######## block 1 ########
block_1/io_placement.png
Scale bar: 100 µm. Pins as bars across the die edge, other pins in grey.
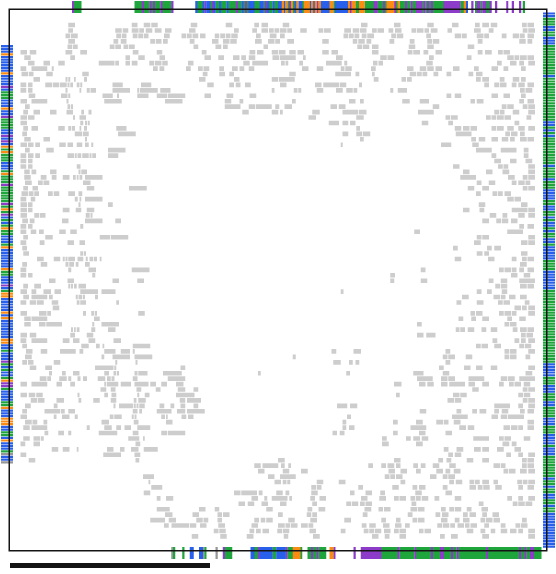

## src/rtl/tlul_pkg.sv

```systemverilog
// TL-UL channel types and opcodes shared by the socket and its error responder.
package tlul_pkg;

    localparam int TL_AW  = 32;
    localparam int TL_DW  = 32;
    localparam int TL_AIW = 8;
    localparam int TL_DIW = 1;
    localparam int TL_SZW = 2;
    localparam int TL_DBW = TL_DW / 8;

    typedef enum logic [2:0] {
        PutFullData    = 3'h0,
        PutPartialData = 3'h1,
        Get            = 3'h4
    } tl_a_op_e;

    typedef enum logic [2:0] {
        AccessAck     = 3'h0,
        AccessAckData = 3'h1
    } tl_d_op_e;

    // Valid/ready: a beat moves on a channel in a cycle where both valid and
    // ready are high; a raised valid and its payload hold until that happens.
    typedef struct packed {
        logic              a_valid;
        tl_a_op_e          a_opcode;
        logic [2:0]        a_param;
        logic [TL_SZW-1:0] a_size;
        logic [TL_AIW-1:0] a_source;
        logic [TL_AW-1:0]  a_address;
        logic [TL_DBW-1:0] a_mask;
        logic [TL_DW-1:0]  a_data;
        logic              d_ready;
    } tl_h2d_t;

    typedef struct packed {
        logic              d_valid;
        tl_d_op_e          d_opcode;
        logic [2:0]        d_param;
        logic [TL_SZW-1:0] d_size;
        logic [TL_AIW-1:0] d_source;
        logic [TL_DIW-1:0] d_sink;
        logic [TL_DW-1:0]  d_data;
        logic              d_error;
        logic              a_ready;
    } tl_d2h_t;

endpackage

```

## src/rtl/tlul_err_resp.sv

```systemverilog
// Error responder for unmapped requests: accepts one request, answers it with
// d_error set and all-ones data on the following cycle.
module tlul_err_resp
    import tlul_pkg::*;
(
    input  logic    clk_i,
    input  logic    rst_i,
    input  tl_h2d_t tl_h_i,
    output tl_d2h_t tl_h_o,
    output logic    state_o
);

    typedef enum logic {
        ErrIdle = 1'b0,
        ErrResp = 1'b1
    } err_state_e;

    err_state_e        state_q, state_d;
    logic [TL_AIW-1:0] source_q;
    logic [TL_SZW-1:0] size_q;
    tl_a_op_e          opcode_q;
    logic              acc;

    assign acc     = tl_h_i.a_valid && (state_q == ErrIdle);
    assign state_o = (state_q == ErrResp);

    always_ff @(posedge clk_i or posedge rst_i) begin
        if (rst_i) begin
            state_q  <= ErrIdle;
            source_q <= '0;
            size_q   <= '0;
            opcode_q <= PutFullData;
        end else begin
            state_q <= state_d;
            if (acc) begin
                source_q <= tl_h_i.a_source;
                size_q   <= tl_h_i.a_size;
                opcode_q <= tl_h_i.a_opcode;
            end
        end
    end

    always_comb begin
        state_d         = state_q;
        tl_h_o          = '0;
        tl_h_o.d_opcode = (opcode_q == Get) ? AccessAckData : AccessAck;
        tl_h_o.d_size   = size_q;
        tl_h_o.d_source = source_q;
        tl_h_o.d_data   = '1;
        tl_h_o.d_error  = 1'b1;
        case (state_q)
            ErrIdle: begin
                tl_h_o.a_ready = 1'b1;
                if (tl_h_i.a_valid) begin
                    state_d = ErrResp;
                end
            end
            ErrResp: begin
                tl_h_o.d_valid = 1'b1;
                if (tl_h_i.d_ready) begin
                    state_d = ErrIdle;
                end
            end
            default: state_d = ErrIdle;
        endcase
    end

    logic unused_a_fields;
    assign unused_a_fields = ^{tl_h_i.a_param, tl_h_i.a_address, tl_h_i.a_mask, tl_h_i.a_data};

endmodule

```

## src/rtl/tlul_socket_1n.sv

```systemverilog
// 1:N TL-UL socket: steers host requests to a decoded device (or the error
// responder) and returns responses in order from the current target group.
module tlul_socket_1n
    import tlul_pkg::*;
#(
    parameter int unsigned N              = 4,
    parameter int unsigned MaxOutstanding = 8,
    parameter int unsigned DevSelW        = $clog2(N + 1)
) (
    input  logic               clk_i,
    input  logic               rst_i,
    input  tl_h2d_t            tl_h_i,
    output tl_d2h_t            tl_h_o,
    input  logic [DevSelW-1:0] dev_select_i,
    output tl_h2d_t            tl_d_o [N],
    input  tl_d2h_t            tl_d_i [N]
);

    localparam int unsigned      CntW   = $clog2(MaxOutstanding + 1);
    localparam logic [DevSelW-1:0] ErrSel = DevSelW'(N);
    localparam logic [CntW-1:0]  MaxCnt = CntW'(MaxOutstanding);

    logic [CntW-1:0]    num_req_q, num_req_d;
    logic [DevSelW-1:0] dev_select_q, dev_select_d;
    logic [DevSelW-1:0] sel_a;
    logic               hold;
    logic               tgt_ready;
    logic               acc, cmp;
    tl_h2d_t            err_h2d;
    tl_d2h_t            err_d2h;
    tl_d2h_t            rsp;
    logic               err_busy;

    // Any out-of-range select is folded onto the error responder.
    assign sel_a = (dev_select_i >= ErrSel) ? ErrSel : dev_select_i;

    // A new target may only be taken once the previous group has fully drained.
    assign hold = ((num_req_q != '0) && (sel_a != dev_select_q)) || (num_req_q == MaxCnt);

    always_comb begin
        tgt_ready = err_d2h.a_ready;
        rsp       = err_d2h;
        err_h2d          = tl_h_i;
        err_h2d.a_valid  = tl_h_i.a_valid && !hold && (sel_a == ErrSel);
        err_h2d.d_ready  = tl_h_i.d_ready && (dev_select_q == ErrSel);
        for (int i = 0; i < int'(N); i++) begin
            tl_d_o[i]         = tl_h_i;
            tl_d_o[i].a_valid = tl_h_i.a_valid && !hold && (sel_a == DevSelW'(i));
            tl_d_o[i].d_ready = tl_h_i.d_ready && (dev_select_q == DevSelW'(i));
            if (sel_a == DevSelW'(i)) begin
                tgt_ready = tl_d_i[i].a_ready;
            end
            if (dev_select_q == DevSelW'(i)) begin
                rsp = tl_d_i[i];
            end
        end
        tl_h_o         = rsp;
        tl_h_o.a_ready = !hold && tgt_ready;
    end

    assign acc = tl_h_i.a_valid && tl_h_o.a_ready;
    assign cmp = tl_h_o.d_valid && tl_h_i.d_ready;

    always_comb begin
        num_req_d    = num_req_q;
        dev_select_d = dev_select_q;
        if (acc) begin
            dev_select_d = sel_a;
        end
        if (acc && !cmp) begin
            num_req_d = num_req_q + CntW'(1);
        end else if (cmp && !acc && (num_req_q != '0)) begin
            num_req_d = num_req_q - CntW'(1);
        end
    end

    always_ff @(posedge clk_i or posedge rst_i) begin
        if (rst_i) begin
            num_req_q    <= '0;
            dev_select_q <= '0;
        end else begin
            num_req_q    <= num_req_d;
            dev_select_q <= dev_select_d;
        end
    end

    tlul_err_resp u_err_resp (
        .clk_i   (clk_i),
        .rst_i   (rst_i),
        .tl_h_i  (err_h2d),
        .tl_h_o  (err_d2h),
        .state_o (err_busy)
    );

    a_sel_stable: assert property (@(posedge clk_i) disable iff (rst_i)
        (tl_h_i.a_valid && !tl_h_o.a_ready) |=> (!tl_h_i.a_valid || $stable(dev_select_i)));

    a_no_underflow: assert property (@(posedge clk_i) disable iff (rst_i)
        cmp |-> (num_req_q != '0));

    a_cnt_bound: assert property (@(posedge clk_i) disable iff (rst_i)
        num_req_q <= MaxCnt);

    a_err_busy: assert property (@(posedge clk_i) disable iff (rst_i)
        err_busy |-> !err_d2h.a_ready);

endmodule

```

## config.mk

```make
export PLATFORM = sky130hd
export DESIGN_NAME = tlul_socket_1n
export DESIGN_NICKNAME = d
export VERILOG_FILES = /design/src/rtl/tlul_pkg.sv /design/src/rtl/tlul_err_resp.sv /design/src/rtl/tlul_socket_1n.sv
export SDC_FILE = /design/constraint.sdc
export NUM_CORES = 1
export LEC_CHECK = 0
export CAP_MARGIN = 10
export CORE_AREA = 5 5 263 265
export CTS_CLUSTER_SIZE = 8
export DETAILED_ROUTE_END_ITERATION = 10
export DIE_AREA = 0 0 268 270
export GPL_TIMING_DRIVEN = 0
export PLACE_DENSITY = 0.32
export SLEW_MARGIN = 10
export SYNTH_ARGS = -nofsm -noshare
export SYNTH_HDL_FRONTEND = slang
export SYNTH_SLANG_ARGS = --single-unit
```

## constraint.sdc

```tcl
create_clock -name clk_i -period 3.1 [get_ports clk_i]
set_clock_uncertainty 0.1 [all_clocks]
set_input_delay 0.775 -clock clk_i [delete_from_list [all_inputs] [get_ports clk_i]]
set_output_delay 0.775 -clock clk_i [all_outputs]
set_load 0.05 [all_outputs]
```

######## block 2 ########
File: config.mk
export PLATFORM = sky130hd
export DESIGN_NAME = song_player_flat
export DESIGN_NICKNAME = d
export VERILOG_FILES = /design/src/rtl/song_player_pkg.sv /design/src/rtl/song_player_if.sv /design/src/rtl/song_player_tone_gen.sv /design/src/rtl/song_player.sv /design/src/flat_wrapper.sv
export SDC_FILE = /design/constraint.sdc
export NUM_CORES = 1
export LEC_CHECK = 0
export CAP_MARGIN = 5
export CORE_UTILIZATION = 30
export CTS_CLUSTER_SIZE = 24
export DETAILED_ROUTE_END_ITERATION = 10
export SETUP_SLACK_MARGIN = 0.1
export SLEW_MARGIN = 20
export SYNTH_ARGS = -nofsm -noshare
export SYNTH_HDL_FRONTEND = slang
export SYNTH_SLANG_ARGS = --single-unit
File: constraint.sdc
create_clock -name clk -period 3.65 [get_ports clk]
set_input_delay 0.73 -clock clk [delete_from_list [all_inputs] [get_ports clk]]
set_output_delay 0.73 -clock clk [all_outputs]
set_load 0.01 [all_outputs]
File: src/rtl/song_player_pkg.sv
// Shared definitions for the song sequencer: FSM state encoding and
// default song/timing constants.
package song_player_pkg;

   typedef enum logic [1:0] {
      ST_IDLE  = 2'd0,
      ST_FETCH = 2'd1,
      ST_PLAY  = 2'd2,
      ST_DONE  = 2'd3
   } state_e;

   localparam int DEF_EIGHTH_TICKS = 12_500_000;
   localparam int DEF_LAST_INDEX   = 44;
   localparam int DEF_IDX_W        = 10;
   localparam int DEF_NOTE_W       = 20;
   localparam int DEF_DUR_W        = 5;

   // Note half-periods at or below this value are silent rests.
   localparam int REST_NOTE = 1;

endpackage

File: src/rtl/song_player_if.sv
// Control, ROM and speaker signals between the song player and its
// surroundings (player = slave, controller/ROM side = master).
interface song_player_if
   import song_player_pkg::*;
#(
   parameter int IDX_W  = DEF_IDX_W,
   parameter int NOTE_W = DEF_NOTE_W,
   parameter int DUR_W  = DEF_DUR_W
);
   logic              start;
   logic              pause;
   logic              stop;
   logic              loop_en;
   logic [NOTE_W-1:0] note_in;
   logic [DUR_W-1:0]  duration_in;
   logic [IDX_W-1:0]  number;
   logic              speaker;
   logic              playing;
   logic              done;

   modport slave (
      input  start, pause, stop, loop_en, note_in, duration_in,
      output number, speaker, playing, done
   );

   modport master (
      output start, pause, stop, loop_en, note_in, duration_in,
      input  number, speaker, playing, done
   );
endinterface

File: src/rtl/song_player_tone_gen.sv
// Square-wave generator: toggles the speaker every note_i cycles while
// enabled; holds its phase when disabled and restarts on clear.
module tone_gen
   import song_player_pkg::*;
#(
   parameter int NOTE_W = DEF_NOTE_W
) (
   input  logic              clk,
   input  logic              rst_n,
   input  logic              en_i,
   input  logic              clr_i,
   input  logic [NOTE_W-1:0] note_i,
   output logic              speaker_o
);
   logic [NOTE_W-1:0] tone_q, tone_d;
   logic              tgl_q, tgl_d;
   logic              isRest;

   assign isRest = (note_i <= NOTE_W'(REST_NOTE));

   always_comb begin
      tone_d = tone_q;
      tgl_d  = tgl_q;
      if (clr_i) begin
         tone_d = '0;
         tgl_d  = 1'b0;
      end else if (en_i) begin
         if (isRest) begin
            tone_d = '0;
         end else if (tone_q == note_i - NOTE_W'(1)) begin
            tone_d = '0;
            tgl_d  = ~tgl_q;
         end else begin
            tone_d = tone_q + NOTE_W'(1);
         end
      end
   end

   always_ff @(posedge clk or negedge rst_n) begin
      if (!rst_n) begin
         tone_q <= '0;
         tgl_q  <= 1'b0;
      end else begin
         tone_q <= tone_d;
         tgl_q  <= tgl_d;
      end
   end

   // The toggle flop keeps its phase across a pause; only the pin is muted.
   assign speaker_o = en_i && !isRest && tgl_q;
endmodule

File: src/rtl/song_player.sv
// Song sequencer: walks the music ROM index, latches each note, times its
// duration in eighth-note units and drives the speaker tone generator.
module song_player
   import song_player_pkg::*;
#(
   parameter int EIGHTH_TICKS = DEF_EIGHTH_TICKS,
   parameter int LAST_INDEX   = DEF_LAST_INDEX,
   parameter int IDX_W        = DEF_IDX_W,
   parameter int NOTE_W       = DEF_NOTE_W,
   parameter int DUR_W        = DEF_DUR_W
) (
   input  logic         clk,
   input  logic         rst_n,
   song_player_if.slave bus
);
   localparam int TICK_W = (EIGHTH_TICKS > 1) ? $clog2(EIGHTH_TICKS) : 1;

   state_e            state_q, state_d;
   logic [IDX_W-1:0]  number_q, number_d;
   logic [NOTE_W-1:0] note_q, note_d;
   logic [DUR_W-1:0]  dur_q, dur_d;
   logic [TICK_W-1:0] tick_q, tick_d;
   logic [DUR_W-1:0]  unit_q, unit_d;
   logic              tickWrap, noteEnd, toneEn;

   assign tickWrap = (tick_q == TICK_W'(EIGHTH_TICKS - 1));
   assign noteEnd  = tickWrap && (unit_q == dur_q - DUR_W'(1));

   always_comb begin
      state_d  = state_q;
      number_d = number_q;
      note_d   = note_q;
      dur_d    = dur_q;
      tick_d   = tick_q;
      unit_d   = unit_q;
      if (bus.stop) begin
         state_d  = ST_IDLE;
         number_d = '0;
         tick_d   = '0;
         unit_d   = '0;
      end else begin
         unique case (state_q)
            ST_IDLE, ST_DONE: begin
               if (bus.start) begin
                  state_d  = ST_FETCH;
                  number_d = '0;
               end
            end
            ST_FETCH: begin
               note_d  = bus.note_in;
               dur_d   = (bus.duration_in == '0) ? DUR_W'(1) : bus.duration_in;
               tick_d  = '0;
               unit_d  = '0;
               state_d = ST_PLAY;
            end
            ST_PLAY: begin
               // Pause freezes both duration counters and the state.
               if (!bus.pause) begin
                  if (!tickWrap) begin
                     tick_d = tick_q + TICK_W'(1);
                  end else begin
                     tick_d = '0;
                     unit_d = unit_q + DUR_W'(1);
                     if (noteEnd) begin
                        unit_d = '0;
                        if (number_q < IDX_W'(LAST_INDEX)) begin
                           number_d = number_q + IDX_W'(1);
                           state_d  = ST_FETCH;
                        end else if (bus.loop_en) begin
                           number_d = '0;
                           state_d  = ST_FETCH;
                        end else begin
                           state_d = ST_DONE;
                        end
                     end
                  end
               end
            end
            default: state_d = ST_IDLE;
         endcase
      end
   end

   always_ff @(posedge clk or negedge rst_n) begin
      if (!rst_n) begin
         state_q  <= ST_IDLE;
         number_q <= '0;
         note_q   <= '0;
         dur_q    <= '0;
         tick_q   <= '0;
         unit_q   <= '0;
      end else begin
         state_q  <= state_d;
         number_q <= number_d;
         note_q   <= note_d;
         dur_q    <= dur_d;
         tick_q   <= tick_d;
         unit_q   <= unit_d;
      end
   end

   assign toneEn = (state_q == ST_PLAY) && !bus.pause;

   tone_gen #(.NOTE_W(NOTE_W)) u_tone (
      .clk       (clk),
      .rst_n     (rst_n),
      .en_i      (toneEn),
      .clr_i     (state_q != ST_PLAY),
      .note_i    (note_q),
      .speaker_o (bus.speaker)
   );

   assign bus.number  = number_q;
   assign bus.playing = (state_q == ST_FETCH) || (state_q == ST_PLAY);
   assign bus.done    = (state_q == ST_DONE);
endmodule

File: src/flat_wrapper.sv
// flat-port wrapper written by rule: the top's interface ports become plain ports
module song_player_flat import song_player_pkg::*;
#(
   parameter int EIGHTH_TICKS = DEF_EIGHTH_TICKS,
   parameter int LAST_INDEX   = DEF_LAST_INDEX,
   parameter int IDX_W        = DEF_IDX_W,
   parameter int NOTE_W       = DEF_NOTE_W,
   parameter int DUR_W        = DEF_DUR_W
)
  (clk, rst_n, bus_start, bus_pause, bus_stop, bus_loop_en, bus_note_in, bus_duration_in, bus_number, bus_speaker, bus_playing, bus_done);
  song_player_if #(.IDX_W(IDX_W), .NOTE_W(NOTE_W), .DUR_W(DUR_W)) bus_i ();
  input  logic clk;
  input  logic rst_n;
  input wire logic [$bits(bus_i.start)-1:0] bus_start;
  input wire logic [$bits(bus_i.pause)-1:0] bus_pause;
  input wire logic [$bits(bus_i.stop)-1:0] bus_stop;
  input wire logic [$bits(bus_i.loop_en)-1:0] bus_loop_en;
  input wire logic [$bits(bus_i.note_in)-1:0] bus_note_in;
  input wire logic [$bits(bus_i.duration_in)-1:0] bus_duration_in;
  output wire logic [$bits(bus_i.number)-1:0] bus_number;
  output wire logic [$bits(bus_i.speaker)-1:0] bus_speaker;
  output wire logic [$bits(bus_i.playing)-1:0] bus_playing;
  output wire logic [$bits(bus_i.done)-1:0] bus_done;
  assign bus_i.start = bus_start;
  assign bus_i.pause = bus_pause;
  assign bus_i.stop = bus_stop;
  assign bus_i.loop_en = bus_loop_en;
  assign bus_i.note_in = bus_note_in;
  assign bus_i.duration_in = bus_duration_in;
  assign bus_number = bus_i.number;
  assign bus_speaker = bus_i.speaker;
  assign bus_playing = bus_i.playing;
  assign bus_done = bus_i.done;
  song_player #(.EIGHTH_TICKS(EIGHTH_TICKS), .LAST_INDEX(LAST_INDEX), .IDX_W(IDX_W), .NOTE_W(NOTE_W), .DUR_W(DUR_W)) u_core (.clk(clk), .rst_n(rst_n), .bus(bus_i));
endmodule
######## block 3 ########
## config.mk

```make
export PLATFORM = sky130hd
export DESIGN_NAME = uart_receiver_flat
export DESIGN_NICKNAME = d
export VERILOG_FILES = /design/src/rtl/uart_pkg.sv /design/src/rtl/uart_receiver_if.sv /design/src/rtl/uart_rx_sync.sv /design/src/rtl/uart_receiver.sv /design/src/flat_wrapper.sv
export SDC_FILE = /design/constraint.sdc
export NUM_CORES = 1
export LEC_CHECK = 0
export CORE_UTILIZATION = 45
export DETAILED_ROUTE_END_ITERATION = 16
export HOLD_SLACK_MARGIN = 0.08
export PLACE_DENSITY = 0.74
export SYNTH_ARGS = -nofsm -noshare
export SYNTH_HDL_FRONTEND = slang
export SYNTH_SLANG_ARGS = --single-unit
```

## constraint.sdc

```tcl
create_clock -name clk -period 1.8 [get_ports clk]
set_input_delay 0.45 -clock clk [delete_from_list [all_inputs] [get_ports clk]]
set_output_delay 0.45 -clock clk [all_outputs]
set_load 0.02 [all_outputs]
```

## src/rtl/uart_pkg.sv

```systemverilog
// uart_pkg: shared receiver state encoding, frame width and parity helper.
package uart_pkg;
   localparam int UART_DATA_BITS = 8;
   typedef enum logic [2:0] {RX_IDLE, RX_START, RX_DATA, RX_PARITY, RX_STOP, RX_BREAK} rx_state_t;
   function automatic logic even_parity(input logic [7:0] d);
      return ^d;
   endfunction
endpackage

```

## src/rtl/uart_receiver_if.sv

```systemverilog
// uart_receiver_if: serial line in, received byte and status strobes out.
interface uart_receiver_if;
   logic       rx;
   logic [7:0] data_out;
   logic       data_valid;
   logic       frame_err;
   logic       parity_err;
   logic       rx_busy;
   modport master (input rx, output data_out, data_valid, frame_err, parity_err, rx_busy);
   modport slave (output rx, input data_out, data_valid, frame_err, parity_err, rx_busy);
endinterface

```

## src/rtl/uart_rx_sync.sv

```systemverilog
// uart_rx_sync: two-flop synchronizer for the serial line, resets to idle-high.
module uart_rx_sync (
   input  logic clk,
   input  logic rst,
   input  logic rx,
   output logic rx_s
);
   logic s1;
   always_ff @(posedge clk or posedge rst)
      if (rst) {rx_s, s1} <= 2'b11;
      else     {rx_s, s1} <= {s1, rx};
endmodule

```

## src/rtl/uart_receiver.sv

```systemverilog
// uart_receiver: 8N1 UART receiver with mid-bit sampling and framing-error detection.
// Define RX_PARITY_EN to expect one even-parity bit between data and stop.
module uart_receiver
   import uart_pkg::*;
#(
   parameter int CLOCKS_PER_PULSE = 16
) (
   input logic             clk,
   input logic             rst,
   uart_receiver_if.master bus
);
   localparam int CW = $clog2(CLOCKS_PER_PULSE);
   localparam logic [CW-1:0] HALF = CW'(CLOCKS_PER_PULSE / 2 - 1);
   localparam logic [CW-1:0] LAST = CW'(CLOCKS_PER_PULSE - 1);
   localparam rx_state_t AFTER_DATA =
`ifdef RX_PARITY_EN
      RX_PARITY;
`else
      RX_STOP;
`endif
   logic rx_s;
   rx_state_t state, state_n;
   logic [CW-1:0] c_clocks, c_clocks_n;
   logic [2:0] c_bits, c_bits_n;
   logic [UART_DATA_BITS-1:0] shift, shift_n, dout, dout_n;
   logic valid, valid_n, ferr, ferr_n, perr, perr_n, pflag, pflag_n;
   uart_rx_sync u_sync (.clk(clk), .rst(rst), .rx(bus.rx), .rx_s(rx_s));
   always_comb begin
      state_n    = state;
      c_clocks_n = c_clocks + 1'b1;
      c_bits_n   = c_bits;
      shift_n    = shift;
      dout_n     = dout;
      pflag_n    = pflag;
      valid_n    = 1'b0;
      ferr_n     = 1'b0;
      perr_n     = 1'b0;
      case (state)
         RX_IDLE: begin
            c_clocks_n = '0;
            state_n    = rx_s ? RX_IDLE : RX_START;
         end
         RX_START: if (c_clocks == HALF) begin
            c_clocks_n = '0;
            c_bits_n   = '0;
            pflag_n    = 1'b0;
            state_n    = rx_s ? RX_IDLE : RX_DATA;
         end
         RX_DATA: if (c_clocks == LAST) begin
            c_clocks_n = '0;
            c_bits_n   = c_bits + 3'd1;
            shift_n    = {rx_s, shift[UART_DATA_BITS-1:1]};
            state_n    = (c_bits == 3'd7) ? AFTER_DATA : RX_DATA;
         end
         RX_PARITY: if (c_clocks == LAST) begin
            c_clocks_n = '0;
            pflag_n    = rx_s ^ even_parity(shift);
            state_n    = RX_STOP;
         end
         RX_STOP: if (c_clocks == LAST) begin
            c_clocks_n = '0;
            valid_n    = rx_s & ~pflag;
            perr_n     = rx_s & pflag;
            ferr_n     = ~rx_s;
            dout_n     = valid_n ? shift : dout;
            state_n    = rx_s ? RX_IDLE : RX_BREAK;
         end
         RX_BREAK: begin
            c_clocks_n = '0;
            state_n    = rx_s ? RX_IDLE : RX_BREAK;
         end
         default: state_n = RX_IDLE;
      endcase
   end
   always_ff @(posedge clk or posedge rst)
      if (rst) begin
         state    <= RX_IDLE;
         c_clocks <= '0;
         c_bits   <= '0;
         shift    <= '0;
         dout     <= '0;
         pflag    <= 1'b0;
         valid    <= 1'b0;
         ferr     <= 1'b0;
         perr     <= 1'b0;
      end else begin
         state    <= state_n;
         c_clocks <= c_clocks_n;
         c_bits   <= c_bits_n;
         shift    <= shift_n;
         dout     <= dout_n;
         pflag    <= pflag_n;
         valid    <= valid_n;
         ferr     <= ferr_n;
         perr     <= perr_n;
      end
   assign bus.data_out   = dout;
   assign bus.data_valid = valid;
   assign bus.frame_err  = ferr;
`ifdef RX_PARITY_EN
   assign bus.parity_err = perr;
`else
   assign bus.parity_err = perr & 1'b0;
`endif
   assign bus.rx_busy    = (state != RX_IDLE);
endmodule

```

## src/flat_wrapper.sv

```systemverilog
// flat-port wrapper written by rule: the top's interface ports become plain ports
module uart_receiver_flat import uart_pkg::*;
#(
   parameter int CLOCKS_PER_PULSE = 16
)
  (clk, rst, bus_rx, bus_data_out, bus_data_valid, bus_frame_err, bus_parity_err, bus_rx_busy);
  uart_receiver_if bus_i ();
  input logic clk;
  input logic rst;
  input wire logic [$bits(bus_i.rx)-1:0] bus_rx;
  output wire logic [$bits(bus_i.data_out)-1:0] bus_data_out;
  output wire logic [$bits(bus_i.data_valid)-1:0] bus_data_valid;
  output wire logic [$bits(bus_i.frame_err)-1:0] bus_frame_err;
  output wire logic [$bits(bus_i.parity_err)-1:0] bus_parity_err;
  output wire logic [$bits(bus_i.rx_busy)-1:0] bus_rx_busy;
  assign bus_i.rx = bus_rx;
  assign bus_data_out = bus_i.data_out;
  assign bus_data_valid = bus_i.data_valid;
  assign bus_frame_err = bus_i.frame_err;
  assign bus_parity_err = bus_i.parity_err;
  assign bus_rx_busy = bus_i.rx_busy;
  uart_receiver #(.CLOCKS_PER_PULSE(CLOCKS_PER_PULSE)) u_core (.clk(clk), .rst(rst), .bus(bus_i));
endmodule
```

block_2/io_placement.png
Scale bar: 50 µm. Pins as bars across the die edge, other pins in grey.
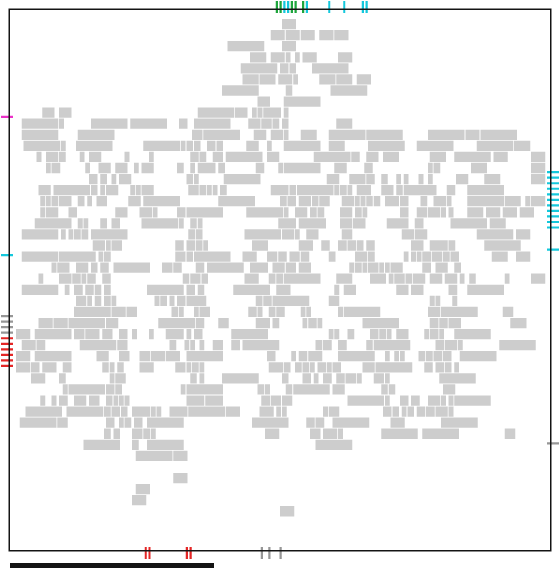
- green: bus_duration_in (pins 5; direction input; edge top)
- cyan: bus_note_in (pins 20; direction input; edge 12 right, 7 top, 1 left)
- red: bus_number (pins 10; direction output; edge 6 left, 4 bottom)
- magenta: clk (pins 1; direction input; edge left)
- all pins by edge: 13 right, 12 top, 12 left, 7 bottom
quantity of I/O buffers inserted on ports: 43
die boundary width: 133 µm
die boundary height: 133 µm

==> notes.md, block 2 <==
Quick summary of the implementation run below.

The post-route cell area came out at 6110 µm². The required time of the critical path is 2.92 ns. The buffer-and-inverter tally for the worst setup path is 1. The run finished with clean final reports. The final-report setup violation count is 0. The tightest hold path in the finished design has a slack of 0.388 ns. Looking at the cell usage after synthesis, the top flip-flop cell is sky130_fd_sc_hd__dfrtp_1.

According to the timing report, the critical path is launched from u_core.note_q[11]$_DFFE_PN0P_. The synthesized area is 5120 µm². For this run, the detailed router's first-pass iteration total came to 4. The worst-case clock buffer depth is 2. The async set-or-reset flop fraction in the synthesized netlist came out at 100%.

The area of the placeable core came out at 16600 µm². The count of standard-cell rows is 47. The top fanout value on the critical path came out at 6.

The master of the slowest instance on the critical path is sky130_fd_sc_hd__or4_1. The final timing report lists a hold violation count of 0. The sum of overflow across all layers after global routing came out at 0. The worst setup path is launched from a flip-flop.
## block 2: routing by layer
layer	part of all wire [%]	GRT usage, %
met5	0	0
met4	1.7	4.73
met3	4.4	5.06
met2	48	24.5
met1	46	18.0
## block 2: cell type report
| type | instances | area share (%) |
|---|---|---|
| well taps | 220 | 4.51 |
| flip-flops and latches | 87 | 35.6 |
| repair buffers | 55 | 8.48 |
| inverters | 22 | 1.35 |
| clock inverters | 6 | 0.840 |
| diodes | 1 | 0.0410 |
| multi-input cells | 432 | 45.2 |
| clock buffers | 10 | 3.91 |
## block 2: flip-flops by register name, indices dropped and copies added, names as in the netlist
name                  flops
u_core.bus.number        10
u_core.u_tone.tgl_q       1
u_core.note_q            20
u_core.dur_q              5
u_core.state_q            2
u_core.unit_q             5
u_core.u_tone.tone_q     20
u_core.tick_q            24
## block 2: where the power goes
| part | internal [mW] | switching, mW |
|---|---|---|
| Sequential | 1.12 | 0.235 |
| Combinational | 0.528 | 0.564 |
| Clock | 0.489 | 0.414 |
| Total | 2.14 | 1.21 |
## block 2: stage by stage
stage	instances	worst slack [ns]
final	833	0.310
after detailed placement	816	0.302
after global routing	832	0.204
after global placement	816	0.432
after CTS	832	0.273
after floorplan	569	0.766
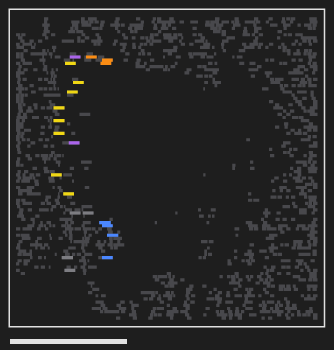
block_1/flops_by_reg.png
Scale bar: 100 µm. Other sequential cells in the stronger grey, the rest of the logic in the fainter grey.
- purple: u_err_resp.size_q (placed flops 2)
- blue: num_req_q (placed flops 4)
- orange: u_err_resp.opcode_q (placed flops 3)
- yellow: u_err_resp.source_q (placed flops 8)
- not coloured: 4
sequential group power: 0.568 mW
utilization of the core after routing: 19.7%
sequential portion of the cell area: 4.04%

## Picture notes: block_1/io_placement.png
- green: tl_d_o (pins 344; direction output; edge 121 right, 98 bottom, 84 top, 41 left)
- blue: tl_d_i (pins 208; direction input; edge 78 left, 76 right, 36 top, 18 bottom)
- orange: tl_h_o (pins 52; direction output; edge 24 top, 22 left, 6 bottom)
- purple: tl_h_i (pins 86; direction input; edge 45 top, 30 bottom, 11 left)
- all pins by edge: 197 right, 189 top, 155 bottom, 154 left

==> notes.md, block 1 <==
Quick summary of the implementation run below.

The flow ran to the end, and the final reports show no timing, DRC or antenna violations. The buffer-and-inverter tally for the worst setup path came out at 2. The synthesis report lists the most area-consuming cells as sky130_fd_sc_hd__buf_4 (46%), sky130_fd_sc_hd__mux4_2 (17%), sky130_fd_sc_hd__dfrtp_1 (9.6%). The largest single stage delay on the critical path is 0.51 ns. The portion of synthesized cell area occupied by the leading cell type is 46.1%.

The type of the setup path with the least slack is primary input to output port. The number of flops mapped to enable cells by yosys came out at 0. The net switching power is 4.61 mW. The logic gate share of total power is 89.0%. The first global-routing pass estimated 60300 µm of wire. The part of the power in the clock network came out at 3.8%. Dividing the final minimum period by the clock period gives 99.5%. After detailed routing, the met3 layer carries 4630 µm of wire.

The placed instance count came out at 2126. The routed via count came out at 6456. The number of standard cells reported by yosys came out at 633. As reported, the later end of the worst-skew pair has a clock insertion delay of 0.27 ns. The storage element area is 529 µm². The initial antenna violation count came out at 11. The master of the slowest instance on the critical path is sky130_fd_sc_hd__mux4_2. The count of nets left with antenna violations after detail routing came out at 0. The area of the placeable core came out at 66600 µm².

The remaining routing DRC violations came out at 0. The clock network power came out at 0.304 mW. The largest contributor to cell area by class is non-clock buffers. The HPWL reported at the end of detailed placement came out at 42000 µm.

Signal nets in the final route climb as high as met5. Ranked by instance count, the synthesized netlist is headed by sky130_fd_sc_hd__buf_4 (336), sky130_fd_sc_hd__mux4_2 (41), sky130_fd_sc_hd__or2_2 (35), sky130_fd_sc_hd__nand2_1 (27), sky130_fd_sc_hd__nor2_1 (26). According to the timing report, the data required time at the worst endpoint equals 2.22 ns. In the hold report, the worst path ends at u_err_resp.opcode_q[2]$_DFFE_PP0P_.
-- block 1: kinds of logic after synthesis --
family,count (synthesis),synth area share [%]
xor+xnor,5,0.801
mux,62,21.7
simple gates,119,11.6
flops,21,9.61
fa+ha+maj,3,0.824
compound gates,52,6.31
buf+inv,371,49.2
-- block 1: layer usage --
| layer | up-vias | track usage (%) |
|---|---|---|
| met5 | - | 0 |
| met4 | 12 | 1.61 |
| met3 | 28 | 4.45 |
| met2 | 373 | 23.5 |
| met1 | 2979 | 11.7 |
| li1 | 3064 | - |
-- block 1: through the flow --
stage	utilization, %	TNS, ns	setup WS, ns	area (µm²)
2_1_floorplan	-	-0.285	-0.131	5540
3_3_place_gp	19.3	-63.35	-1.32	12800
3_5_place_dp	19.3	-63.03	-1.33	12800
4_1_cts	19.7	-0.0435	-0.0254	13100
5_1_grt	19.7	-0.358	-0.0782	13100
6_report	19.7	0	0.0157	13100
-- block 1: flip-flops by register name, summed over array words and instances (netlist names) --
name	count
u_err_resp.source_q	8
num_req_q	4
u_err_resp.size_q	2
u_err_resp.opcode_q	3
u_err_resp.state_o	1
dev_select_q	3
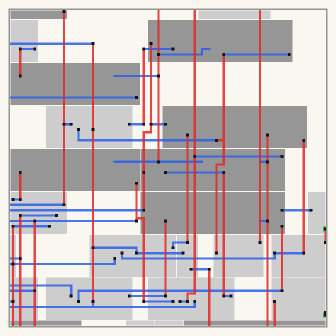
block_3/detail.png
Window x 35 to 55, y 35 to 55 µm. Cells in grey, sequential cells in the stronger grey; small squares are vias.
- red: metal 2
- green: metal 3
- blue: metal 1
- sequential cells in the window: 6
- netlist names of flops here include: u_core.bus.data_out (5), u_core.shift (1)
- cells with their middle in the window: 16
- most frequent: dfrtp_1 (6), mux2_4 (4), clkdlybuf4s50_1 (2)

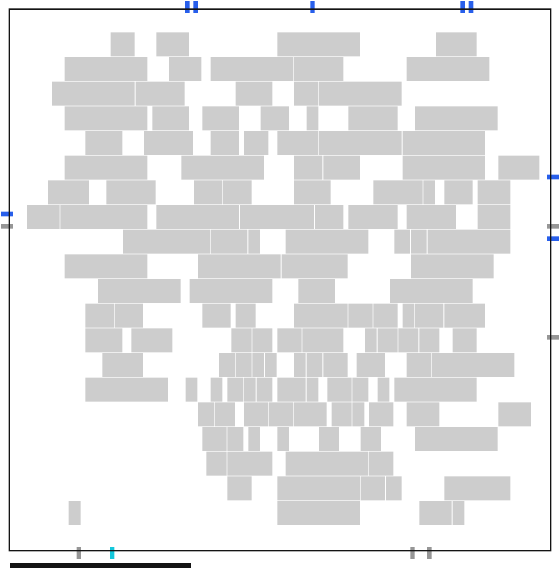
block_3/io_placement.png
Scale bar: 20 µm. Pins as bars across the die edge, other pins in grey.
- cyan: clk (pins 1; direction input; edge bottom)
- blue: bus_data_out (pins 8; direction output; edge 5 top, 2 right, 1 left)

==> notes.md, block 3 <==
Quick summary of the implementation run below.

The routed length per placed instance came out at 13.9 µm. Leaving out fill and tap cells, the most frequent cell in the layout is sky130_fd_sc_hd__dfrtp_1. In the Yosys report, the sequential cells make up 52.2% of the chip area. The tapcell count came out at 44. The initial detailed-routing violation count is 31. The number of flops mapped to enable cells by yosys is 0.

The flow ran to the end, and the final reports show no timing, DRC or antenna violations. The final cell utilization of the core is 57.1%. The clock skew is 0.0168 ns.

Nets still carrying antenna violations after routing amount to 0. The arrival time reported for the critical path endpoint came out at 1.30 ns. The final sequential cell count is 31.

The final critical-path share of the clock period is 97.2%. In the synthesized netlist the async set-or-reset flop fraction comes to 100%. The total overflow left after global routing is 0. The group that draws the most power in this run is registers.

The clock network power is 0.415 mW. The finished layout holds 184 standard cells, fillers aside. In this run, placement finished with an instance count of 176.

The post-synthesis net count is 124. Total global-route track usage over all layers is 17.4%. In the layout the commonest cells are sky130_fd_sc_hd__dfrtp_1 (29), sky130_fd_sc_hd__mux2_2 (9), sky130_fd_sc_hd__xnor2_1 (8), sky130_fd_sc_hd__mux2_4 (8).

The aggregate routed wire length came out at 2560 µm. The number of buffers added for setup after CTS came out at 0. Cell internal power was estimated by the tool at 1.18 mW. The buffer-and-inverter tally for the worst setup path came out at 1. The insertion delay of the later-clocked pin in the worst-skew pair came out at 0.34 ns. Global routing used 4.59% of the available met3 tracks.
-- block 3: path summary, 6_finish.rpt --
path                                                    startpoint                      endpoint  slack (ns)  depth (start not counted)
worst max-delay path            u_core.bus.data_out[6]$_DFFE_PP0P_               bus_data_out[6]        0.05                          1
worst min-delay path                    u_core.u_sync.s1$_DFF_PP1_  u_core.u_sync.rx_s$_DFF_PP1_        0.36                          0
worst max register to register        u_core.c_clocks[0]$_DFF_PP0_  u_core.c_clocks[1]$_DFF_PP0_        0.18                          6
worst min register to register          u_core.u_sync.s1$_DFF_PP1_  u_core.u_sync.rx_s$_DFF_PP1_        0.36                          0
max in group asynchronous                                      rst    u_core.u_sync.s1$_DFF_PP1_        1.11                          3
min in group asynchronous                                      rst  u_core.c_bits[2]$_DFFE_PP0P_        0.43                          3
-- block 3: flip-flops by register name (all words and copies together), names as in the netlist --
name / flops
u_core.bus.data_out: 8
u_core.c_clocks: 4
u_core.bus.data_valid: 1
u_core.state: 3
u_core.c_bits: 3
u_core.u_sync.s1: 1
u_core.pflag: 1
u_core.bus.frame_err: 1
u_core.u_sync.rx_s: 1
u_core.shift: 8

==> layout pictures side by side <==
Cell density map.
panel A
The die is cut into 13 by 13 equal tiles; white is low, dark blue is high, 0 to 100% covered.
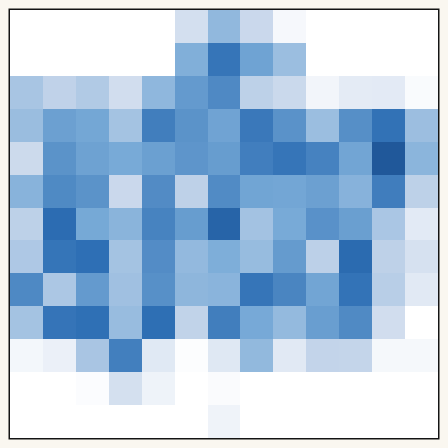
panel B
The die is cut into 12 by 12 equal tiles; white is low, dark blue is high, 0 to 100% covered.
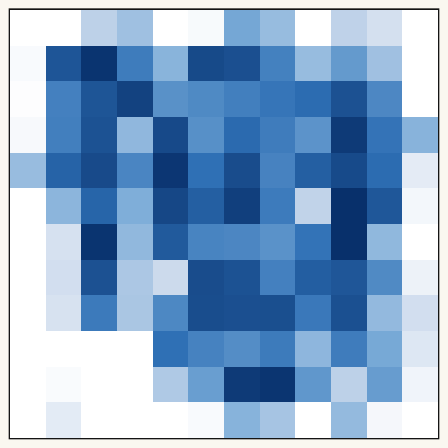
panel C
The die is cut into 27 by 27 equal tiles; white is low, dark blue is high, 0 to 100% covered.
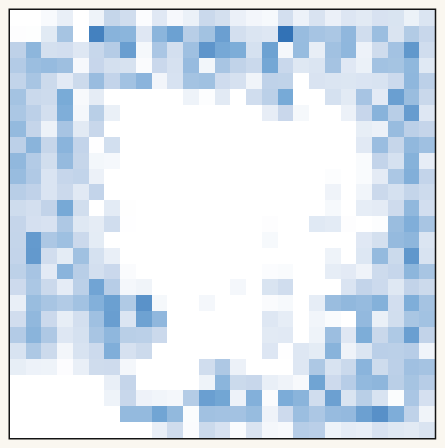
panel A -> block 2
panel B -> block 3
panel C -> block 1
Of these, highest utilization: panel B
Of these, lowest utilization: panel C


######## block 4 ########
block_4/cell_density.png
The die is cut into 10 by 10 equal tiles; white is low, dark blue is high, 0 to 100% covered.
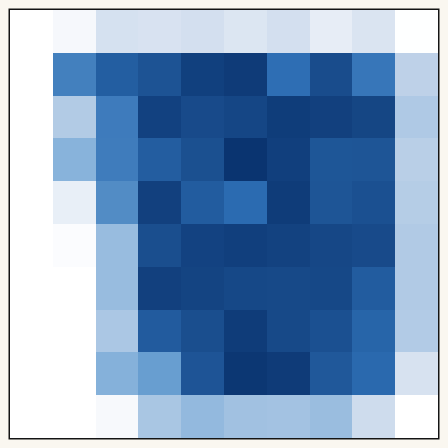

`src/rtl/cap_scan_pkg.sv`:
```
// Shared FSM encoding and default sizing for the capacitive sensor scanner.
package cap_scan_pkg;

    localparam int CNT_W_DEFAULT        = 16;
    localparam int DISCH_CYCLES_DEFAULT = 5000;

    localparam logic [1:0] ST_IDLE      = 2'd0;
    localparam logic [1:0] ST_DISCHARGE = 2'd1;
    localparam logic [1:0] ST_MEASURE   = 2'd2;
    localparam logic [1:0] ST_RESULT    = 2'd3;

endpackage

```
`src/rtl/cap_touch_debounce.sv`:
```
// Per-channel touch debounce: the flag changes only after two matching results in a row.
module cap_touch_debounce
    import cap_scan_pkg::*;
(
    input  logic clock,
    input  logic resetn,
    input  logic update,
    input  logic above,
    output logic touch
);

    logic last_above;

    always_ff @(posedge clock or negedge resetn) begin
        if (!resetn) begin
            last_above <= 1'b0;
            touch      <= 1'b0;
        end else if (update) begin
            last_above <= above;
            if (above && last_above)
                touch <= 1'b1;
            else if (!above && !last_above)
                touch <= 1'b0;
        end
    end

endmodule

```
`src/rtl/cap_sensor_scanner.sv`:
```
// Round-robin capacitive touch scanner measuring pad rise time per channel.
// Define CAP_SCAN_DEBOUNCE_EN to debounce each touch flag over two results.
module cap_sensor_scanner
    import cap_scan_pkg::*;
#(
    parameter int N_CH         = 4,
    parameter int CNT_W        = CNT_W_DEFAULT,
    parameter int DISCH_CYCLES = DISCH_CYCLES_DEFAULT,
    parameter int TIMEOUT      = 2**CNT_W - 1
) (
    input  logic                     clock,
    input  logic                     resetn,
    input  logic                     enable,
    input  logic [CNT_W-1:0]         threshold,
    input  logic [N_CH-1:0]          sensor_in,
    output logic [N_CH-1:0]          sensor_out,
    output logic [CNT_W-1:0]         count_out,
    output logic [$clog2(N_CH)-1:0]  count_ch,
    output logic                     count_valid,
    output logic [N_CH-1:0]          touch,
    output logic                     scan_done
);

    localparam int CH_W = $clog2(N_CH);
    localparam int DW   = $clog2(DISCH_CYCLES + 1);
    localparam logic [CH_W-1:0]  LAST_CH    = CH_W'(N_CH - 1);
    localparam logic [DW-1:0]    DISCH_LAST = DW'(DISCH_CYCLES - 1);
    localparam logic [CNT_W-1:0] TIMEOUT_C  = CNT_W'(TIMEOUT);

    logic [1:0]       state;
    logic [CH_W-1:0]  ch;
    logic [CNT_W-1:0] counter;
    logic [DW-1:0]    disch_cnt;
    logic [N_CH-1:0]  sync_meta;
    logic [N_CH-1:0]  sync_q;
    logic             result_above;

    always_ff @(posedge clock or negedge resetn) begin
        if (!resetn) begin
            sync_meta <= '0;
            sync_q    <= '0;
        end else begin
            sync_meta <= sensor_in;
            sync_q    <= sync_meta;
        end
    end

    // Dropping enable outside RESULT abandons the measurement without reporting it.
    always_ff @(posedge clock or negedge resetn) begin
        if (!resetn) begin
            state       <= ST_IDLE;
            ch          <= '0;
            counter     <= '0;
            disch_cnt   <= '0;
            count_out   <= '0;
            count_ch    <= '0;
            count_valid <= 1'b0;
            scan_done   <= 1'b0;
        end else begin
            count_valid <= 1'b0;
            scan_done   <= 1'b0;
            case (state)
                ST_IDLE: begin
                    ch <= '0;
                    if (enable) begin
                        state     <= ST_DISCHARGE;
                        disch_cnt <= '0;
                    end
                end
                ST_DISCHARGE: begin
                    if (!enable) begin
                        state <= ST_IDLE;
                    end else if (disch_cnt == DISCH_LAST) begin
                        state   <= ST_MEASURE;
                        counter <= '0;
                    end else begin
                        disch_cnt <= disch_cnt + 1'b1;
                    end
                end
                ST_MEASURE: begin
                    if (!enable)
                        state <= ST_IDLE;
                    else if (sync_q[ch] || counter == TIMEOUT_C)
                        state <= ST_RESULT;
                    else
                        counter <= counter + 1'b1;
                end
                ST_RESULT: begin
                    count_out   <= counter;
                    count_ch    <= ch;
                    count_valid <= 1'b1;
                    disch_cnt   <= '0;
                    if (ch != LAST_CH) begin
                        ch    <= ch + 1'b1;
                        state <= ST_DISCHARGE;
                    end else begin
                        scan_done <= 1'b1;
                        ch        <= '0;
                        state     <= enable ? ST_DISCHARGE : ST_IDLE;
                    end
                end
                default: state <= ST_IDLE;
            endcase
        end
    end

    always_comb begin
        sensor_out = '0;
        if (state == ST_MEASURE)
            sensor_out[ch] = 1'b1;
    end

    assign result_above = (counter > threshold);

`ifdef CAP_SCAN_DEBOUNCE_EN
    for (genvar i = 0; i < N_CH; i++) begin : g_debounce
        cap_touch_debounce u_debounce (
            .clock  (clock),
            .resetn (resetn),
            .update ((state == ST_RESULT) && (ch == CH_W'(i))),
            .above  (result_above),
            .touch  (touch[i])
        );
    end
`else
    always_ff @(posedge clock or negedge resetn) begin
        if (!resetn)
            touch <= '0;
        else if (state == ST_RESULT)
            touch[ch] <= result_above;
    end
`endif

endmodule
```
`config.mk`:
```
export PLATFORM = sky130hd
export DESIGN_NAME = cap_sensor_scanner
export DESIGN_NICKNAME = d
export VERILOG_FILES = /design/src/rtl/cap_scan_pkg.sv /design/src/rtl/cap_touch_debounce.sv /design/src/rtl/cap_sensor_scanner.sv
export SDC_FILE = /design/constraint.sdc
export NUM_CORES = 1
export LEC_CHECK = 0
export ABC_AREA = 1
export CORE_MARGIN = 5
export CORE_UTILIZATION = 50
export DETAILED_ROUTE_END_ITERATION = 10
export GPL_TIMING_DRIVEN = 0
export PLACE_DENSITY = 0.83
export SYNTH_ARGS = -nofsm -noshare
export SYNTH_HDL_FRONTEND = slang
export SYNTH_SLANG_ARGS = --single-unit
```
`constraint.sdc`:
```
create_clock -name clock -period 1.6 [get_ports clock]
set_input_delay 0.24 -clock clock [delete_from_list [all_inputs] [get_ports clock]]
set_output_delay 0.24 -clock clock [all_outputs]
set_load 0.01 [all_outputs]
```
######## block 5 ########
<file path="src/rtl/cpu_mc_pkg.sv">
// Shared definitions for the multicycle MIPS control unit: state codes, opcodes,
// datapath mux encodings and the packed control-word payload.
package cpu_mc_pkg;

    localparam int unsigned STATE_W = 4;
    localparam int unsigned OP_W    = 6;

    typedef enum logic [STATE_W-1:0] {
        S_FETCH    = 4'd0,
        S_DECODE   = 4'd1,
        S_MEMADR   = 4'd2,
        S_MEMREAD  = 4'd3,
        S_MEMWB    = 4'd4,
        S_MEMWRITE = 4'd5,
        S_EXEC     = 4'd6,
        S_RWB      = 4'd7,
        S_BEQ      = 4'd8,
        S_JUMP     = 4'd9,
        S_IMMEX    = 4'd10,
        S_IMMWB    = 4'd11,
        S_BNE      = 4'd12,
        S_ILLEGAL  = 4'd15
    } state_t;

    localparam logic [OP_W-1:0] OP_RTYPE = 6'h00;
    localparam logic [OP_W-1:0] OP_J     = 6'h02;
    localparam logic [OP_W-1:0] OP_BEQ   = 6'h04;
    localparam logic [OP_W-1:0] OP_BNE   = 6'h05;
    localparam logic [OP_W-1:0] OP_ADDI  = 6'h08;
    localparam logic [OP_W-1:0] OP_SLTI  = 6'h0A;
    localparam logic [OP_W-1:0] OP_LW    = 6'h23;
    localparam logic [OP_W-1:0] OP_SW    = 6'h2B;

    localparam logic [1:0] ALUOP_ADD   = 2'b00;
    localparam logic [1:0] ALUOP_SUB   = 2'b01;
    localparam logic [1:0] ALUOP_FUNCT = 2'b10;
    localparam logic [1:0] ALUOP_SLT   = 2'b11;

    localparam logic [1:0] SRCB_B      = 2'b00;
    localparam logic [1:0] SRCB_FOUR   = 2'b01;
    localparam logic [1:0] SRCB_IMM    = 2'b10;
    localparam logic [1:0] SRCB_IMM_SH = 2'b11;

    localparam logic [1:0] PCSRC_ALU    = 2'b00;
    localparam logic [1:0] PCSRC_ALUOUT = 2'b01;
    localparam logic [1:0] PCSRC_JUMP   = 2'b10;

    typedef struct packed {
        logic       pc_write;
        logic       pc_write_cond;
        logic       branch_ne;
        logic       i_or_d;
        logic       mem_read;
        logic       mem_write;
        logic       ir_write;
        logic       mem_to_reg;
        logic       reg_dst;
        logic       reg_write;
        logic       alu_src_a;
        logic [1:0] alu_src_b;
        logic [1:0] alu_op;
        logic [1:0] pc_source;
        logic       illegal;
    } ctrl_t;

    // DECODE dispatch target for an opcode; anything unsupported traps.
    function automatic state_t dispatch(input logic [OP_W-1:0] op);
        case (op)
            OP_LW, OP_SW:     return S_MEMADR;
            OP_RTYPE:         return S_EXEC;
            OP_ADDI, OP_SLTI: return S_IMMEX;
            OP_BEQ:           return S_BEQ;
            OP_BNE:           return S_BNE;
            OP_J:             return S_JUMP;
            default:          return S_ILLEGAL;
        endcase
    endfunction

endpackage

</file>
<file path="src/rtl/mc_output_decode.sv">
// Moore control decode: maps the current state (plus mem_ready in FETCH and the
// opcode in IMMEX) onto the datapath control word.
module mc_output_decode
    import cpu_mc_pkg::*;
(
    input  state_t          state,
    input  logic            mem_ready,
    input  logic [OP_W-1:0] opcode,
    output ctrl_t           ctrl
);

    always_comb begin
        ctrl = '0;
        case (state)
            S_FETCH: begin
                ctrl.mem_read  = 1'b1;
                ctrl.alu_src_b = SRCB_FOUR;
                ctrl.alu_op    = ALUOP_ADD;
                ctrl.pc_source = PCSRC_ALU;
                ctrl.ir_write  = mem_ready;
                ctrl.pc_write  = mem_ready;
            end
            S_DECODE: begin
                ctrl.alu_src_b = SRCB_IMM_SH;
                ctrl.alu_op    = ALUOP_ADD;
            end
            S_MEMADR: begin
                ctrl.alu_src_a = 1'b1;
                ctrl.alu_src_b = SRCB_IMM;
                ctrl.alu_op    = ALUOP_ADD;
            end
            S_MEMREAD: begin
                ctrl.mem_read = 1'b1;
                ctrl.i_or_d   = 1'b1;
            end
            S_MEMWB: begin
                ctrl.reg_write  = 1'b1;
                ctrl.mem_to_reg = 1'b1;
            end
            S_MEMWRITE: begin
                ctrl.mem_write = 1'b1;
                ctrl.i_or_d    = 1'b1;
            end
            S_EXEC: begin
                ctrl.alu_src_a = 1'b1;
                ctrl.alu_src_b = SRCB_B;
                ctrl.alu_op    = ALUOP_FUNCT;
            end
            S_RWB: begin
                ctrl.reg_write = 1'b1;
                ctrl.reg_dst   = 1'b1;
            end
            S_IMMEX: begin
                ctrl.alu_src_a = 1'b1;
                ctrl.alu_src_b = SRCB_IMM;
                ctrl.alu_op    = (opcode == OP_SLTI) ? ALUOP_SLT : ALUOP_ADD;
            end
            S_IMMWB: begin
                ctrl.reg_write = 1'b1;
            end
            S_BEQ, S_BNE: begin
                ctrl.alu_src_a     = 1'b1;
                ctrl.alu_src_b     = SRCB_B;
                ctrl.alu_op        = ALUOP_SUB;
                ctrl.pc_write_cond = 1'b1;
                ctrl.pc_source     = PCSRC_ALUOUT;
                ctrl.branch_ne     = (state == S_BNE);
            end
            S_JUMP: begin
                ctrl.pc_write  = 1'b1;
                ctrl.pc_source = PCSRC_JUMP;
            end
            S_ILLEGAL: begin
                ctrl.illegal = 1'b1;
            end
            default: ctrl = '0;
        endcase
    end

endmodule

</file>
<file path="src/rtl/multicycle_control_fsm.sv">
// Multicycle MIPS main controller: state register with next-state sequencing;
// control outputs come from mc_output_decode and are forced low during reset.
module multicycle_control_fsm
    import cpu_mc_pkg::*;
(
    input  logic               clk,
    input  logic               reset,
    input  logic [OP_W-1:0]    opcode,
    input  logic               mem_ready,
    output logic [STATE_W-1:0] state,
    output logic               pc_write,
    output logic               pc_write_cond,
    output logic               branch_ne,
    output logic               i_or_d,
    output logic               mem_read,
    output logic               mem_write,
    output logic               ir_write,
    output logic               mem_to_reg,
    output logic               reg_dst,
    output logic               reg_write,
    output logic               alu_src_a,
    output logic [1:0]         alu_src_b,
    output logic [1:0]         alu_op,
    output logic [1:0]         pc_source,
    output logic               illegal
);

    state_t state_q;
    ctrl_t  dec;
    ctrl_t  ctrl;

    // Memory states hold on mem_ready; unused codes fall back to FETCH.
    always_ff @(posedge clk) begin
        if (reset) begin
            state_q <= S_FETCH;
        end else begin
            case (state_q)
                S_FETCH:    if (mem_ready) state_q <= S_DECODE;
                S_DECODE:   state_q <= dispatch(opcode);
                S_MEMADR:   state_q <= (opcode == OP_SW) ? S_MEMWRITE : S_MEMREAD;
                S_MEMREAD:  if (mem_ready) state_q <= S_MEMWB;
                S_MEMWRITE: if (mem_ready) state_q <= S_FETCH;
                S_EXEC:     state_q <= S_RWB;
                S_IMMEX:    state_q <= S_IMMWB;
                S_ILLEGAL:  state_q <= S_ILLEGAL;
                default:    state_q <= S_FETCH;
            endcase
        end
    end

    mc_output_decode u_decode (
        .state     (state_q),
        .mem_ready (mem_ready),
        .opcode    (opcode),
        .ctrl      (dec)
    );

    // Requests drop in the same cycle reset is seen, even mid-access.
    assign ctrl = reset ? '0 : dec;

    assign state         = state_q;
    assign pc_write      = ctrl.pc_write;
    assign pc_write_cond = ctrl.pc_write_cond;
    assign branch_ne     = ctrl.branch_ne;
    assign i_or_d        = ctrl.i_or_d;
    assign mem_read      = ctrl.mem_read;
    assign mem_write     = ctrl.mem_write;
    assign ir_write      = ctrl.ir_write;
    assign mem_to_reg    = ctrl.mem_to_reg;
    assign reg_dst       = ctrl.reg_dst;
    assign reg_write     = ctrl.reg_write;
    assign alu_src_a     = ctrl.alu_src_a;
    assign alu_src_b     = ctrl.alu_src_b;
    assign alu_op        = ctrl.alu_op;
    assign pc_source     = ctrl.pc_source;
    assign illegal       = ctrl.illegal;

endmodule

</file>
<file path="config.mk">
export PLATFORM = sky130hd
export DESIGN_NAME = multicycle_control_fsm
export DESIGN_NICKNAME = d
export VERILOG_FILES = /design/src/rtl/cpu_mc_pkg.sv /design/src/rtl/mc_output_decode.sv /design/src/rtl/multicycle_control_fsm.sv
export SDC_FILE = /design/constraint.sdc
export NUM_CORES = 1
export LEC_CHECK = 0
export CORE_MARGIN = 2
export CORE_UTILIZATION = 41
export DETAILED_ROUTE_END_ITERATION = 8
export PLACE_DENSITY = 0.84
export SYNTH_ARGS = -nofsm -noshare
export SYNTH_HDL_FRONTEND = slang
export SYNTH_HIERARCHICAL = 1
export SYNTH_SLANG_ARGS = --single-unit
export TNS_END_PERCENT = 100
</file>
<file path="constraint.sdc">
create_clock -name clk -period 5.5 [get_ports clk]
set_input_delay 0.825 -clock clk [delete_from_list [all_inputs] [get_ports clk]]
set_output_delay 0.825 -clock clk [all_outputs]
set_load 0.02 [all_outputs]
</file>
######## block 6 ########
$ cat config.mk
export PLATFORM = sky130hd
export DESIGN_NAME = mem_responder
export DESIGN_NICKNAME = d
export VERILOG_FILES = /design/src/rtl/mem_responder.sv
export SDC_FILE = /design/constraint.sdc
export NUM_CORES = 1
export LEC_CHECK = 0
export ABC_AREA = 1
export CAP_MARGIN = 40
export CELL_PAD_IN_SITES_DETAIL_PLACEMENT = 0
export CELL_PAD_IN_SITES_GLOBAL_PLACEMENT = 1
export CORE_UTILIZATION = 30
export DETAILED_ROUTE_END_ITERATION = 7
export GPL_TIMING_DRIVEN = 0
export HOLD_SLACK_MARGIN = 0.08
export PLACE_DENSITY = 0.63
export SETUP_SLACK_MARGIN = 0.2
export SLEW_MARGIN = 20
export SYNTH_ARGS = -nofsm -noshare
export SYNTH_HDL_FRONTEND = slang
export SYNTH_SLANG_ARGS = --single-unit
$ cat constraint.sdc
create_clock -name clk -period 3.8 [get_ports clk]
set_input_delay 0.76 -clock clk [delete_from_list [all_inputs] [get_ports clk]]
set_output_delay 0.76 -clock clk [all_outputs]
set_load 0.02 [all_outputs]
$ cat src/rtl/mem_responder.sv
// -----------------------------------------------------------------------------
// mem_responder
//
// Memory-side responder for the mem_intf bus (the `mem` modport end).
// Holds 32 x 8 bits of storage with synchronous write and a registered read
// pipeline of READ_LAT stages. It also keeps saturating access counters, a
// sticky read/write collision flag and a flag that marks reads of words not
// written since reset.
//
// Parameters:
//   READ_LAT  read latency in posedges, 1..4. The sampling posedge counts as 1.
//   CNT_W     width of rd_cnt / wr_cnt.
//
// Ports:
//   clk        bus clock; everything is sampled on the posedge
//   rst_n      asynchronous active-low reset
//   data_in    write data
//   addr_rn    word address for reads and writes, 0..31
//   read       read request
//   write      write request
//   data_out   read data; holds the last read result
//   rd_valid   one-cycle pulse when data_out updates
//   uninit_rd  one-cycle pulse with rd_valid when the word was never written
//   rw_err     sticky; set when read and write are both high
//   clr_err    synchronous clear of rw_err
//   rd_cnt     accepted reads, saturating
//   wr_cnt     accepted writes, saturating
// -----------------------------------------------------------------------------
module mem_responder #(
    parameter int unsigned READ_LAT = 1,
    parameter int unsigned CNT_W    = 16
) (
    input  logic             clk,
    input  logic             rst_n,
    input  logic [7:0]       data_in,
    input  logic [4:0]       addr_rn,
    input  logic             read,
    input  logic             write,
    output logic [7:0]       data_out,
    output logic             rd_valid,
    output logic             uninit_rd,
    output logic             rw_err,
    input  logic             clr_err,
    output logic [CNT_W-1:0] rd_cnt,
    output logic [CNT_W-1:0] wr_cnt
);

    localparam int unsigned DEPTH = 32;

    // Storage and per-word "written since reset" flags
    logic [7:0]       mem_q [DEPTH];
    logic [7:0]       mem_d [DEPTH];
    logic [DEPTH-1:0] written_q;
    logic [DEPTH-1:0] written_d;

    // Read pipeline; the last stage drives the outputs directly
    logic [READ_LAT-1:0] pipe_vld_q;
    logic [READ_LAT-1:0] pipe_vld_d;
    logic [READ_LAT-1:0] pipe_uninit_q;
    logic [READ_LAT-1:0] pipe_uninit_d;
    logic [7:0]          pipe_data_q [READ_LAT];
    logic [7:0]          pipe_data_d [READ_LAT];

    logic             rw_err_q;
    logic             rw_err_d;
    logic [CNT_W-1:0] rd_cnt_q;
    logic [CNT_W-1:0] rd_cnt_d;
    logic [CNT_W-1:0] wr_cnt_q;
    logic [CNT_W-1:0] wr_cnt_d;

    // Request decode: a collision suppresses both the read and the write
    logic rd_acc;
    logic wr_acc;
    logic collide;

    always_comb begin
        rd_acc  = read & ~write;
        wr_acc  = write & ~read;
        collide = read & write;
    end

    // Storage update
    always_comb begin
        mem_d     = mem_q;
        written_d = written_q;
        if (wr_acc) begin
            mem_d[addr_rn]     = data_in;
            written_d[addr_rn] = 1'b1;
        end
    end

    // Read pipeline. Stage 0 captures the word at the sampling posedge, so a
    // write in a later cycle to the same address cannot alter a read already
    // in flight. Data registers only load alongside a valid token, which
    // makes data_out hold its last result between reads.
    always_comb begin
        pipe_vld_d[0]    = rd_acc;
        pipe_uninit_d[0] = rd_acc & ~written_q[addr_rn];
        pipe_data_d[0]   = rd_acc ? mem_q[addr_rn] : pipe_data_q[0];
        for (int unsigned i = 1; i < READ_LAT; i++) begin
            pipe_vld_d[i]    = pipe_vld_q[i-1];
            pipe_uninit_d[i] = pipe_uninit_q[i-1];
            pipe_data_d[i]   = pipe_vld_q[i-1] ? pipe_data_q[i-1] : pipe_data_q[i];
        end
    end

    // Error flag: a collision in the same cycle as clr_err keeps the flag set
    always_comb begin
        rw_err_d = rw_err_q;
        if (collide) begin
            rw_err_d = 1'b1;
        end else if (clr_err) begin
            rw_err_d = 1'b0;
        end
    end

    // Saturating access counters
    always_comb begin
        rd_cnt_d = rd_cnt_q;
        wr_cnt_d = wr_cnt_q;
        if (rd_acc && (rd_cnt_q != '1)) begin
            rd_cnt_d = rd_cnt_q + CNT_W'(1);
        end
        if (wr_acc && (wr_cnt_q != '1)) begin
            wr_cnt_d = wr_cnt_q + CNT_W'(1);
        end
    end

    always_ff @(posedge clk or negedge rst_n) begin
        if (!rst_n) begin
            for (int unsigned i = 0; i < DEPTH; i++) begin
                mem_q[i] <= '0;
            end
            written_q     <= '0;
            pipe_vld_q    <= '0;
            pipe_uninit_q <= '0;
            for (int unsigned i = 0; i < READ_LAT; i++) begin
                pipe_data_q[i] <= '0;
            end
            rw_err_q <= 1'b0;
            rd_cnt_q <= '0;
            wr_cnt_q <= '0;
        end else begin
            for (int unsigned i = 0; i < DEPTH; i++) begin
                mem_q[i] <= mem_d[i];
            end
            written_q     <= written_d;
            pipe_vld_q    <= pipe_vld_d;
            pipe_uninit_q <= pipe_uninit_d;
            for (int unsigned i = 0; i < READ_LAT; i++) begin
                pipe_data_q[i] <= pipe_data_d[i];
            end
            rw_err_q <= rw_err_d;
            rd_cnt_q <= rd_cnt_d;
            wr_cnt_q <= wr_cnt_d;
        end
    end

    always_comb begin
        data_out  = pipe_data_q[READ_LAT-1];
        rd_valid  = pipe_vld_q[READ_LAT-1];
        uninit_rd = pipe_uninit_q[READ_LAT-1];
        rw_err    = rw_err_q;
        rd_cnt    = rd_cnt_q;
        wr_cnt    = wr_cnt_q;
    end

endmodule


==> screenshots <==
Cell placement.
picture 1
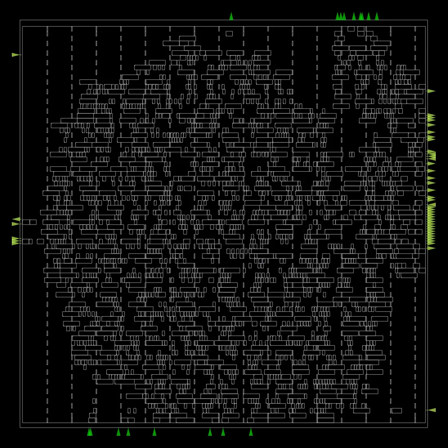
picture 2
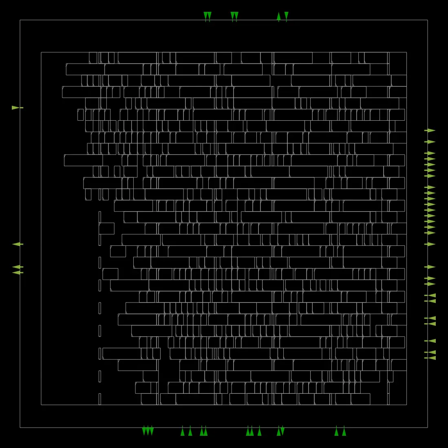
picture 3
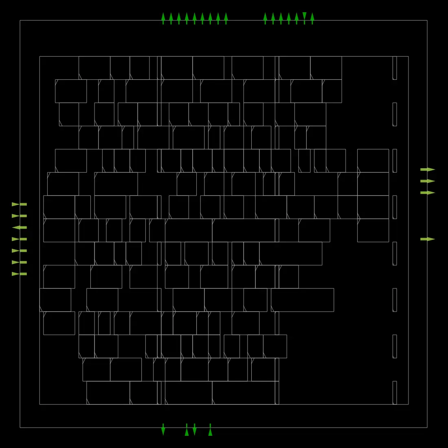
Picture 3 comes from block 5.
Picture 1 comes from block 6.
Picture 2 comes from block 4.
The one with the fewest cells is picture 3.
The one with the lowest utilization is picture 1.

block_6/cell_density.png
The die is cut into 23 by 23 equal tiles; white is low, dark blue is high, 0 to 100% covered.
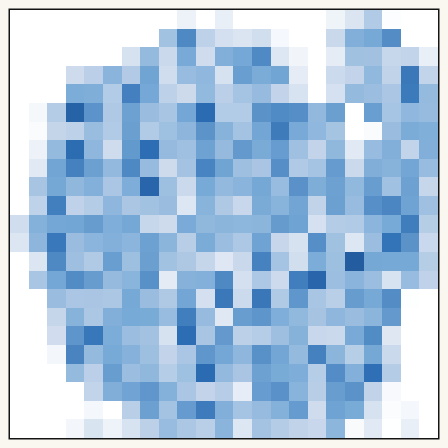
- nearly empty tiles: 18%
- fullest tile: 82%
- emptiest ninth of the die: top left
- mean over tiles: 33%
- tiles over 75% full: 1.7%
Placeable Area: 50600 µm²
starting density of the core: 30.7%
utilization of the core after routing: 36.3%

==> notes.md, block 6 <==
Quick summary of the implementation run below.

The detailed route wirelength on metal3 is 2930 µm. The most common logic cells in the final layout are sky130_fd_sc_hd__nand2_1 (1016), sky130_fd_sc_hd__dfrtp_1 (331), sky130_fd_sc_hd__o21ai_0 (240). Checking hold timing, the worst path is listed with class primary input to async pin. Setup repair after global routing left no endpoint under its margin. Per the layout report, the design carries 173 non-clock buffers. Synthesis produced 2013 cells.

The summed negative setup slack over all endpoints is 0 ns. The sort of element at the end of the critical path is a flip-flop. The count of H-tree levels built during CTS came out at 2. The total number of warnings across the stage logs is 26. Before any placement, the netlist area is recorded as 15500 µm².

Among logic cells in the layout, the one with the most instances is sky130_fd_sc_hd__nand2_1. The flow ran to the end, and the final reports show no timing, DRC or antenna violations. Tap insertion was completed with 672 tapcells. The sum of routed wire segments on met1 came out at 25200 µm.

Clock skew on the completed layout was measured at 0.0175 ns. The async set-or-reset flop fraction in the synthesized netlist came out at 100%. The dominant register cell is sky130_fd_sc_hd__dfrtp_1. The max-cap violation count came out at 0. Entering global routing, the biggest net connects 98 pins.

The final critical-path share of the clock period came out at 70.8%. The die extent in y is 229 µm. The initial antenna violation count is 1. The adder and majority cell fraction of the synthesized area is 0.161%. The warning tally printed by Yosys for this design is 0. The worst setup timing slack at the placement stage is 0.577 ns. The pin slew with the least headroom to its limit came out at 0.909 ns. Dividing the synthesized area by the synthesized cell count gives 7.71 µm².
==> block 6: where the power goes <==
group          internal, mW  switching, mW
Sequential             3.97          0.299
Combinational         0.543          0.898
Clock                  2.33           1.55
Total                  6.84           2.75
==> block 6: registers in the layout, indices dropped and copies added (netlist names) <==
| signal | flops |
|---|---|
| written_q | 32 |
| data_out | 8 |
| mem_q | 256 |
| wr_cnt | 16 |
| rw_err | 1 |
| rd_valid | 1 |
| uninit_rd | 1 |
| rd_cnt | 16 |
==> block 6: final timing paths <==
path | endpoint | slack, ns | cells after the start
worst max register to register | rd_cnt[15]$_DFFE_PN0P_ | 1.92 | 8
min in group clk | written_q[1]$_DFFE_PN0P_ | 0.45 | 2
worst min-delay path | mem_q[220]$_DFFE_PN0P_ | 0.19 | 1
worst min register to register | written_q[1]$_DFFE_PN0P_ | 0.45 | 2
worst max-delay path | mem_q[141]$_DFFE_PN0P_ | 1.11 | 8
max in group asynchronous | mem_q[35]$_DFFE_PN0P_ | 2.31 | 3
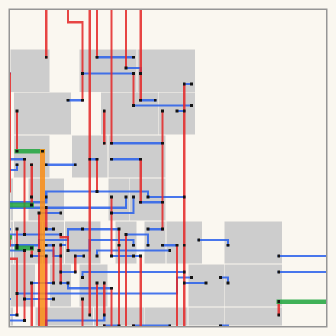
block_5/detail.png
Window x 26 to 46, y 26 to 46 µm. Cells in grey, sequential cells in the stronger grey; small squares are vias.
- orange: metal 4
- red: metal 2
- green: metal 3
- blue: metal 1
- cells with their middle in the window: 24
- sequential cells in the window: 0
- most frequent: clkdlybuf4s50_1 (8), nor2b_1 (6), nor2_1 (3)

==> notes.md, block 5 <==
Quick summary of the implementation run below.

The run finished with clean final reports. The worst hold-check slack came out at 0.786 ns. The first global-routing pass estimated 3370 µm of wire. The routed design could run at a clock period as short as 4.16 ns. The minimum setup slack in the final design came out at 1.34 ns. The clock network takes up 2.10% of total cell area after layout.

The largest contributor to cell area by class is multi-input combinational cells. Per STA, the worst path is made up of clkdlybuf4s50_1, or4b_1, or4b_4, a21oi_1, nor2b_1, clkdlybuf4s50_1. The floorplan report gives the top-level pin count as 31.

The mean instance size in the synthesized netlist came out at 6.76 µm². Per STA, the startpoint of the critical path is opcode[0]. By instance count, the cell type seen most on the critical path is sky130_fd_sc_hd__clkdlybuf4s50_1. After detailed routing, the number of remaining DRC violations is 0. The post-synthesis to final-layout area growth came out at 37.0%. OpenROAD emitted warnings numbering 26. The core region is 1760 µm². The sum of overflow across all layers after global routing came out at 0. Summed over all cells, the static leakage comes to 0.361 nW.

For this run, the detailed router reports a per-instance via density of 5.69. The clock passes through at most 2 buffers. The number of clock sinks is 4.

The die width is 47.7 µm. After technology mapping, the gate count stands at 116.
## block 5: report_power, final
group	internal, mW	switching [mW]	total [mW]
Clock	0.0244	0.0121	0.0365
Sequential	0.0350	0.0282	0.0632
Combinational	0.0849	0.0800	0.165
## block 5: worst min-delay path: cells and delay by family (launching register included)
| kind | cells | cell delay, ns |
|---|---|---|
| AOI/OAI and AO/OA | 2 | 0.22 |
| DFF | 1 | 0.51 |
## block 5: layer usage
| layer | wire, µm | global-route usage [%] |
|---|---|---|
| met5 | 0 | 0 |
| met2 | 1080 | 35.2 |
| met4 | 46 | 12.4 |
| met3 | 83 | 2.64 |
| met1 | 879 | 25.1 |
## block 5: metrics by stage
step           power, mW  instance area (µm²)  utilization (%)
2_1_floorplan      0.172                  785                -
3_5_place_dp       0.226                 1050             59.6
3_3_place_gp       0.222                 1050             59.6
6_report           0.265                 1070             60.9
5_1_grt            0.288                 1070             60.9
4_1_cts            0.265                 1070             60.9
## block 5: kinds of logic after synthesis
logic type	Yosys count	synth area share (%)
DFF	4	10.2
and+or+nand+nor	67	50.7
AOI/OAI and AO/OA	27	24.2
muxes	2	2.55
buffers and inverters	14	10.0
xor gates and xnor gates	2	2.23
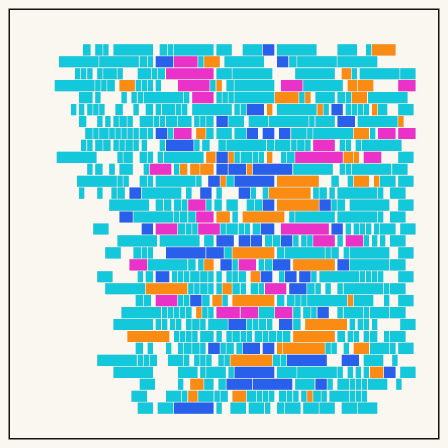
block_4/sizes.png
- blue: _3 and _4 cells (cells 56)
- cyan: _0 and _1 cells (cells 470)
- magenta: _6 and larger (cells 27)
- orange: _2 cells (cells 55)
number of buffers other than clock buffers in the final layout: 91
post-layout instance area: 5250 µm²
post-layout worst setup margin: -0.0979 ns

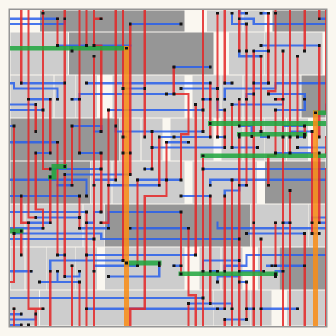
block_4/detail.png
Window x 63 to 83, y 63 to 83 µm. Cells in grey, sequential cells in the stronger grey; small squares are vias.
- red: metal 2
- blue: metal 1
- orange: metal 4
- green: metal 3
- sequential cells in the window: 5
- netlist names of flops here include: ch (2)
- cells with their middle in the window: 43
- most frequent: nand2_1 (13), dfrtp_1 (5)

## Picture notes: block_4/cell_density.png
- tiles over 75% full: 46%
- emptiest ninth of the die: bottom left
- densest ninth of the die: middle
- nearly empty tiles: 17%
- mean over tiles: 54%

==> notes.md, block 4 <==
Quick summary of the implementation run below.

The worst hold-check slack is -0.0287 ns. In this run the remaining antenna-violating nets after routing total 0. Across the whole layout, storage elements make up 31.3% of the cell area. The cell-mix breakdown from Yosys lists the XOR/XNOR area share as 1.83%. The number of warnings printed during yosys synthesis is 0.

The initialized floorplan defines 31 standard-cell rows. The detail-routed via count per cell came out at 5.75. The number of standard cells reported by yosys is 512. The final reports fail on hold timing, setup timing.

The floorplan utilization is 51.9%. The final-report setup violation count came out at 24. The count of unique library cells instantiated by Yosys came out at 31. TritonCTS built the clock tree. The minimum setup slack in the final design is -0.0979 ns.

The pin count of the biggest net entering global routing is 66. The final cell utilization of the core is 71.2%. Among logic cells in the layout, the one with the most instances is sky130_fd_sc_hd__nand2_1. The number of hold-slack violations in the final timing report came out at 28. The number of antenna diodes in the final layout is 0. The overall chip area is 9500 µm². The total area inside the core boundary comes to 7370 µm². The flow ran to the end, but the final reports show violations. Per the cell usage report, the commonest logic cells after layout are sky130_fd_sc_hd__nand2_1 (163), sky130_fd_sc_hd__dfrtp_1 (52), sky130_fd_sc_hd__clkdlybuf4s50_1 (45). After synthesis, the chip area reported by Yosys is 3830 µm².

The mux cell area share after synthesis came out at 0%.
==> block 4: power breakdown <==
group	internal, mW	switching [mW]
sequential	1.76	0.119
clock	1.05	0.740
combinational	0.749	1.07
==> block 4: worst max-delay path, cell delays in order, from the launching register on <==
cell                       delay, ns
sky130_fd_sc_hd__dfrtp_1        0.43
sky130_fd_sc_hd__ha_4           0.19
sky130_fd_sc_hd__nand2_4        0.06
sky130_fd_sc_hd__nor2_4         0.14
sky130_fd_sc_hd__nand2_4        0.07
sky130_fd_sc_hd__buf_6          0.12
sky130_fd_sc_hd__o211ai_1       0.26
sky130_fd_sc_hd__nand2_1        0.15
sky130_fd_sc_hd__nand2_1        0.11
sky130_fd_sc_hd__nand2_1        0.08
==> block 4: metal layers <==
metal  vias to the layer above  GRT usage (%)  part of all wire [%]
met4                         0           8.73                   4.4
li1                       1807              -                     -
met5                         -              0                     0
met3                        78           5.38                   8.4
met2                       291           37.7                    49
met1                      1887           25.0                    38

######## block 7 ########
block_7/sizes.png
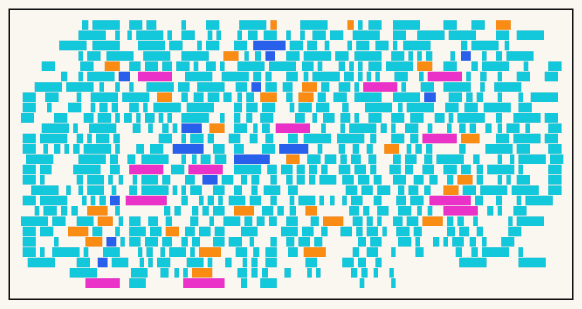

<file path="src/rtl/sprite_pkg.sv">
// Shared types for the sprite motion generator.
// State encoding, direction encoding, speed width and limit helper.
package sprite_pkg;

    localparam int SPD_W = 4;

    typedef enum logic [1:0] {
        IDLE,
        CALC_X,
        CALC_Y,
        COMMIT
    } state_t;

    // One bit per axis: 0 moves toward larger coordinates.
    typedef enum logic {
        DIR_POS = 1'b0,
        DIR_NEG = 1'b1
    } dir_t;

    // Largest top-left coordinate that keeps the scaled sprite on screen.
    function automatic int span_limit(int res, int dim, int scale);
        return res - (dim << scale);
    endfunction

endpackage

</file>
<file path="src/rtl/sprite_motion_if.sv">
// Bundle between the frame timing source and the sprite position block.
// master: drives frame/en/speed, reads sprx/spry/bounce_x/bounce_y/busy.
// slave:  the reverse (the sprite_motion block).
interface sprite_motion_if
    import sprite_pkg::*;
#(
    parameter int CORDW = 16
);
    logic                     frame;
    logic                     en;
    logic [SPD_W-1:0]         speed;
    logic signed [CORDW-1:0]  sprx;
    logic signed [CORDW-1:0]  spry;
    logic                     bounce_x;
    logic                     bounce_y;
    logic                     busy;

    modport master (
        output frame, en, speed,
        input  sprx, spry, bounce_x, bounce_y, busy
    );

    modport slave (
        input  frame, en, speed,
        output sprx, spry, bounce_x, bounce_y, busy
    );

endinterface

</file>
<file path="src/rtl/sprite_axis_step.sv">
// One-axis next position / direction / bounce calculation (combinational).
// Ports: pos, dir, spd, limit in; npos, ndir, bounce out.
module sprite_axis_step
    import sprite_pkg::*;
#(
    parameter int CORDW = 16
) (
    input  logic signed [CORDW-1:0] pos,
    input  dir_t                    dir,
    input  logic [SPD_W-1:0]        spd,
    input  logic signed [CORDW-1:0] limit,
    output logic signed [CORDW-1:0] npos,
    output dir_t                    ndir,
    output logic                    bounce
);

    // One extra bit so pos +/- spd can never wrap.
    logic signed [CORDW:0] pos_e;
    logic signed [CORDW:0] spd_e;
    logic signed [CORDW:0] lim_e;
    logic signed [CORDW:0] sum;
    logic signed [CORDW:0] dif;
    logic signed [CORDW:0] raw;
    logic                  hit;

    assign pos_e = {pos[CORDW-1], pos};
    assign lim_e = {limit[CORDW-1], limit};
    assign spd_e = signed'({{(CORDW + 1 - SPD_W){1'b0}}, spd});
    assign sum   = pos_e + spd_e;
    assign dif   = pos_e - spd_e;

    always_comb begin
        hit = 1'b0;
        raw = pos_e;
        if (spd != '0) begin
            if (dir == DIR_POS) begin
                hit = (sum >= lim_e);
                raw = sum;
            end else begin
                hit = (pos_e <= spd_e);
                raw = dif;
            end
        end
    end

    // A non-bouncing move that still lands outside [0, limit] (an
    // out-of-range start moving inward) is pulled back to the range.
    always_comb begin
        bounce = hit;
        ndir   = hit ? dir_t'(~dir) : dir;
        if (hit) begin
            npos = (dir == DIR_POS) ? limit : '0;
        end else if (spd == '0) begin
            npos = pos;
        end else if (raw > lim_e) begin
            npos = limit;
        end else if (raw[CORDW]) begin
            npos = '0;
        end else begin
            npos = raw[CORDW-1:0];
        end
    end

endmodule

</file>
<file path="src/rtl/sprite_motion.sv">
// Sprite position generator: once per divided frame, steps x then y,
// reflects off screen edges and commits both coordinates on one edge.
// Ports: clk, rst (sync, active-high), bus (sprite_motion_if.slave).
module sprite_motion
    import sprite_pkg::*;
#(
    parameter int CORDW      = 16,
    parameter int H_RES      = 640,
    parameter int V_RES      = 480,
    parameter int SPR_WIDTH  = 8,
    parameter int SPR_HEIGHT = 8,
    parameter int SPR_SCALE  = 0,
    parameter int X_START    = 0,
    parameter int Y_START    = 0,
    parameter int FRAME_DIV  = 0
) (
    input  logic           clk,
    input  logic           rst,
    sprite_motion_if.slave bus
);

    localparam logic signed [CORDW-1:0] XMAX =
        CORDW'(span_limit(H_RES, SPR_WIDTH, SPR_SCALE));
    localparam logic signed [CORDW-1:0] YMAX =
        CORDW'(span_limit(V_RES, SPR_HEIGHT, SPR_SCALE));
    localparam logic signed [CORDW-1:0] X0 = CORDW'(X_START);
    localparam logic signed [CORDW-1:0] Y0 = CORDW'(Y_START);
    localparam bit NODIV = (FRAME_DIV == 0);
    localparam int DIV_W = NODIV ? 1 : FRAME_DIV;

    state_t state;
    state_t state_nx;

    logic                    do_x;
    logic                    do_y;
    logic                    do_cm;
    logic                    accept;
    logic                    start;
    logic [DIV_W-1:0]        div;
    logic [SPD_W-1:0]        spd_r;
    logic signed [CORDW-1:0] x;
    logic signed [CORDW-1:0] y;
    dir_t                    dir_x;
    dir_t                    dir_y;
    logic signed [CORDW-1:0] nx;
    logic signed [CORDW-1:0] ny;
    logic                    bx;
    logic                    by;
    logic                    bnc_x;
    logic                    bnc_y;
    logic                    busy_r;

    logic signed [CORDW-1:0] a_pos;
    logic signed [CORDW-1:0] a_lim;
    dir_t                    a_dir;
    logic signed [CORDW-1:0] s_pos;
    dir_t                    s_dir;
    logic                    s_bnc;

    // busy lags the FSM by one cycle, so a frame arriving in the cycle
    // right after COMMIT is still refused.
    assign accept = (state == IDLE) && !busy_r && bus.en && bus.frame;
    assign start  = accept && (NODIV || (&div));

    always_ff @(posedge clk) begin
        if (rst) begin
            state <= IDLE;
        end else begin
            state <= state_nx;
        end
    end

    always_comb begin
        state_nx = state;
        unique case (state)
            IDLE:    if (start) state_nx = CALC_X;
            CALC_X:  state_nx = CALC_Y;
            CALC_Y:  state_nx = COMMIT;
            COMMIT:  state_nx = IDLE;
        endcase
    end

    always_comb begin
        do_x  = 1'b0;
        do_y  = 1'b0;
        do_cm = 1'b0;
        unique case (state)
            IDLE:    ;
            CALC_X:  do_x  = 1'b1;
            CALC_Y:  do_y  = 1'b1;
            COMMIT:  do_cm = 1'b1;
        endcase
    end

    // Single step unit shared between the two calculation cycles.
    assign a_pos = do_y ? y     : x;
    assign a_dir = do_y ? dir_y : dir_x;
    assign a_lim = do_y ? YMAX  : XMAX;

    sprite_axis_step #(
        .CORDW (CORDW)
    ) u_step (
        .pos    (a_pos),
        .dir    (a_dir),
        .spd    (spd_r),
        .limit  (a_lim),
        .npos   (s_pos),
        .ndir   (s_dir),
        .bounce (s_bnc)
    );

    always_ff @(posedge clk) begin
        if (rst) begin
            x      <= X0;
            y      <= Y0;
            dir_x  <= DIR_POS;
            dir_y  <= DIR_POS;
            nx     <= '0;
            ny     <= '0;
            bx     <= 1'b0;
            by     <= 1'b0;
            bnc_x  <= 1'b0;
            bnc_y  <= 1'b0;
            busy_r <= 1'b0;
            div    <= '0;
            spd_r  <= '0;
        end else begin
            busy_r <= (state != IDLE);
            bnc_x  <= 1'b0;
            bnc_y  <= 1'b0;
            if (accept) begin
                div <= NODIV ? '0 : div + 1'b1;
            end
            if (start) begin
                spd_r <= bus.speed;
            end
            if (do_x) begin
                nx    <= s_pos;
                dir_x <= s_dir;
                bx    <= s_bnc;
            end
            if (do_y) begin
                ny    <= s_pos;
                dir_y <= s_dir;
                by    <= s_bnc;
            end
            if (do_cm) begin
                x     <= nx;
                y     <= ny;
                bnc_x <= bx;
                bnc_y <= by;
            end
        end
    end

    assign bus.sprx     = x;
    assign bus.spry     = y;
    assign bus.bounce_x = bnc_x;
    assign bus.bounce_y = bnc_y;
    assign bus.busy     = busy_r;

endmodule

</file>
<file path="src/flat_wrapper.sv">
// flat-port wrapper written by rule: the top's interface ports become plain ports
module sprite_motion_flat import sprite_pkg::*;
#(
    parameter int CORDW      = 16,
    parameter int H_RES      = 640,
    parameter int V_RES      = 480,
    parameter int SPR_WIDTH  = 8,
    parameter int SPR_HEIGHT = 8,
    parameter int SPR_SCALE  = 0,
    parameter int X_START    = 0,
    parameter int Y_START    = 0,
    parameter int FRAME_DIV  = 0
)
  (clk, rst, bus_frame, bus_en, bus_speed, bus_sprx, bus_spry, bus_bounce_x, bus_bounce_y, bus_busy);
  sprite_motion_if #(.CORDW(CORDW)) bus_i ();
  input  logic clk;
  input  logic rst;
  input wire logic [$bits(bus_i.frame)-1:0] bus_frame;
  input wire logic [$bits(bus_i.en)-1:0] bus_en;
  input wire logic [$bits(bus_i.speed)-1:0] bus_speed;
  output wire logic [$bits(bus_i.sprx)-1:0] bus_sprx;
  output wire logic [$bits(bus_i.spry)-1:0] bus_spry;
  output wire logic [$bits(bus_i.bounce_x)-1:0] bus_bounce_x;
  output wire logic [$bits(bus_i.bounce_y)-1:0] bus_bounce_y;
  output wire logic [$bits(bus_i.busy)-1:0] bus_busy;
  assign bus_i.frame = bus_frame;
  assign bus_i.en = bus_en;
  assign bus_i.speed = bus_speed;
  assign bus_sprx = bus_i.sprx;
  assign bus_spry = bus_i.spry;
  assign bus_bounce_x = bus_i.bounce_x;
  assign bus_bounce_y = bus_i.bounce_y;
  assign bus_busy = bus_i.busy;
  sprite_motion #(.CORDW(CORDW), .H_RES(H_RES), .V_RES(V_RES), .SPR_WIDTH(SPR_WIDTH), .SPR_HEIGHT(SPR_HEIGHT), .SPR_SCALE(SPR_SCALE), .X_START(X_START), .Y_START(Y_START), .FRAME_DIV(FRAME_DIV)) u_core (.clk(clk), .rst(rst), .bus(bus_i));
endmodule
</file>
<file path="config.mk">
export PLATFORM = sky130hd
export DESIGN_NAME = sprite_motion_flat
export DESIGN_NICKNAME = d
export VERILOG_FILES = /design/src/rtl/sprite_pkg.sv /design/src/rtl/sprite_motion_if.sv /design/src/rtl/sprite_axis_step.sv /design/src/rtl/sprite_motion.sv /design/src/flat_wrapper.sv
export SDC_FILE = /design/constraint.sdc
export NUM_CORES = 1
export LEC_CHECK = 0
export ABC_CLOCK_PERIOD_IN_PS = 9650
export CELL_PAD_IN_SITES_DETAIL_PLACEMENT = 1
export CELL_PAD_IN_SITES_GLOBAL_PLACEMENT = 1
export CORE_ASPECT_RATIO = 0.5
export CORE_MARGIN = 2
export CORE_UTILIZATION = 48
export DETAILED_ROUTE_END_ITERATION = 8
export PLACE_DENSITY = 0.95
export SYNTH_ARGS = -nofsm -noshare
export SYNTH_HDL_FRONTEND = slang
export SYNTH_SLANG_ARGS = --single-unit
</file>
<file path="constraint.sdc">
create_clock -name clk -period 9.65 [get_ports clk]
set_clock_uncertainty 0.2 [all_clocks]
set_input_delay 1.93 -clock clk [delete_from_list [all_inputs] [get_ports clk]]
set_output_delay 1.93 -clock clk [all_outputs]
set_load 0.03 [all_outputs]
</file>
######## block 8 ########
### src/rtl/victim_pkg.sv
// Shared types and default geometry for the L1/L2 victim buffer controller.
package victim_pkg;

    typedef enum logic [2:0] {
        IDLE,
        WB,
        FILL,
        RESP,
        FL_SCAN,
        FL_WB
    } state_e;

    localparam int DEF_ENTRIES   = 4;
    localparam int DEF_ADDR_BITS = 32;
    localparam int DEF_LINE_BITS = 256;
    localparam int DEF_CNT_BITS  = 16;
    localparam int DEF_OFFSET    = $clog2(DEF_LINE_BITS / 8);
    localparam int DEF_IDX_BITS  = $clog2(DEF_ENTRIES);

    typedef logic [DEF_LINE_BITS-1:0] line_t;
    typedef logic [DEF_IDX_BITS-1:0]  slot_t;

endpackage

### src/rtl/victim_lru.sv
// Age-based LRU tracker: ages form a permutation, age 0 is MRU, age ENTRIES-1 is LRU.
module victim_lru #(
    parameter int ENTRIES = 4
) (
    input  logic                       clk,
    input  logic                       rst_n,
    input  logic                       i_touch,
    input  logic [$clog2(ENTRIES)-1:0] i_touch_idx,
    output logic [$clog2(ENTRIES)-1:0] o_lru_idx
);
    localparam int IDX = $clog2(ENTRIES);

    logic [IDX-1:0] r_age [ENTRIES];

    always_ff @(posedge clk) begin
        if (!rst_n) begin
            for (int i = 0; i < ENTRIES; i++) r_age[i] <= IDX'(i);
        end else if (i_touch) begin
            // Everything younger than the touched slot ages by one; the permutation is preserved.
            for (int i = 0; i < ENTRIES; i++) begin
                if (IDX'(i) == i_touch_idx)
                    r_age[i] <= '0;
                else if (r_age[i] < r_age[i_touch_idx])
                    r_age[i] <= r_age[i] + IDX'(1);
            end
        end
    end

    always_comb begin
        o_lru_idx = '0;
        for (int i = 0; i < ENTRIES; i++)
            if (r_age[i] == IDX'(ENTRIES - 1)) o_lru_idx = IDX'(i);
    end

endmodule

### src/rtl/victim_buffer_ctrl.sv
// Fully associative exclusive victim buffer between L1 and L2: swap on hit,
// fill from L2 on miss, write back dirty victims on replacement and flush.
module victim_buffer_ctrl
    import victim_pkg::*;
#(
    parameter int ENTRIES   = DEF_ENTRIES,
    parameter int ADDR_BITS = DEF_ADDR_BITS,
    parameter int LINE_BITS = DEF_LINE_BITS,
    parameter int CNT_BITS  = DEF_CNT_BITS
) (
    input  logic                 clk,
    input  logic                 rst_n,
    input  logic                 l1_req,
    input  logic [ADDR_BITS-1:0] l1_addr,
    input  logic                 evict_valid,
    input  logic [ADDR_BITS-1:0] evict_addr,
    input  logic [LINE_BITS-1:0] evict_data,
    input  logic                 evict_dirty,
    output logic [LINE_BITS-1:0] l1_rdata,
    output logic                 l1_resp,
    output logic                 l2_read,
    output logic                 l2_write,
    output logic [ADDR_BITS-1:0] l2_addr,
    output logic [LINE_BITS-1:0] l2_wdata,
    input  logic [LINE_BITS-1:0] l2_rdata,
    input  logic                 l2_resp,
    input  logic                 flush_req,
    output logic                 flush_done,
    output logic [CNT_BITS-1:0]  hit_count,
    output logic [CNT_BITS-1:0]  miss_count,
    output state_e               dbg_state
);
    localparam int OFFSET = $clog2(LINE_BITS / 8);
    localparam int TAG    = ADDR_BITS - OFFSET;
    localparam int IDX    = $clog2(ENTRIES);

    state_e               r_state, w_next;
    logic [ENTRIES-1:0]   r_valid, r_dirty;
    logic [TAG-1:0]       r_tag  [ENTRIES];
    logic [LINE_BITS-1:0] r_data [ENTRIES];
    logic [IDX-1:0]       r_slot;
    logic [LINE_BITS-1:0] r_rdata, r_l2_wdata;
    logic [ADDR_BITS-1:0] r_l2_addr;
    logic                 r_l1_resp, r_l2_read, r_l2_write, r_flush_done;
    logic [CNT_BITS-1:0]  r_hit_cnt, r_miss_cnt;

    logic [TAG-1:0] w_req_tag, w_ev_tag;
    logic           w_hit, w_free, w_fl_found, w_lookup, w_touch, w_wr_en;
    logic [IDX-1:0] w_hit_idx, w_free_idx, w_fl_idx, w_target, w_lru_idx;
    logic [IDX-1:0] w_wb_idx, w_touch_idx;
    logic           w_unused_offsets;

    assign w_req_tag        = l1_addr[ADDR_BITS-1:OFFSET];
    assign w_ev_tag         = evict_addr[ADDR_BITS-1:OFFSET];
    assign w_unused_offsets = ^{l1_addr[OFFSET-1:0], evict_addr[OFFSET-1:0]};
    assign w_lookup         = (r_state == IDLE) && l1_req;

    // Descending scans leave the lowest matching index in each result.
    always_comb begin
        w_hit      = 1'b0;
        w_hit_idx  = '0;
        w_free     = 1'b0;
        w_free_idx = '0;
        w_fl_found = 1'b0;
        w_fl_idx   = '0;
        for (int i = ENTRIES - 1; i >= 0; i--) begin
            if (r_valid[i] && (r_tag[i] == w_req_tag)) begin
                w_hit     = 1'b1;
                w_hit_idx = IDX'(i);
            end
            if (!r_valid[i]) begin
                w_free     = 1'b1;
                w_free_idx = IDX'(i);
            end
            if (r_valid[i] && r_dirty[i]) begin
                w_fl_found = 1'b1;
                w_fl_idx   = IDX'(i);
            end
        end
        w_target = w_free ? w_free_idx : w_lru_idx;
    end

    assign w_wb_idx    = (r_state == FL_SCAN) ? w_fl_idx : w_target;
    assign w_touch_idx = (r_state == IDLE) ? w_hit_idx : r_slot;
    assign w_wr_en     = evict_valid && ((w_lookup && w_hit) || ((r_state == FILL) && l2_resp));
    assign w_touch     = (w_lookup && w_hit) || ((r_state == FILL) && l2_resp && evict_valid);

    always_comb begin
        w_next = r_state;
        unique case (r_state)
            IDLE: begin
                if (l1_req) begin
                    if (w_hit)
                        w_next = RESP;
                    else if (evict_valid && r_valid[w_target] && r_dirty[w_target])
                        w_next = WB;
                    else
                        w_next = FILL;
                end else if (flush_req) begin
                    w_next = FL_SCAN;
                end
            end
            WB:      if (l2_resp) w_next = FILL;
            FILL:    if (l2_resp) w_next = RESP;
            RESP:    w_next = IDLE;
            FL_SCAN: w_next = w_fl_found ? FL_WB : IDLE;
            FL_WB:   if (l2_resp) w_next = FL_SCAN;
            default: w_next = IDLE;
        endcase
    end

    always_ff @(posedge clk) begin
        if (!rst_n) r_state <= IDLE;
        else        r_state <= w_next;
    end

    // Strobes are registered from the next state so they rise on state entry
    // and fall the cycle after l2_resp is sampled.
    always_ff @(posedge clk) begin
        if (!rst_n) begin
            r_valid      <= '0;
            r_dirty      <= '0;
            r_slot       <= '0;
            r_rdata      <= '0;
            r_l1_resp    <= 1'b0;
            r_l2_read    <= 1'b0;
            r_l2_write   <= 1'b0;
            r_l2_addr    <= '0;
            r_l2_wdata   <= '0;
            r_flush_done <= 1'b0;
            r_hit_cnt    <= '0;
            r_miss_cnt   <= '0;
        end else begin
            r_l1_resp    <= (w_next == RESP);
            r_l2_read    <= (w_next == FILL);
            r_l2_write   <= (w_next == WB) || (w_next == FL_WB);
            r_flush_done <= (r_state == FL_SCAN) && !w_fl_found;

            if (w_lookup) begin
                if (w_hit) begin
                    if (r_hit_cnt != '1) r_hit_cnt <= r_hit_cnt + CNT_BITS'(1);
                    r_rdata <= r_data[w_hit_idx];
                    if (!evict_valid) begin
                        r_valid[w_hit_idx] <= 1'b0;
                        r_dirty[w_hit_idx] <= 1'b0;
                    end
                end else begin
                    if (r_miss_cnt != '1) r_miss_cnt <= r_miss_cnt + CNT_BITS'(1);
                    r_slot <= w_target;
                end
            end

            if (r_state == FL_SCAN) r_slot <= w_fl_idx;

            if (((r_state == IDLE) && (w_next == WB)) || ((r_state == FL_SCAN) && (w_next == FL_WB))) begin
                r_l2_addr  <= {r_tag[w_wb_idx], {OFFSET{1'b0}}};
                r_l2_wdata <= r_data[w_wb_idx];
            end
            if ((w_next == FILL) && (r_state != FILL))
                r_l2_addr <= {w_req_tag, {OFFSET{1'b0}}};

            if ((r_state == FILL) && l2_resp) r_rdata <= l2_rdata;

            if (w_wr_en) begin
                r_valid[w_touch_idx] <= 1'b1;
                r_dirty[w_touch_idx] <= evict_dirty;
            end

            if ((r_state == FL_WB) && l2_resp) r_dirty[r_slot] <= 1'b0;

            if ((r_state == FL_SCAN) && !w_fl_found) begin
                r_valid <= '0;
                r_dirty <= '0;
            end
        end
    end

    // Line storage carries no reset; valid bits qualify every read.
    always_ff @(posedge clk) begin
        if (w_wr_en) begin
            r_tag[w_touch_idx]  <= w_ev_tag;
            r_data[w_touch_idx] <= evict_data;
        end
    end

    victim_lru #(.ENTRIES(ENTRIES)) u_lru (
        .clk         (clk),
        .rst_n       (rst_n),
        .i_touch     (w_touch),
        .i_touch_idx (w_touch_idx),
        .o_lru_idx   (w_lru_idx)
    );

    assign l1_rdata   = r_rdata;
    assign l1_resp    = r_l1_resp;
    assign l2_read    = r_l2_read;
    assign l2_write   = r_l2_write;
    assign l2_addr    = r_l2_addr;
    assign l2_wdata   = r_l2_wdata;
    assign flush_done = r_flush_done;
    assign hit_count  = r_hit_cnt;
    assign miss_count = r_miss_cnt;
    assign dbg_state  = r_state;

endmodule
### config.mk
export PLATFORM = sky130hd
export DESIGN_NAME = victim_buffer_ctrl
export DESIGN_NICKNAME = d
export VERILOG_FILES = /design/src/rtl/victim_pkg.sv /design/src/rtl/victim_lru.sv /design/src/rtl/victim_buffer_ctrl.sv
export SDC_FILE = /design/constraint.sdc
export NUM_CORES = 2
export LEC_CHECK = 0
export ABC_AREA = 0
export CORE_AREA = 2 2 457 459
export CTS_CLUSTER_DIAMETER = 150
export DETAILED_ROUTE_END_ITERATION = 8
export DIE_AREA = 0 0 459 461
export GPL_TIMING_DRIVEN = 0
export PLACE_DENSITY_LB_ADDON = 0.05
export SLEW_MARGIN = 20
export SYNTH_ARGS = -nofsm -noshare
export SYNTH_HDL_FRONTEND = slang
export SYNTH_SLANG_ARGS = --single-unit
### constraint.sdc
create_clock -name clk -period 21.7 [get_ports clk]
set_input_delay 2.17 -clock clk [delete_from_list [all_inputs] [get_ports clk]]
set_output_delay 2.17 -clock clk [all_outputs]
set_load 0.01 [all_outputs]
######## block 9 ########
$ cat config.mk
export PLATFORM = sky130hd
export DESIGN_NAME = mem_req_arbiter_flat
export DESIGN_NICKNAME = d
export VERILOG_FILES = /design/src/rtl/mem_req_arbiter_if.sv /design/src/rtl/mem_req_arbiter.sv /design/src/flat_wrapper.sv
export SDC_FILE = /design/constraint.sdc
export NUM_CORES = 1
export LEC_CHECK = 0
export CORE_AREA = 3 3 118 120
export DETAILED_ROUTE_END_ITERATION = 7
export DIE_AREA = 0 0 121 123
export MAX_ROUTING_LAYER = met4
export PLACE_DENSITY = 0.83
export SYNTH_ARGS = -nofsm -noshare
export SYNTH_HDL_FRONTEND = slang
export SYNTH_SLANG_ARGS = --single-unit
export TNS_END_PERCENT = 20
$ cat constraint.sdc
create_clock -name clk -period 4.3 [get_ports clk]
set_clock_uncertainty 0.1 [all_clocks]
set_input_delay 1.29 -clock clk [delete_from_list [all_inputs] [get_ports clk]]
set_output_delay 1.29 -clock clk [all_outputs]
set_load 0.005 [all_outputs]
$ cat src/rtl/mem_req_arbiter_if.sv
// One request/response channel: requestor-side is master, responder-side is slave.
// valid/ready: a request transfers on a cycle where req_valid & req_ready; resp_valid is a one-cycle pulse with no backpressure.
interface mem_req_arbiter_if #(
    parameter int CPU_WIDTH      = 32,
    parameter int WORD_ADDR_BITS = 30
);
    logic                      req_valid;
    logic                      req_ready;
    logic [WORD_ADDR_BITS-1:0] req_addr;
    logic [CPU_WIDTH-1:0]      req_data;
    logic [3:0]                req_write;
    logic                      resp_valid;
    logic [CPU_WIDTH-1:0]      resp_data;

    modport master (
        output req_valid, req_addr, req_data, req_write,
        input  req_ready, resp_valid, resp_data
    );

    modport slave (
        input  req_valid, req_addr, req_data, req_write,
        output req_ready, resp_valid, resp_data
    );
endinterface

$ cat src/rtl/mem_req_arbiter.sv
// Round-robin merge of instruction and data request streams onto one memory port,
// with an in-order tag FIFO steering each read response back to its issuer.
module mem_req_arbiter #(
    parameter int CPU_WIDTH       = 32,
    parameter int WORD_ADDR_BITS  = 30,
    parameter int MAX_OUTSTANDING = 4
) (
    input  logic                               clk,
    input  logic                               reset,
    mem_req_arbiter_if.slave                   i_bus,
    mem_req_arbiter_if.slave                   d_bus,
    mem_req_arbiter_if.master                  mem_bus,
    output logic                               resp_err,
    output logic                               dbg_last_grant,
    output logic [$clog2(MAX_OUTSTANDING):0]   dbg_count
);
    localparam int PTR_W = $clog2(MAX_OUTSTANDING);
    localparam logic [PTR_W:0] FULL_COUNT = (PTR_W+1)'(MAX_OUTSTANDING);
    localparam logic ID_I = 1'b0;
    localparam logic ID_D = 1'b1;

    logic                       last_grant;
    logic [PTR_W-1:0]           wr_ptr;
    logic [PTR_W-1:0]           rd_ptr;
    logic [PTR_W:0]             count;
    logic [MAX_OUTSTANDING-1:0] tag_q;

    logic                 i_resp_valid_q;
    logic                 d_resp_valid_q;
    logic [CPU_WIDTH-1:0] i_resp_data_q;
    logic [CPU_WIDTH-1:0] d_resp_data_q;

    logic fifo_full, fifo_empty;
    logic i_elig, d_elig;
    logic grant_valid, grant_d;
    logic accept, push, pop, head_id;

    always_comb begin
        fifo_full  = (count == FULL_COUNT);
        fifo_empty = (count == '0);
        // Reads need a free tag slot; writes never produce a response so they bypass it.
        i_elig = i_bus.req_valid & ((|i_bus.req_write) | ~fifo_full);
        d_elig = d_bus.req_valid & ((|d_bus.req_write) | ~fifo_full);
        grant_valid = i_elig | d_elig;
        grant_d     = d_elig & (~i_elig | (last_grant == ID_I));
        accept  = grant_valid & mem_bus.req_ready;
        push    = accept & (mem_bus.req_write == 4'b0000);
        pop     = mem_bus.resp_valid & ~fifo_empty;
        head_id = tag_q[rd_ptr];
    end

    assign mem_bus.req_valid = grant_valid;
    assign mem_bus.req_addr  = grant_d ? d_bus.req_addr  : i_bus.req_addr;
    assign mem_bus.req_data  = grant_d ? d_bus.req_data  : i_bus.req_data;
    assign mem_bus.req_write = grant_d ? d_bus.req_write : i_bus.req_write;

    assign i_bus.req_ready  = accept & ~grant_d;
    assign d_bus.req_ready  = accept & grant_d;
    assign i_bus.resp_valid = i_resp_valid_q;
    assign d_bus.resp_valid = d_resp_valid_q;
    assign i_bus.resp_data  = i_resp_data_q;
    assign d_bus.resp_data  = d_resp_data_q;

    assign dbg_last_grant = last_grant;
    assign dbg_count      = count;

    always_ff @(posedge clk) begin
        if (reset) begin
            last_grant     <= ID_D;
            wr_ptr         <= '0;
            rd_ptr         <= '0;
            count          <= '0;
            tag_q          <= '0;
            i_resp_valid_q <= 1'b0;
            d_resp_valid_q <= 1'b0;
            i_resp_data_q  <= '0;
            d_resp_data_q  <= '0;
            resp_err       <= 1'b0;
        end else begin
            if (accept) begin
                last_grant <= grant_d;
            end
            if (push) begin
                tag_q[wr_ptr] <= grant_d;
                wr_ptr        <= wr_ptr + PTR_W'(1);
            end
            if (pop) begin
                rd_ptr <= rd_ptr + PTR_W'(1);
            end
            case ({push, pop})
                2'b10:   count <= count + (PTR_W+1)'(1);
                2'b01:   count <= count - (PTR_W+1)'(1);
                default: count <= count;
            endcase

            i_resp_valid_q <= pop & (head_id == ID_I);
            d_resp_valid_q <= pop & (head_id == ID_D);
            if (pop & (head_id == ID_I)) begin
                i_resp_data_q <= mem_bus.resp_data;
            end
            if (pop & (head_id == ID_D)) begin
                d_resp_data_q <= mem_bus.resp_data;
            end
            // A response with nothing outstanding is dropped and latched as an error.
            if (mem_bus.resp_valid & fifo_empty) begin
                resp_err <= 1'b1;
            end
        end
    end
endmodule

$ cat src/flat_wrapper.sv
// flat-port wrapper written by rule: the top's interface ports become plain ports
module mem_req_arbiter_flat 
#(
    parameter int CPU_WIDTH       = 32,
    parameter int WORD_ADDR_BITS  = 30,
    parameter int MAX_OUTSTANDING = 4
)
  (clk, reset, resp_err, dbg_last_grant, dbg_count, i_bus_req_valid, i_bus_req_addr, i_bus_req_data, i_bus_req_write, i_bus_req_ready, i_bus_resp_valid, i_bus_resp_data, d_bus_req_valid, d_bus_req_addr, d_bus_req_data, d_bus_req_write, d_bus_req_ready, d_bus_resp_valid, d_bus_resp_data, mem_bus_req_valid, mem_bus_req_addr, mem_bus_req_data, mem_bus_req_write, mem_bus_req_ready, mem_bus_resp_valid, mem_bus_resp_data);
  mem_req_arbiter_if #(.CPU_WIDTH(CPU_WIDTH), .WORD_ADDR_BITS(WORD_ADDR_BITS)) i_bus_i ();
  mem_req_arbiter_if #(.CPU_WIDTH(CPU_WIDTH), .WORD_ADDR_BITS(WORD_ADDR_BITS)) d_bus_i ();
  mem_req_arbiter_if #(.CPU_WIDTH(CPU_WIDTH), .WORD_ADDR_BITS(WORD_ADDR_BITS)) mem_bus_i ();
  input  logic clk;
  input  logic reset;
  output logic resp_err;
  output logic dbg_last_grant;
  output logic [$clog2(MAX_OUTSTANDING):0] dbg_count;
  input wire logic [$bits(i_bus_i.req_valid)-1:0] i_bus_req_valid;
  input wire logic [$bits(i_bus_i.req_addr)-1:0] i_bus_req_addr;
  input wire logic [$bits(i_bus_i.req_data)-1:0] i_bus_req_data;
  input wire logic [$bits(i_bus_i.req_write)-1:0] i_bus_req_write;
  output wire logic [$bits(i_bus_i.req_ready)-1:0] i_bus_req_ready;
  output wire logic [$bits(i_bus_i.resp_valid)-1:0] i_bus_resp_valid;
  output wire logic [$bits(i_bus_i.resp_data)-1:0] i_bus_resp_data;
  input wire logic [$bits(d_bus_i.req_valid)-1:0] d_bus_req_valid;
  input wire logic [$bits(d_bus_i.req_addr)-1:0] d_bus_req_addr;
  input wire logic [$bits(d_bus_i.req_data)-1:0] d_bus_req_data;
  input wire logic [$bits(d_bus_i.req_write)-1:0] d_bus_req_write;
  output wire logic [$bits(d_bus_i.req_ready)-1:0] d_bus_req_ready;
  output wire logic [$bits(d_bus_i.resp_valid)-1:0] d_bus_resp_valid;
  output wire logic [$bits(d_bus_i.resp_data)-1:0] d_bus_resp_data;
  output wire logic [$bits(mem_bus_i.req_valid)-1:0] mem_bus_req_valid;
  output wire logic [$bits(mem_bus_i.req_addr)-1:0] mem_bus_req_addr;
  output wire logic [$bits(mem_bus_i.req_data)-1:0] mem_bus_req_data;
  output wire logic [$bits(mem_bus_i.req_write)-1:0] mem_bus_req_write;
  input wire logic [$bits(mem_bus_i.req_ready)-1:0] mem_bus_req_ready;
  input wire logic [$bits(mem_bus_i.resp_valid)-1:0] mem_bus_resp_valid;
  input wire logic [$bits(mem_bus_i.resp_data)-1:0] mem_bus_resp_data;
  assign i_bus_i.req_valid = i_bus_req_valid;
  assign i_bus_i.req_addr = i_bus_req_addr;
  assign i_bus_i.req_data = i_bus_req_data;
  assign i_bus_i.req_write = i_bus_req_write;
  assign i_bus_req_ready = i_bus_i.req_ready;
  assign i_bus_resp_valid = i_bus_i.resp_valid;
  assign i_bus_resp_data = i_bus_i.resp_data;
  assign d_bus_i.req_valid = d_bus_req_valid;
  assign d_bus_i.req_addr = d_bus_req_addr;
  assign d_bus_i.req_data = d_bus_req_data;
  assign d_bus_i.req_write = d_bus_req_write;
  assign d_bus_req_ready = d_bus_i.req_ready;
  assign d_bus_resp_valid = d_bus_i.resp_valid;
  assign d_bus_resp_data = d_bus_i.resp_data;
  assign mem_bus_req_valid = mem_bus_i.req_valid;
  assign mem_bus_req_addr = mem_bus_i.req_addr;
  assign mem_bus_req_data = mem_bus_i.req_data;
  assign mem_bus_req_write = mem_bus_i.req_write;
  assign mem_bus_i.req_ready = mem_bus_req_ready;
  assign mem_bus_i.resp_valid = mem_bus_resp_valid;
  assign mem_bus_i.resp_data = mem_bus_resp_data;
  mem_req_arbiter #(.CPU_WIDTH(CPU_WIDTH), .WORD_ADDR_BITS(WORD_ADDR_BITS), .MAX_OUTSTANDING(MAX_OUTSTANDING)) u_core (.clk(clk), .reset(reset), .i_bus(i_bus_i), .d_bus(d_bus_i), .mem_bus(mem_bus_i), .resp_err(resp_err), .dbg_last_grant(dbg_last_grant), .dbg_count(dbg_count));
endmodule
######## block 10 ########
--- config.mk ---
export PLATFORM = sky130hd
export DESIGN_NAME = lut_const_div
export DESIGN_NICKNAME = d
export VERILOG_FILES = /design/src/rtl/lut_const_div.sv
export SDC_FILE = /design/constraint.sdc
export NUM_CORES = 1
export LEC_CHECK = 0
export CORE_ASPECT_RATIO = 0.6
export CORE_MARGIN = 3
export CORE_UTILIZATION = 32
export DETAILED_ROUTE_END_ITERATION = 8
export GPL_TIMING_DRIVEN = 0
export PLACE_DENSITY = 0.65
export SLEW_MARGIN = 20
export SYNTH_ARGS = -nofsm -noshare
export SYNTH_HDL_FRONTEND = slang
export SYNTH_SLANG_ARGS = --single-unit
--- constraint.sdc ---
create_clock -name clk -period 4.4 [get_ports clk]
set_input_delay 0.44 -clock clk [delete_from_list [all_inputs] [get_ports clk]]
set_output_delay 0.44 -clock clk [all_outputs]
set_load 0.05 [all_outputs]
--- src/rtl/lut_const_div.sv ---
// Radix-16 restoring divider by a constant: one quotient nibble per cycle,
// picked from a 16-entry table of divisor multiples built at elaboration.
module lut_const_div #(
   parameter int A_CONST = 2
) (
   input  logic        clk,
   input  logic        rst,
   input  logic        in_valid,
   output logic        in_ready,
   input  logic [15:0] dividend,
   output logic        out_valid,
   input  logic        out_ready,
   output logic [15:0] quotient,
   output logic [7:0]  remainder
);

   typedef enum logic [1:0] {
      IDLE = 2'd0,
      BUSY = 2'd1,
      DONE = 2'd2
   } state_t;

   state_t      state;
   state_t      state_next;
   logic [15:0] dvd;
   logic [7:0]  rem_q;
   logic [15:0] quo_q;
   logic [1:0]  cnt;
   logic [11:0] lut [16];
   logic [11:0] t;
   logic [3:0]  digit;
   logic [7:0]  rem_next;
   logic        accept;

   // d * A_CONST fits in 12 bits for every legal divisor (15 * 255 = 3825)
   for (genvar g = 0; g < 16; g++) begin : g_lut
      assign lut[g] = 12'(g * A_CONST);
   end

   // Table is monotonic, so the last entry that still fits is the digit.
   // Because the partial remainder stays below A_CONST, T never needs more than 12 bits.
   always_comb begin
      t     = {rem_q, dvd[15:12]};
      digit = '0;
      for (int i = 0; i < 16; i++) begin
         if (lut[i] <= t) begin
            digit = 4'(i);
         end
      end
      rem_next = 8'(t - lut[digit]);
   end

   assign in_ready  = (state == IDLE) && !rst;
   assign out_valid = (state == DONE);
   assign accept    = in_valid && in_ready;
   assign quotient  = quo_q;
   assign remainder = rem_q;

   always_comb begin
      state_next = state;
      case (state)
         IDLE:    if (accept) state_next = BUSY;
         BUSY:    if (cnt == 2'd3) state_next = DONE;
         DONE:    if (out_ready) state_next = IDLE;
         default: state_next = IDLE;
      endcase
   end

   always_ff @(posedge clk or posedge rst) begin
      if (rst) begin
         state <= IDLE;
      end else begin
         state <= state_next;
      end
   end

   // Results stay in quo_q/rem_q after DONE until the next acceptance clears them
   always_ff @(posedge clk or posedge rst) begin
      if (rst) begin
         dvd   <= '0;
         rem_q <= '0;
         quo_q <= '0;
         cnt   <= '0;
      end else begin
         case (state)
            IDLE: begin
               if (accept) begin
                  dvd   <= dividend;
                  rem_q <= '0;
                  quo_q <= '0;
                  cnt   <= '0;
               end
            end
            BUSY: begin
               dvd   <= {dvd[11:0], 4'h0};
               rem_q <= rem_next;
               quo_q <= {quo_q[11:0], digit};
               cnt   <= cnt + 2'd1;
            end
            default: ;
         endcase
      end
   end

endmodule

block_9/io_placement.png
Scale bar: 20 µm. Pins as bars across the die edge, other pins in grey.
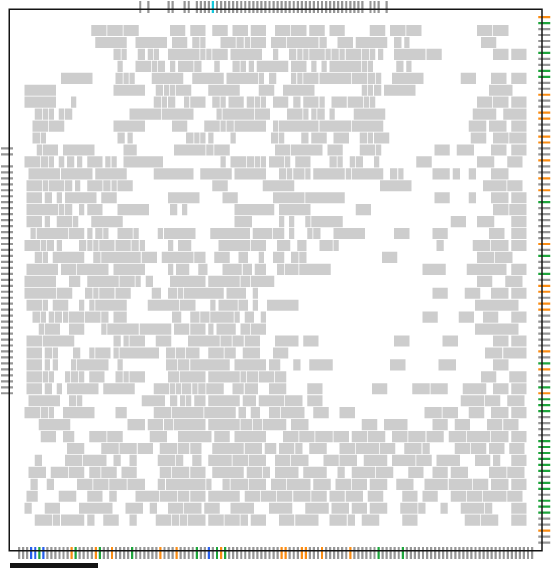
- green: d_bus_req_data (pins 32; direction input; edge 23 right, 9 bottom)
- orange: d_bus_req_addr (pins 30; direction input; edge 18 right, 12 bottom)
- blue: mem_bus_req_write (pins 4; direction output; edge bottom)
- cyan: clk (pins 1; direction input; edge top)
- all pins by edge: 128 bottom, 89 right, 52 top, 41 left

==> notes.md, block 9 <==
Quick summary of the implementation run below.

The maximum achievable frequency came out at 229 MHz. The run finished, with violations left. The final reports fail on setup timing. The count of plain and timing-repair buffers came out at 348.

The area of the placeable core came out at 13100 µm². The global-route wire length before repair came out at 27200 µm. The final-report setup violation count came out at 66.

The minimum setup slack in the final design is -0.0684 ns. The register bit total from synthesis came out at 79. The die extent in y is 123 µm.

The delay of the slowest cell on the worst path came out at 0.54 ns. TritonCTS built the clock tree. Looking at hold timing, the worst path starts from u_core.i_bus.resp_data[27]$_SDFFE_PP0P_. The synthesis run shows the most used standard cells to be sky130_fd_sc_hd__nand2_1 (133), sky130_fd_sc_hd__dfxtp_1 (79), sky130_fd_sc_hd__a21oi_1 (67), sky130_fd_sc_hd__mux2_2 (66), sky130_fd_sc_hd__clkbuf_1 (23). sky130_fd_sc_hd__nand2_1 is the most common cell in the netlist.

The number of buffers created by CTS is 9. The worst setup timing slack at the placement stage came out at -0.849 ns.
block 9: flip-flops by register name (all words and copies together) (netlist names), 2 cells and up:
signal,count
u_core.wr_ptr,2
u_core.dbg_count,3
u_core.i_bus.resp_data,32
u_core.tag_q,4
u_core.d_bus.resp_data,32
u_core.rd_ptr,2
block 9: through the flow:
stage               hold WS, ns  instance area (µm²)  instances
floorplan                 0.349                 3790        441
global placement          0.340                 7190        922
detailed placement        0.346                 7190        922
CTS                       0.354                 7500        949
global route              0.370                 7820        958
finish                    0.352                 7820        958
block 9: routing by layer:
metal | vias to the layer above | track usage (%)
li1 | 2144 | -
met2 | 242 | 41.3
met4 | 0 | 8.14
met1 | 2154 | 29.4
met5 | - | -
met3 | 28 | 11.5
block 9: power breakdown:
part	internal [mW]	total (mW)	switching, mW
registers	0.743	0.752	0.00814
logic	0.361	0.567	0.205
clock network	0.398	0.711	0.313
total	1.50	2.03	0.526
block 9: cells by family after synthesis:
family	count (synthesis)	synth area share, %
and+or+nand+nor	167	18.5
DFF	79	41.7
AOI/OAI and AO/OA	75	10.7
muxes	73	21.9
buffers and inverters	37	4.12
adders and majority gates	6	2.18
xor gates and xnor gates	4	0.924
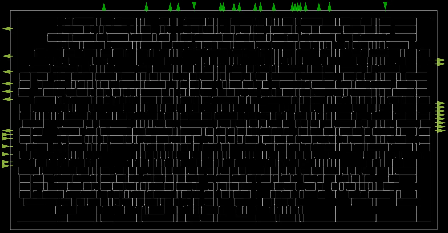
block_7/placement.png
non-filler instance count after layout: 754
Filler Cells Inserted: 1207
layout sequential cell count: 77

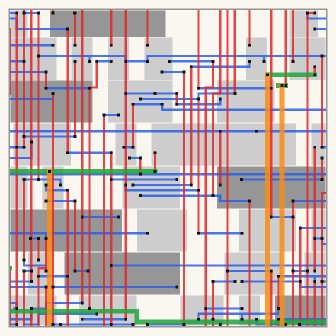
block_7/detail.png
Window x 101 to 121, y 47 to 67 µm. Cells in grey, sequential cells in the stronger grey; small squares are vias.
- red: metal 2
- green: metal 3
- blue: metal 1
- orange: metal 4
- netlist names of flops here include: u_core.bus.spry (3), u_core.bus.sprx (2)
- cells with their middle in the window: 30
- most frequent: nor2_1 (8), mux2i_1 (5), dfxtp_1 (5)
- sequential cells in the window: 5

About block_7/sizes.png:
- cyan: _0 and _1 cells (cells 560)
- magenta: _6 and larger (cells 12)
- orange: _2 cells (cells 28)
- blue: _3 and _4 cells (cells 14)
post-layout instance area: 5810 µm²
number of buffers other than clock buffers in the final layout: 48
relative area change from synthesis to final layout: 16.6%

==> notes.md, block 7 <==
Quick summary of the implementation run below.

The flow ran to the end, and the final reports show no timing, DRC or antenna violations. The gate family responsible for the most delay along the worst path is AND-OR/OR-AND gates. The top fanout value on the critical path came out at 77. The count of pins over their slew limit is 0. The aggregate routed wire length is 17700 µm. Averaged over all synthesized cells, the footprint is 8.51 µm². Per report_power, the top consumer among the power groups is the clock network. The number of iterations in the first detailed-routing pass is 5. The final-report setup violation count is 0. The type of the setup path with the least slack is flip-flop to flip-flop.

STA lists the startpoint of the worst hold path as u_core.ny[10]$_SDFFE_PP0P_. The count of buffers from port buffering is 42. In this run the worst setup path terminates at u_core.ny[5]$_SDFFE_PP0P_.

Once synthesis finished, the tally of register bits stood at 77. STA reports the tightest min-delay check as being of type flip-flop to flip-flop. After routing, the total negative slack on setup checks comes to 0 ns. The synthesized netlist devotes 22.3% of its cell area to simple gates. The cell area reported after detailed placement came out at 5470 µm². The final hold violation count recorded for this run is 0.
[block 7: final cells by class]
type | instances | share of cell area, %
clock buffers | 9 | 3.88
clock inverters | 6 | 1.94
inverters | 17 | 1.10
multi-input cells | 457 | 55.6
flip-flops and latches | 77 | 26.5
well taps | 140 | 3.02
repair buffers | 48 | 7.93
[block 7: state kept, by name, summed over array words and instances, names as in the netlist, 2 cells and up]
register / flops
u_core.ny: 16
u_core.bus.sprx: 16
u_core.nx: 16
u_core.bus.spry: 16
u_core.state: 2
u_core.spd_r: 4
[block 7: per-layer routing]
metal	track usage, %	vias up	share of wire (%)
li1	-	2224	-
met5	0	-	0
met2	52.9	255	47
met1	39.1	2484	43
met3	6.95	82	6.4
met4	13.9	0	4.1
[block 7: placed cells by master (no fill, tap or decap), drive strengths merged, types with 17 or more instances in the layout]
| cell type | netlist | routed |
|---|---|---|
| a21oi | 37 | 37 |
| nand3 | 21 | 21 |
| nand2 | 43 | 43 |
| ha | 21 | 21 |
| mux2i | 52 | 52 |
| nor2 | 78 | 78 |
| o21ai | 20 | 20 |
| inv | 17 | 17 |
| clkdlybuf4s50 | 0 | 41 |
| dfxtp | 77 | 77 |
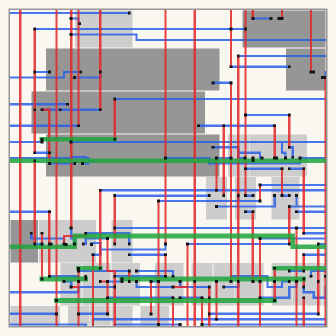
block_8/detail.png
Window x 334 to 354, y 336 to 356 µm. Cells in grey, sequential cells in the stronger grey; small squares are vias.
- blue: metal 1
- red: metal 2
- green: metal 3
- cells with their middle in the window: 20
- sequential cells in the window: 3
- netlist names of flops here include: r_data (3)
- most frequent: nand2_1 (7), nand3_1 (6), edfxtp_1 (3)

==> notes.md, block 8 <==
Quick summary of the implementation run below.

The flow ran to the end, but the final reports show violations. Across every metal layer, demand over resource in global routing totals 29.9%. The post-synthesis simple-gate area fraction is 19.7%.

The overall chip area is 212000 µm². The routed layout reports a DRC error count of 6. The storage element area is 46000 µm². In this design, the critical path's most frequently occurring cell is sky130_fd_sc_hd__buf_16.

In this run the count of I/O pins placed on the die edge is 1166. The final timing report gives a worst setup slack of 15.19 ns. The xor and xnor fraction of the mapped netlist area is 1.69%. Among all cell classes, the greatest summed area belongs to sequential cells.

Counting only logic cells after layout, the most numerous master is sky130_fd_sc_hd__nand2_1. The finished layout reports a core utilization of 46.1%. The maximum achievable frequency is 154 MHz.

The type of the setup path with the least slack is primary input to flip-flop. The checks that failed: DRC. Summing all placed instances gives a cell area of 88500 µm².
-- block 8: flip-flops by register name, indices dropped and copies added (netlist names), 2 cells and up --
name / count
u_lru.r_age: 8
miss_count: 16
r_tag: 108
r_data: 1024
r_slot: 2
l2_wdata: 256
r_valid: 4
dbg_state: 3
l1_rdata: 256
l2_addr: 27
hit_count: 16
r_dirty: 4
-- block 8: path summary, 6_finish.rpt --
kind / from / end
worst max-delay path: l1_addr[16] / r_data[1][80]$_DFFE_PP_
worst min-delay path: l2_wdata[213]$_SDFFE_PN0P_ / l2_wdata[213]$_SDFFE_PN0P_
worst max register to register: r_tag[3][11]$_DFFE_PP_ / r_data[1][80]$_DFFE_PP_
worst min register to register: l2_wdata[213]$_SDFFE_PN0P_ / l2_wdata[213]$_SDFFE_PN0P_
-- block 8: metal layers --
metal / vias up / GRT usage, % / wire length, µm
met5: - / 0 / 490
met4: 74 / 14.1 / 15700
met3: 615 / 6.94 / 28400
met2: 3193 / 47.7 / 153000
met1: 31400 / 38.5 / 132000
li1: 28300 / - / -
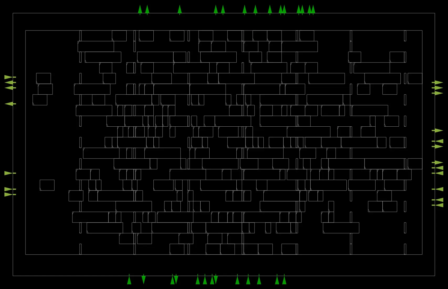
block_10/placement.png
non-filler instance count after layout: 321
Placeable Area: 5780 µm²
utilization of the core after routing: 46.2%
Filler Cells Inserted: 548
sequential portion of the cell area: 41.3%

==> notes.md, block 10 <==
Quick summary of the implementation run below.

The run finished with clean final reports. The placed instance count came out at 313. The max-cap violation count is 0. The async set-or-reset flop fraction in the synthesized netlist is 100%.

The sort of element at the end of the critical path is a flip-flop. Per the area breakdown, the dominant cell category is sequential cells. The number of buffers created by CTS is 5. The number of clock sinks came out at 44. The post-synthesis net count is 213. The quantity of gates resized following cts is 0. The count of buffers from port buffering came out at 45. The die width is 108 µm.

At the end of the flow, the number of nets in the layout was 266. The detailed route wirelength on metal3 came out at 419 µm. The worst-case clock buffer depth came out at 2. The register bit total from synthesis came out at 44.

Yosys stat counts 187 cells in the synthesized netlist. The total number of warnings across the stage logs is 26. The portion of synthesized cell area occupied by the leading cell type came out at 55.5%. The largest single stage delay on the critical path is 0.47 ns.

The synthesized design spends more area on one cell type than any other, namely sky130_fd_sc_hd__dfrtp_1. The final critical-path share of the clock period came out at 61.8%. The count of pins over their slew limit is 0. The leakage component of the power came out at 1.21 nW. The routed via count is 1581. The required time of the critical path is 4.59 ns.

For reference, the critical path is launched at remainder[1]$_DFFE_PP0P_. In the synthesized netlist, mux cells make up 0.505% of the area. The count of unique library cells instantiated by Yosys is 31.

STA reports the tightest min-delay check as being of type flip-flop to flip-flop.
-- block 10: path summary, 6_finish.rpt --
check	endpoint	slack, ns	depth (start not counted)
worst max-delay path	remainder[7]$_DFFE_PP0P_	1.68	9
worst min register to register	dvd[3]$_DFFE_PP0P_	0.51	2
min in group asynchronous	state[0]$_DFFE_PP0P_	0.59	2
worst max register to register	remainder[7]$_DFFE_PP0P_	1.68	9
max in group asynchronous	quotient[14]$_DFFE_PP0P_	3.32	3
worst min-delay path	dvd[3]$_DFFE_PP0P_	0.51	2
-- block 10: report_power, final --
group          switching, mW  internal (mW)  total (mW)
logic                  0.813          0.508        1.32
clock network          0.137          0.169       0.306
registers              0.154          0.596       0.750
-- block 10: metrics by stage --
stage	utilization (%)	hold WS, ns	power (mW)	worst slack (ns)	cell area [µm²]
after CTS	46.2	0.509	2.40	1.69	2670
after global routing	46.2	0.527	2.56	1.45	2670
after global placement	43.8	0.484	2.06	1.78	2530
after floorplan	-	0.466	1.66	1.82	1980
after detailed placement	44.3	0.487	2.09	1.72	2560
final	46.2	0.511	2.38	1.68	2670
-- block 10: flip-flops by register name (all words and copies together) (netlist names) --
register,count
quotient,16
dvd,16
remainder,8
cnt,2
state,2

## Gallery

Cell density map.
image #1
The die is cut into 15 by 8 equal tiles; white is low, dark blue is high, 0 to 100% covered.
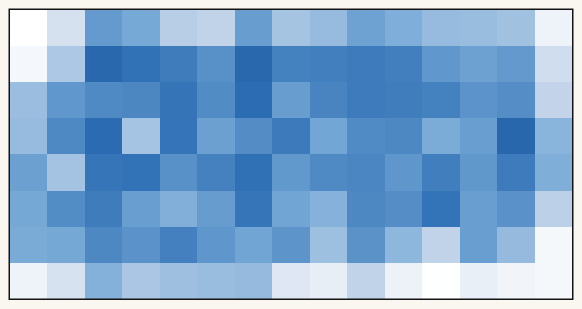
image #2
The die is cut into 11 by 7 equal tiles; white is low, dark blue is high, 0 to 100% covered.
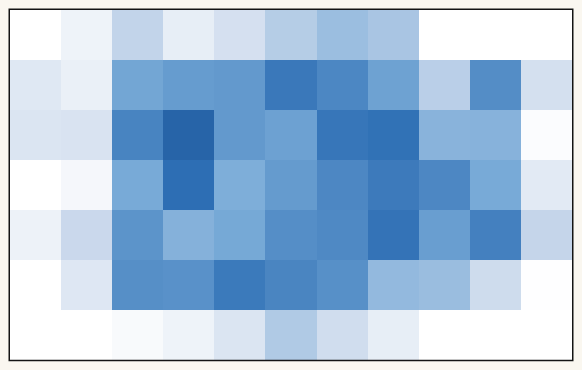
image #3
The die is cut into 23 by 23 equal tiles; white is low, dark blue is high, 0 to 100% covered.
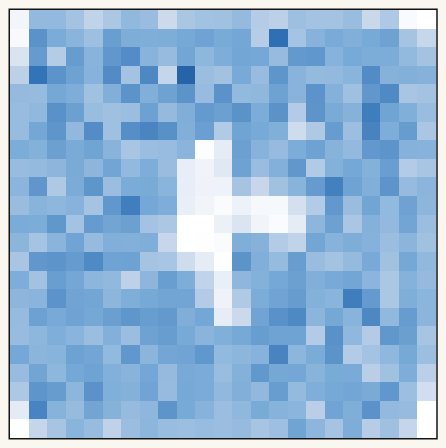
image #4
The die is cut into 12 by 12 equal tiles; white is low, dark blue is high, 0 to 100% covered.
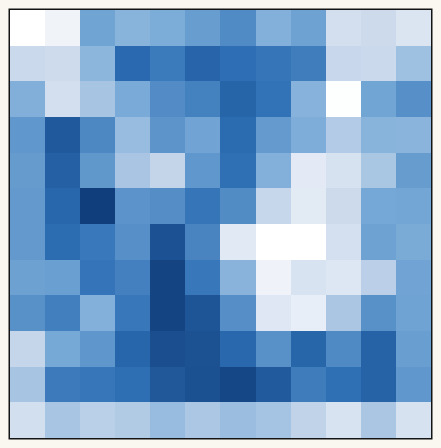
Image #2 is block 10.
Image #4 is block 9.
Image #3 is block 8.
Image #1 is block 7.

Key to image #3:
- emptiest ninth of the die: middle
- fullest tile: 80%
- nearly empty tiles: 1.9%
- tiles over 75% full: 0.20%



==> screenshots <==
Pin map.
Plate I
Scale bar: 100 µm. Pins as bars across the die edge, other pins in grey.
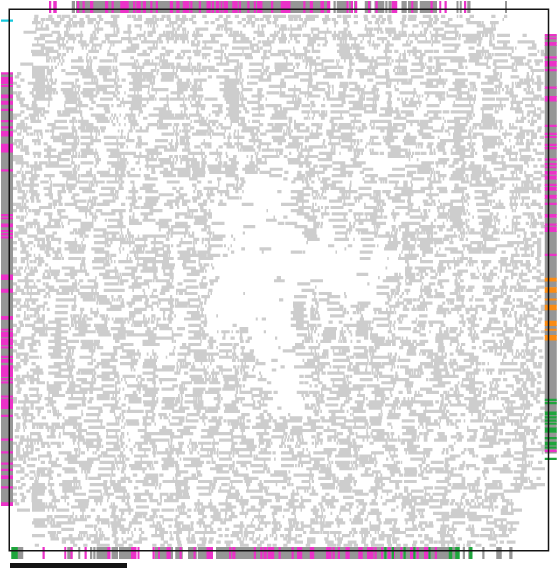
Plate II
Scale bar: 50 µm. Pins as bars across the die edge, other pins in grey.
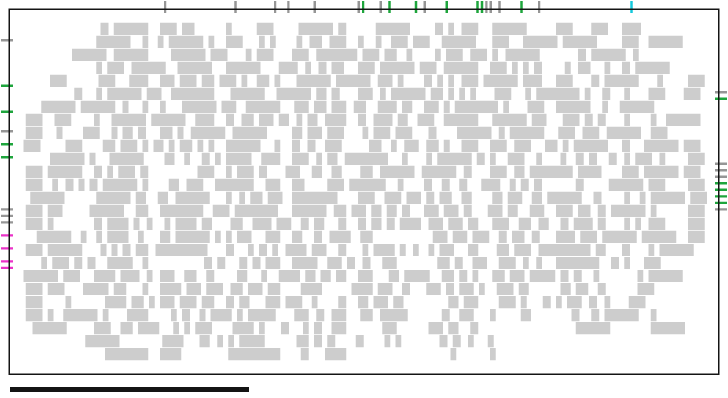
Plate III
Scale bar: 20 µm. Pins as bars across the die edge, other pins in grey.
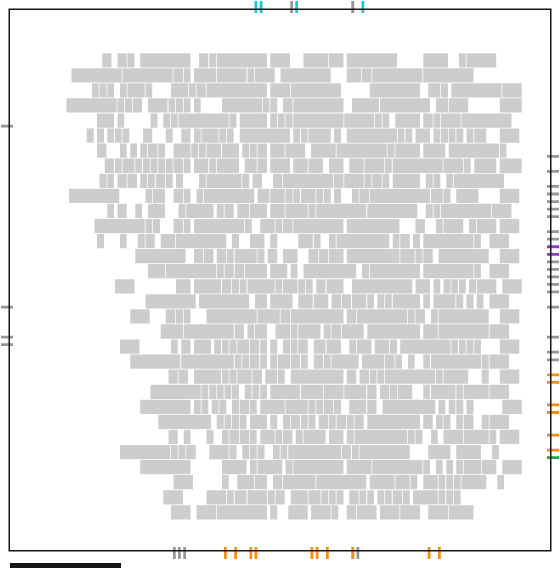
Plate IV
Scale bar: 50 µm. Pins as bars across the die edge, other pins in grey.
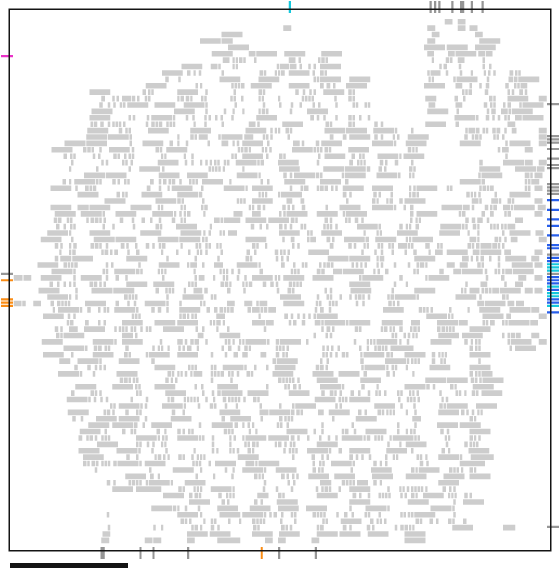
Plate V
Scale bar: 20 µm. Pins as bars across the die edge, other pins in grey.
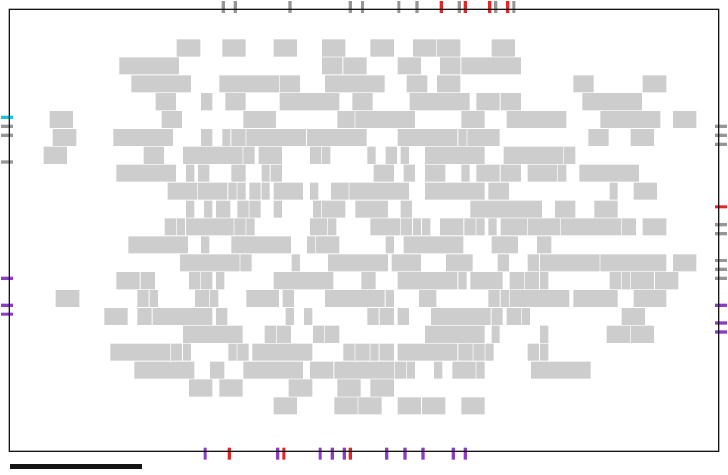
Plate VI
Scale bar: 10 µm. Pins as bars across the die edge, other pins in grey.
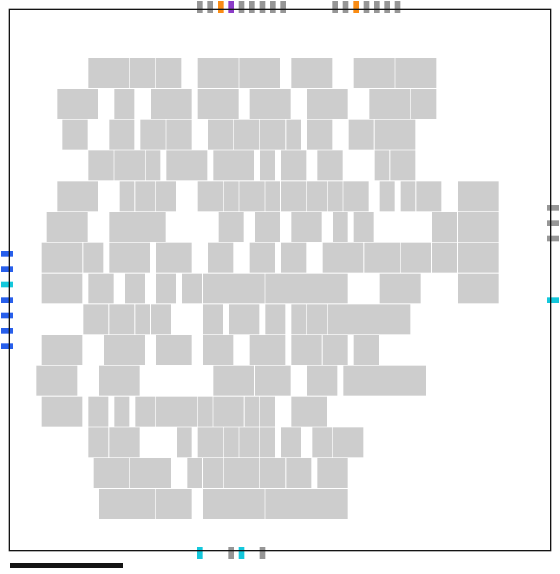
For block 7, see Plate II.
For block 8, see Plate I.
For block 6, see Plate IV.
For block 10, see Plate V.
For block 5, see Plate VI.
For block 4, see Plate III.
The one with the smallest die is Plate VI.
The one with the largest die is Plate I.


## Gallery

Cell placement.
shot_01.png
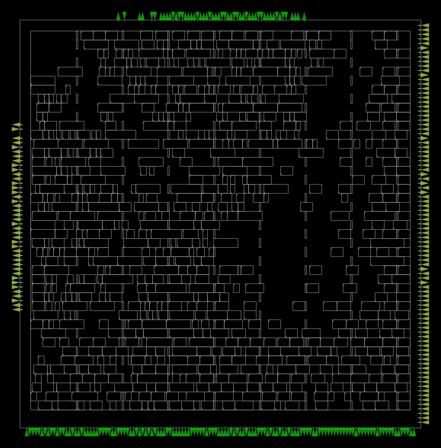
shot_02.png
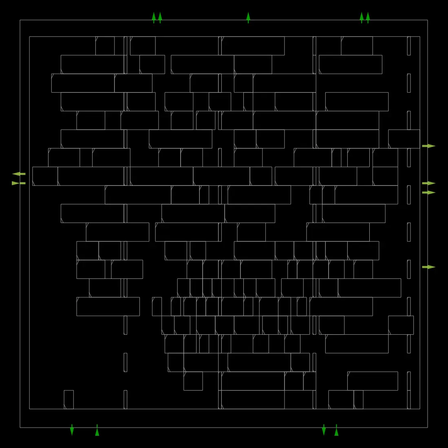
shot_03.png
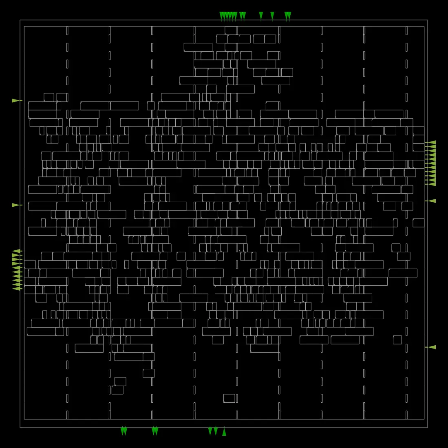
shot_04.png
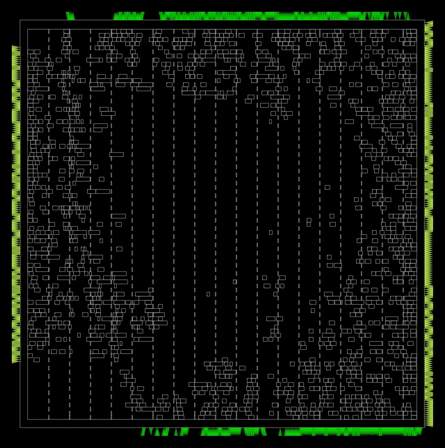
shot_05.png
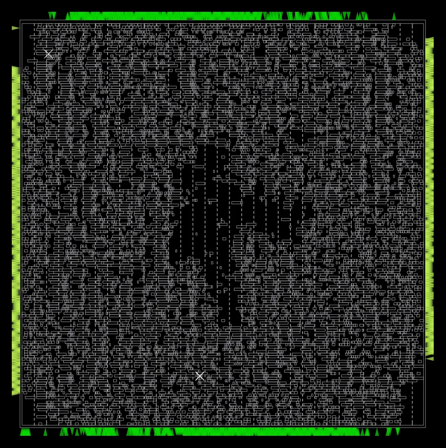
- fewest sequential cells: shot_04.png
- most cells: shot_05.png
| picture | from |
|---|---|
| shot_05.png | block 8 |
| shot_02.png | block 3 |
| shot_03.png | block 2 |
| shot_04.png | block 1 |
| shot_01.png | block 9 |

No activity file was given, so power comes from the tool's default toggle rates.
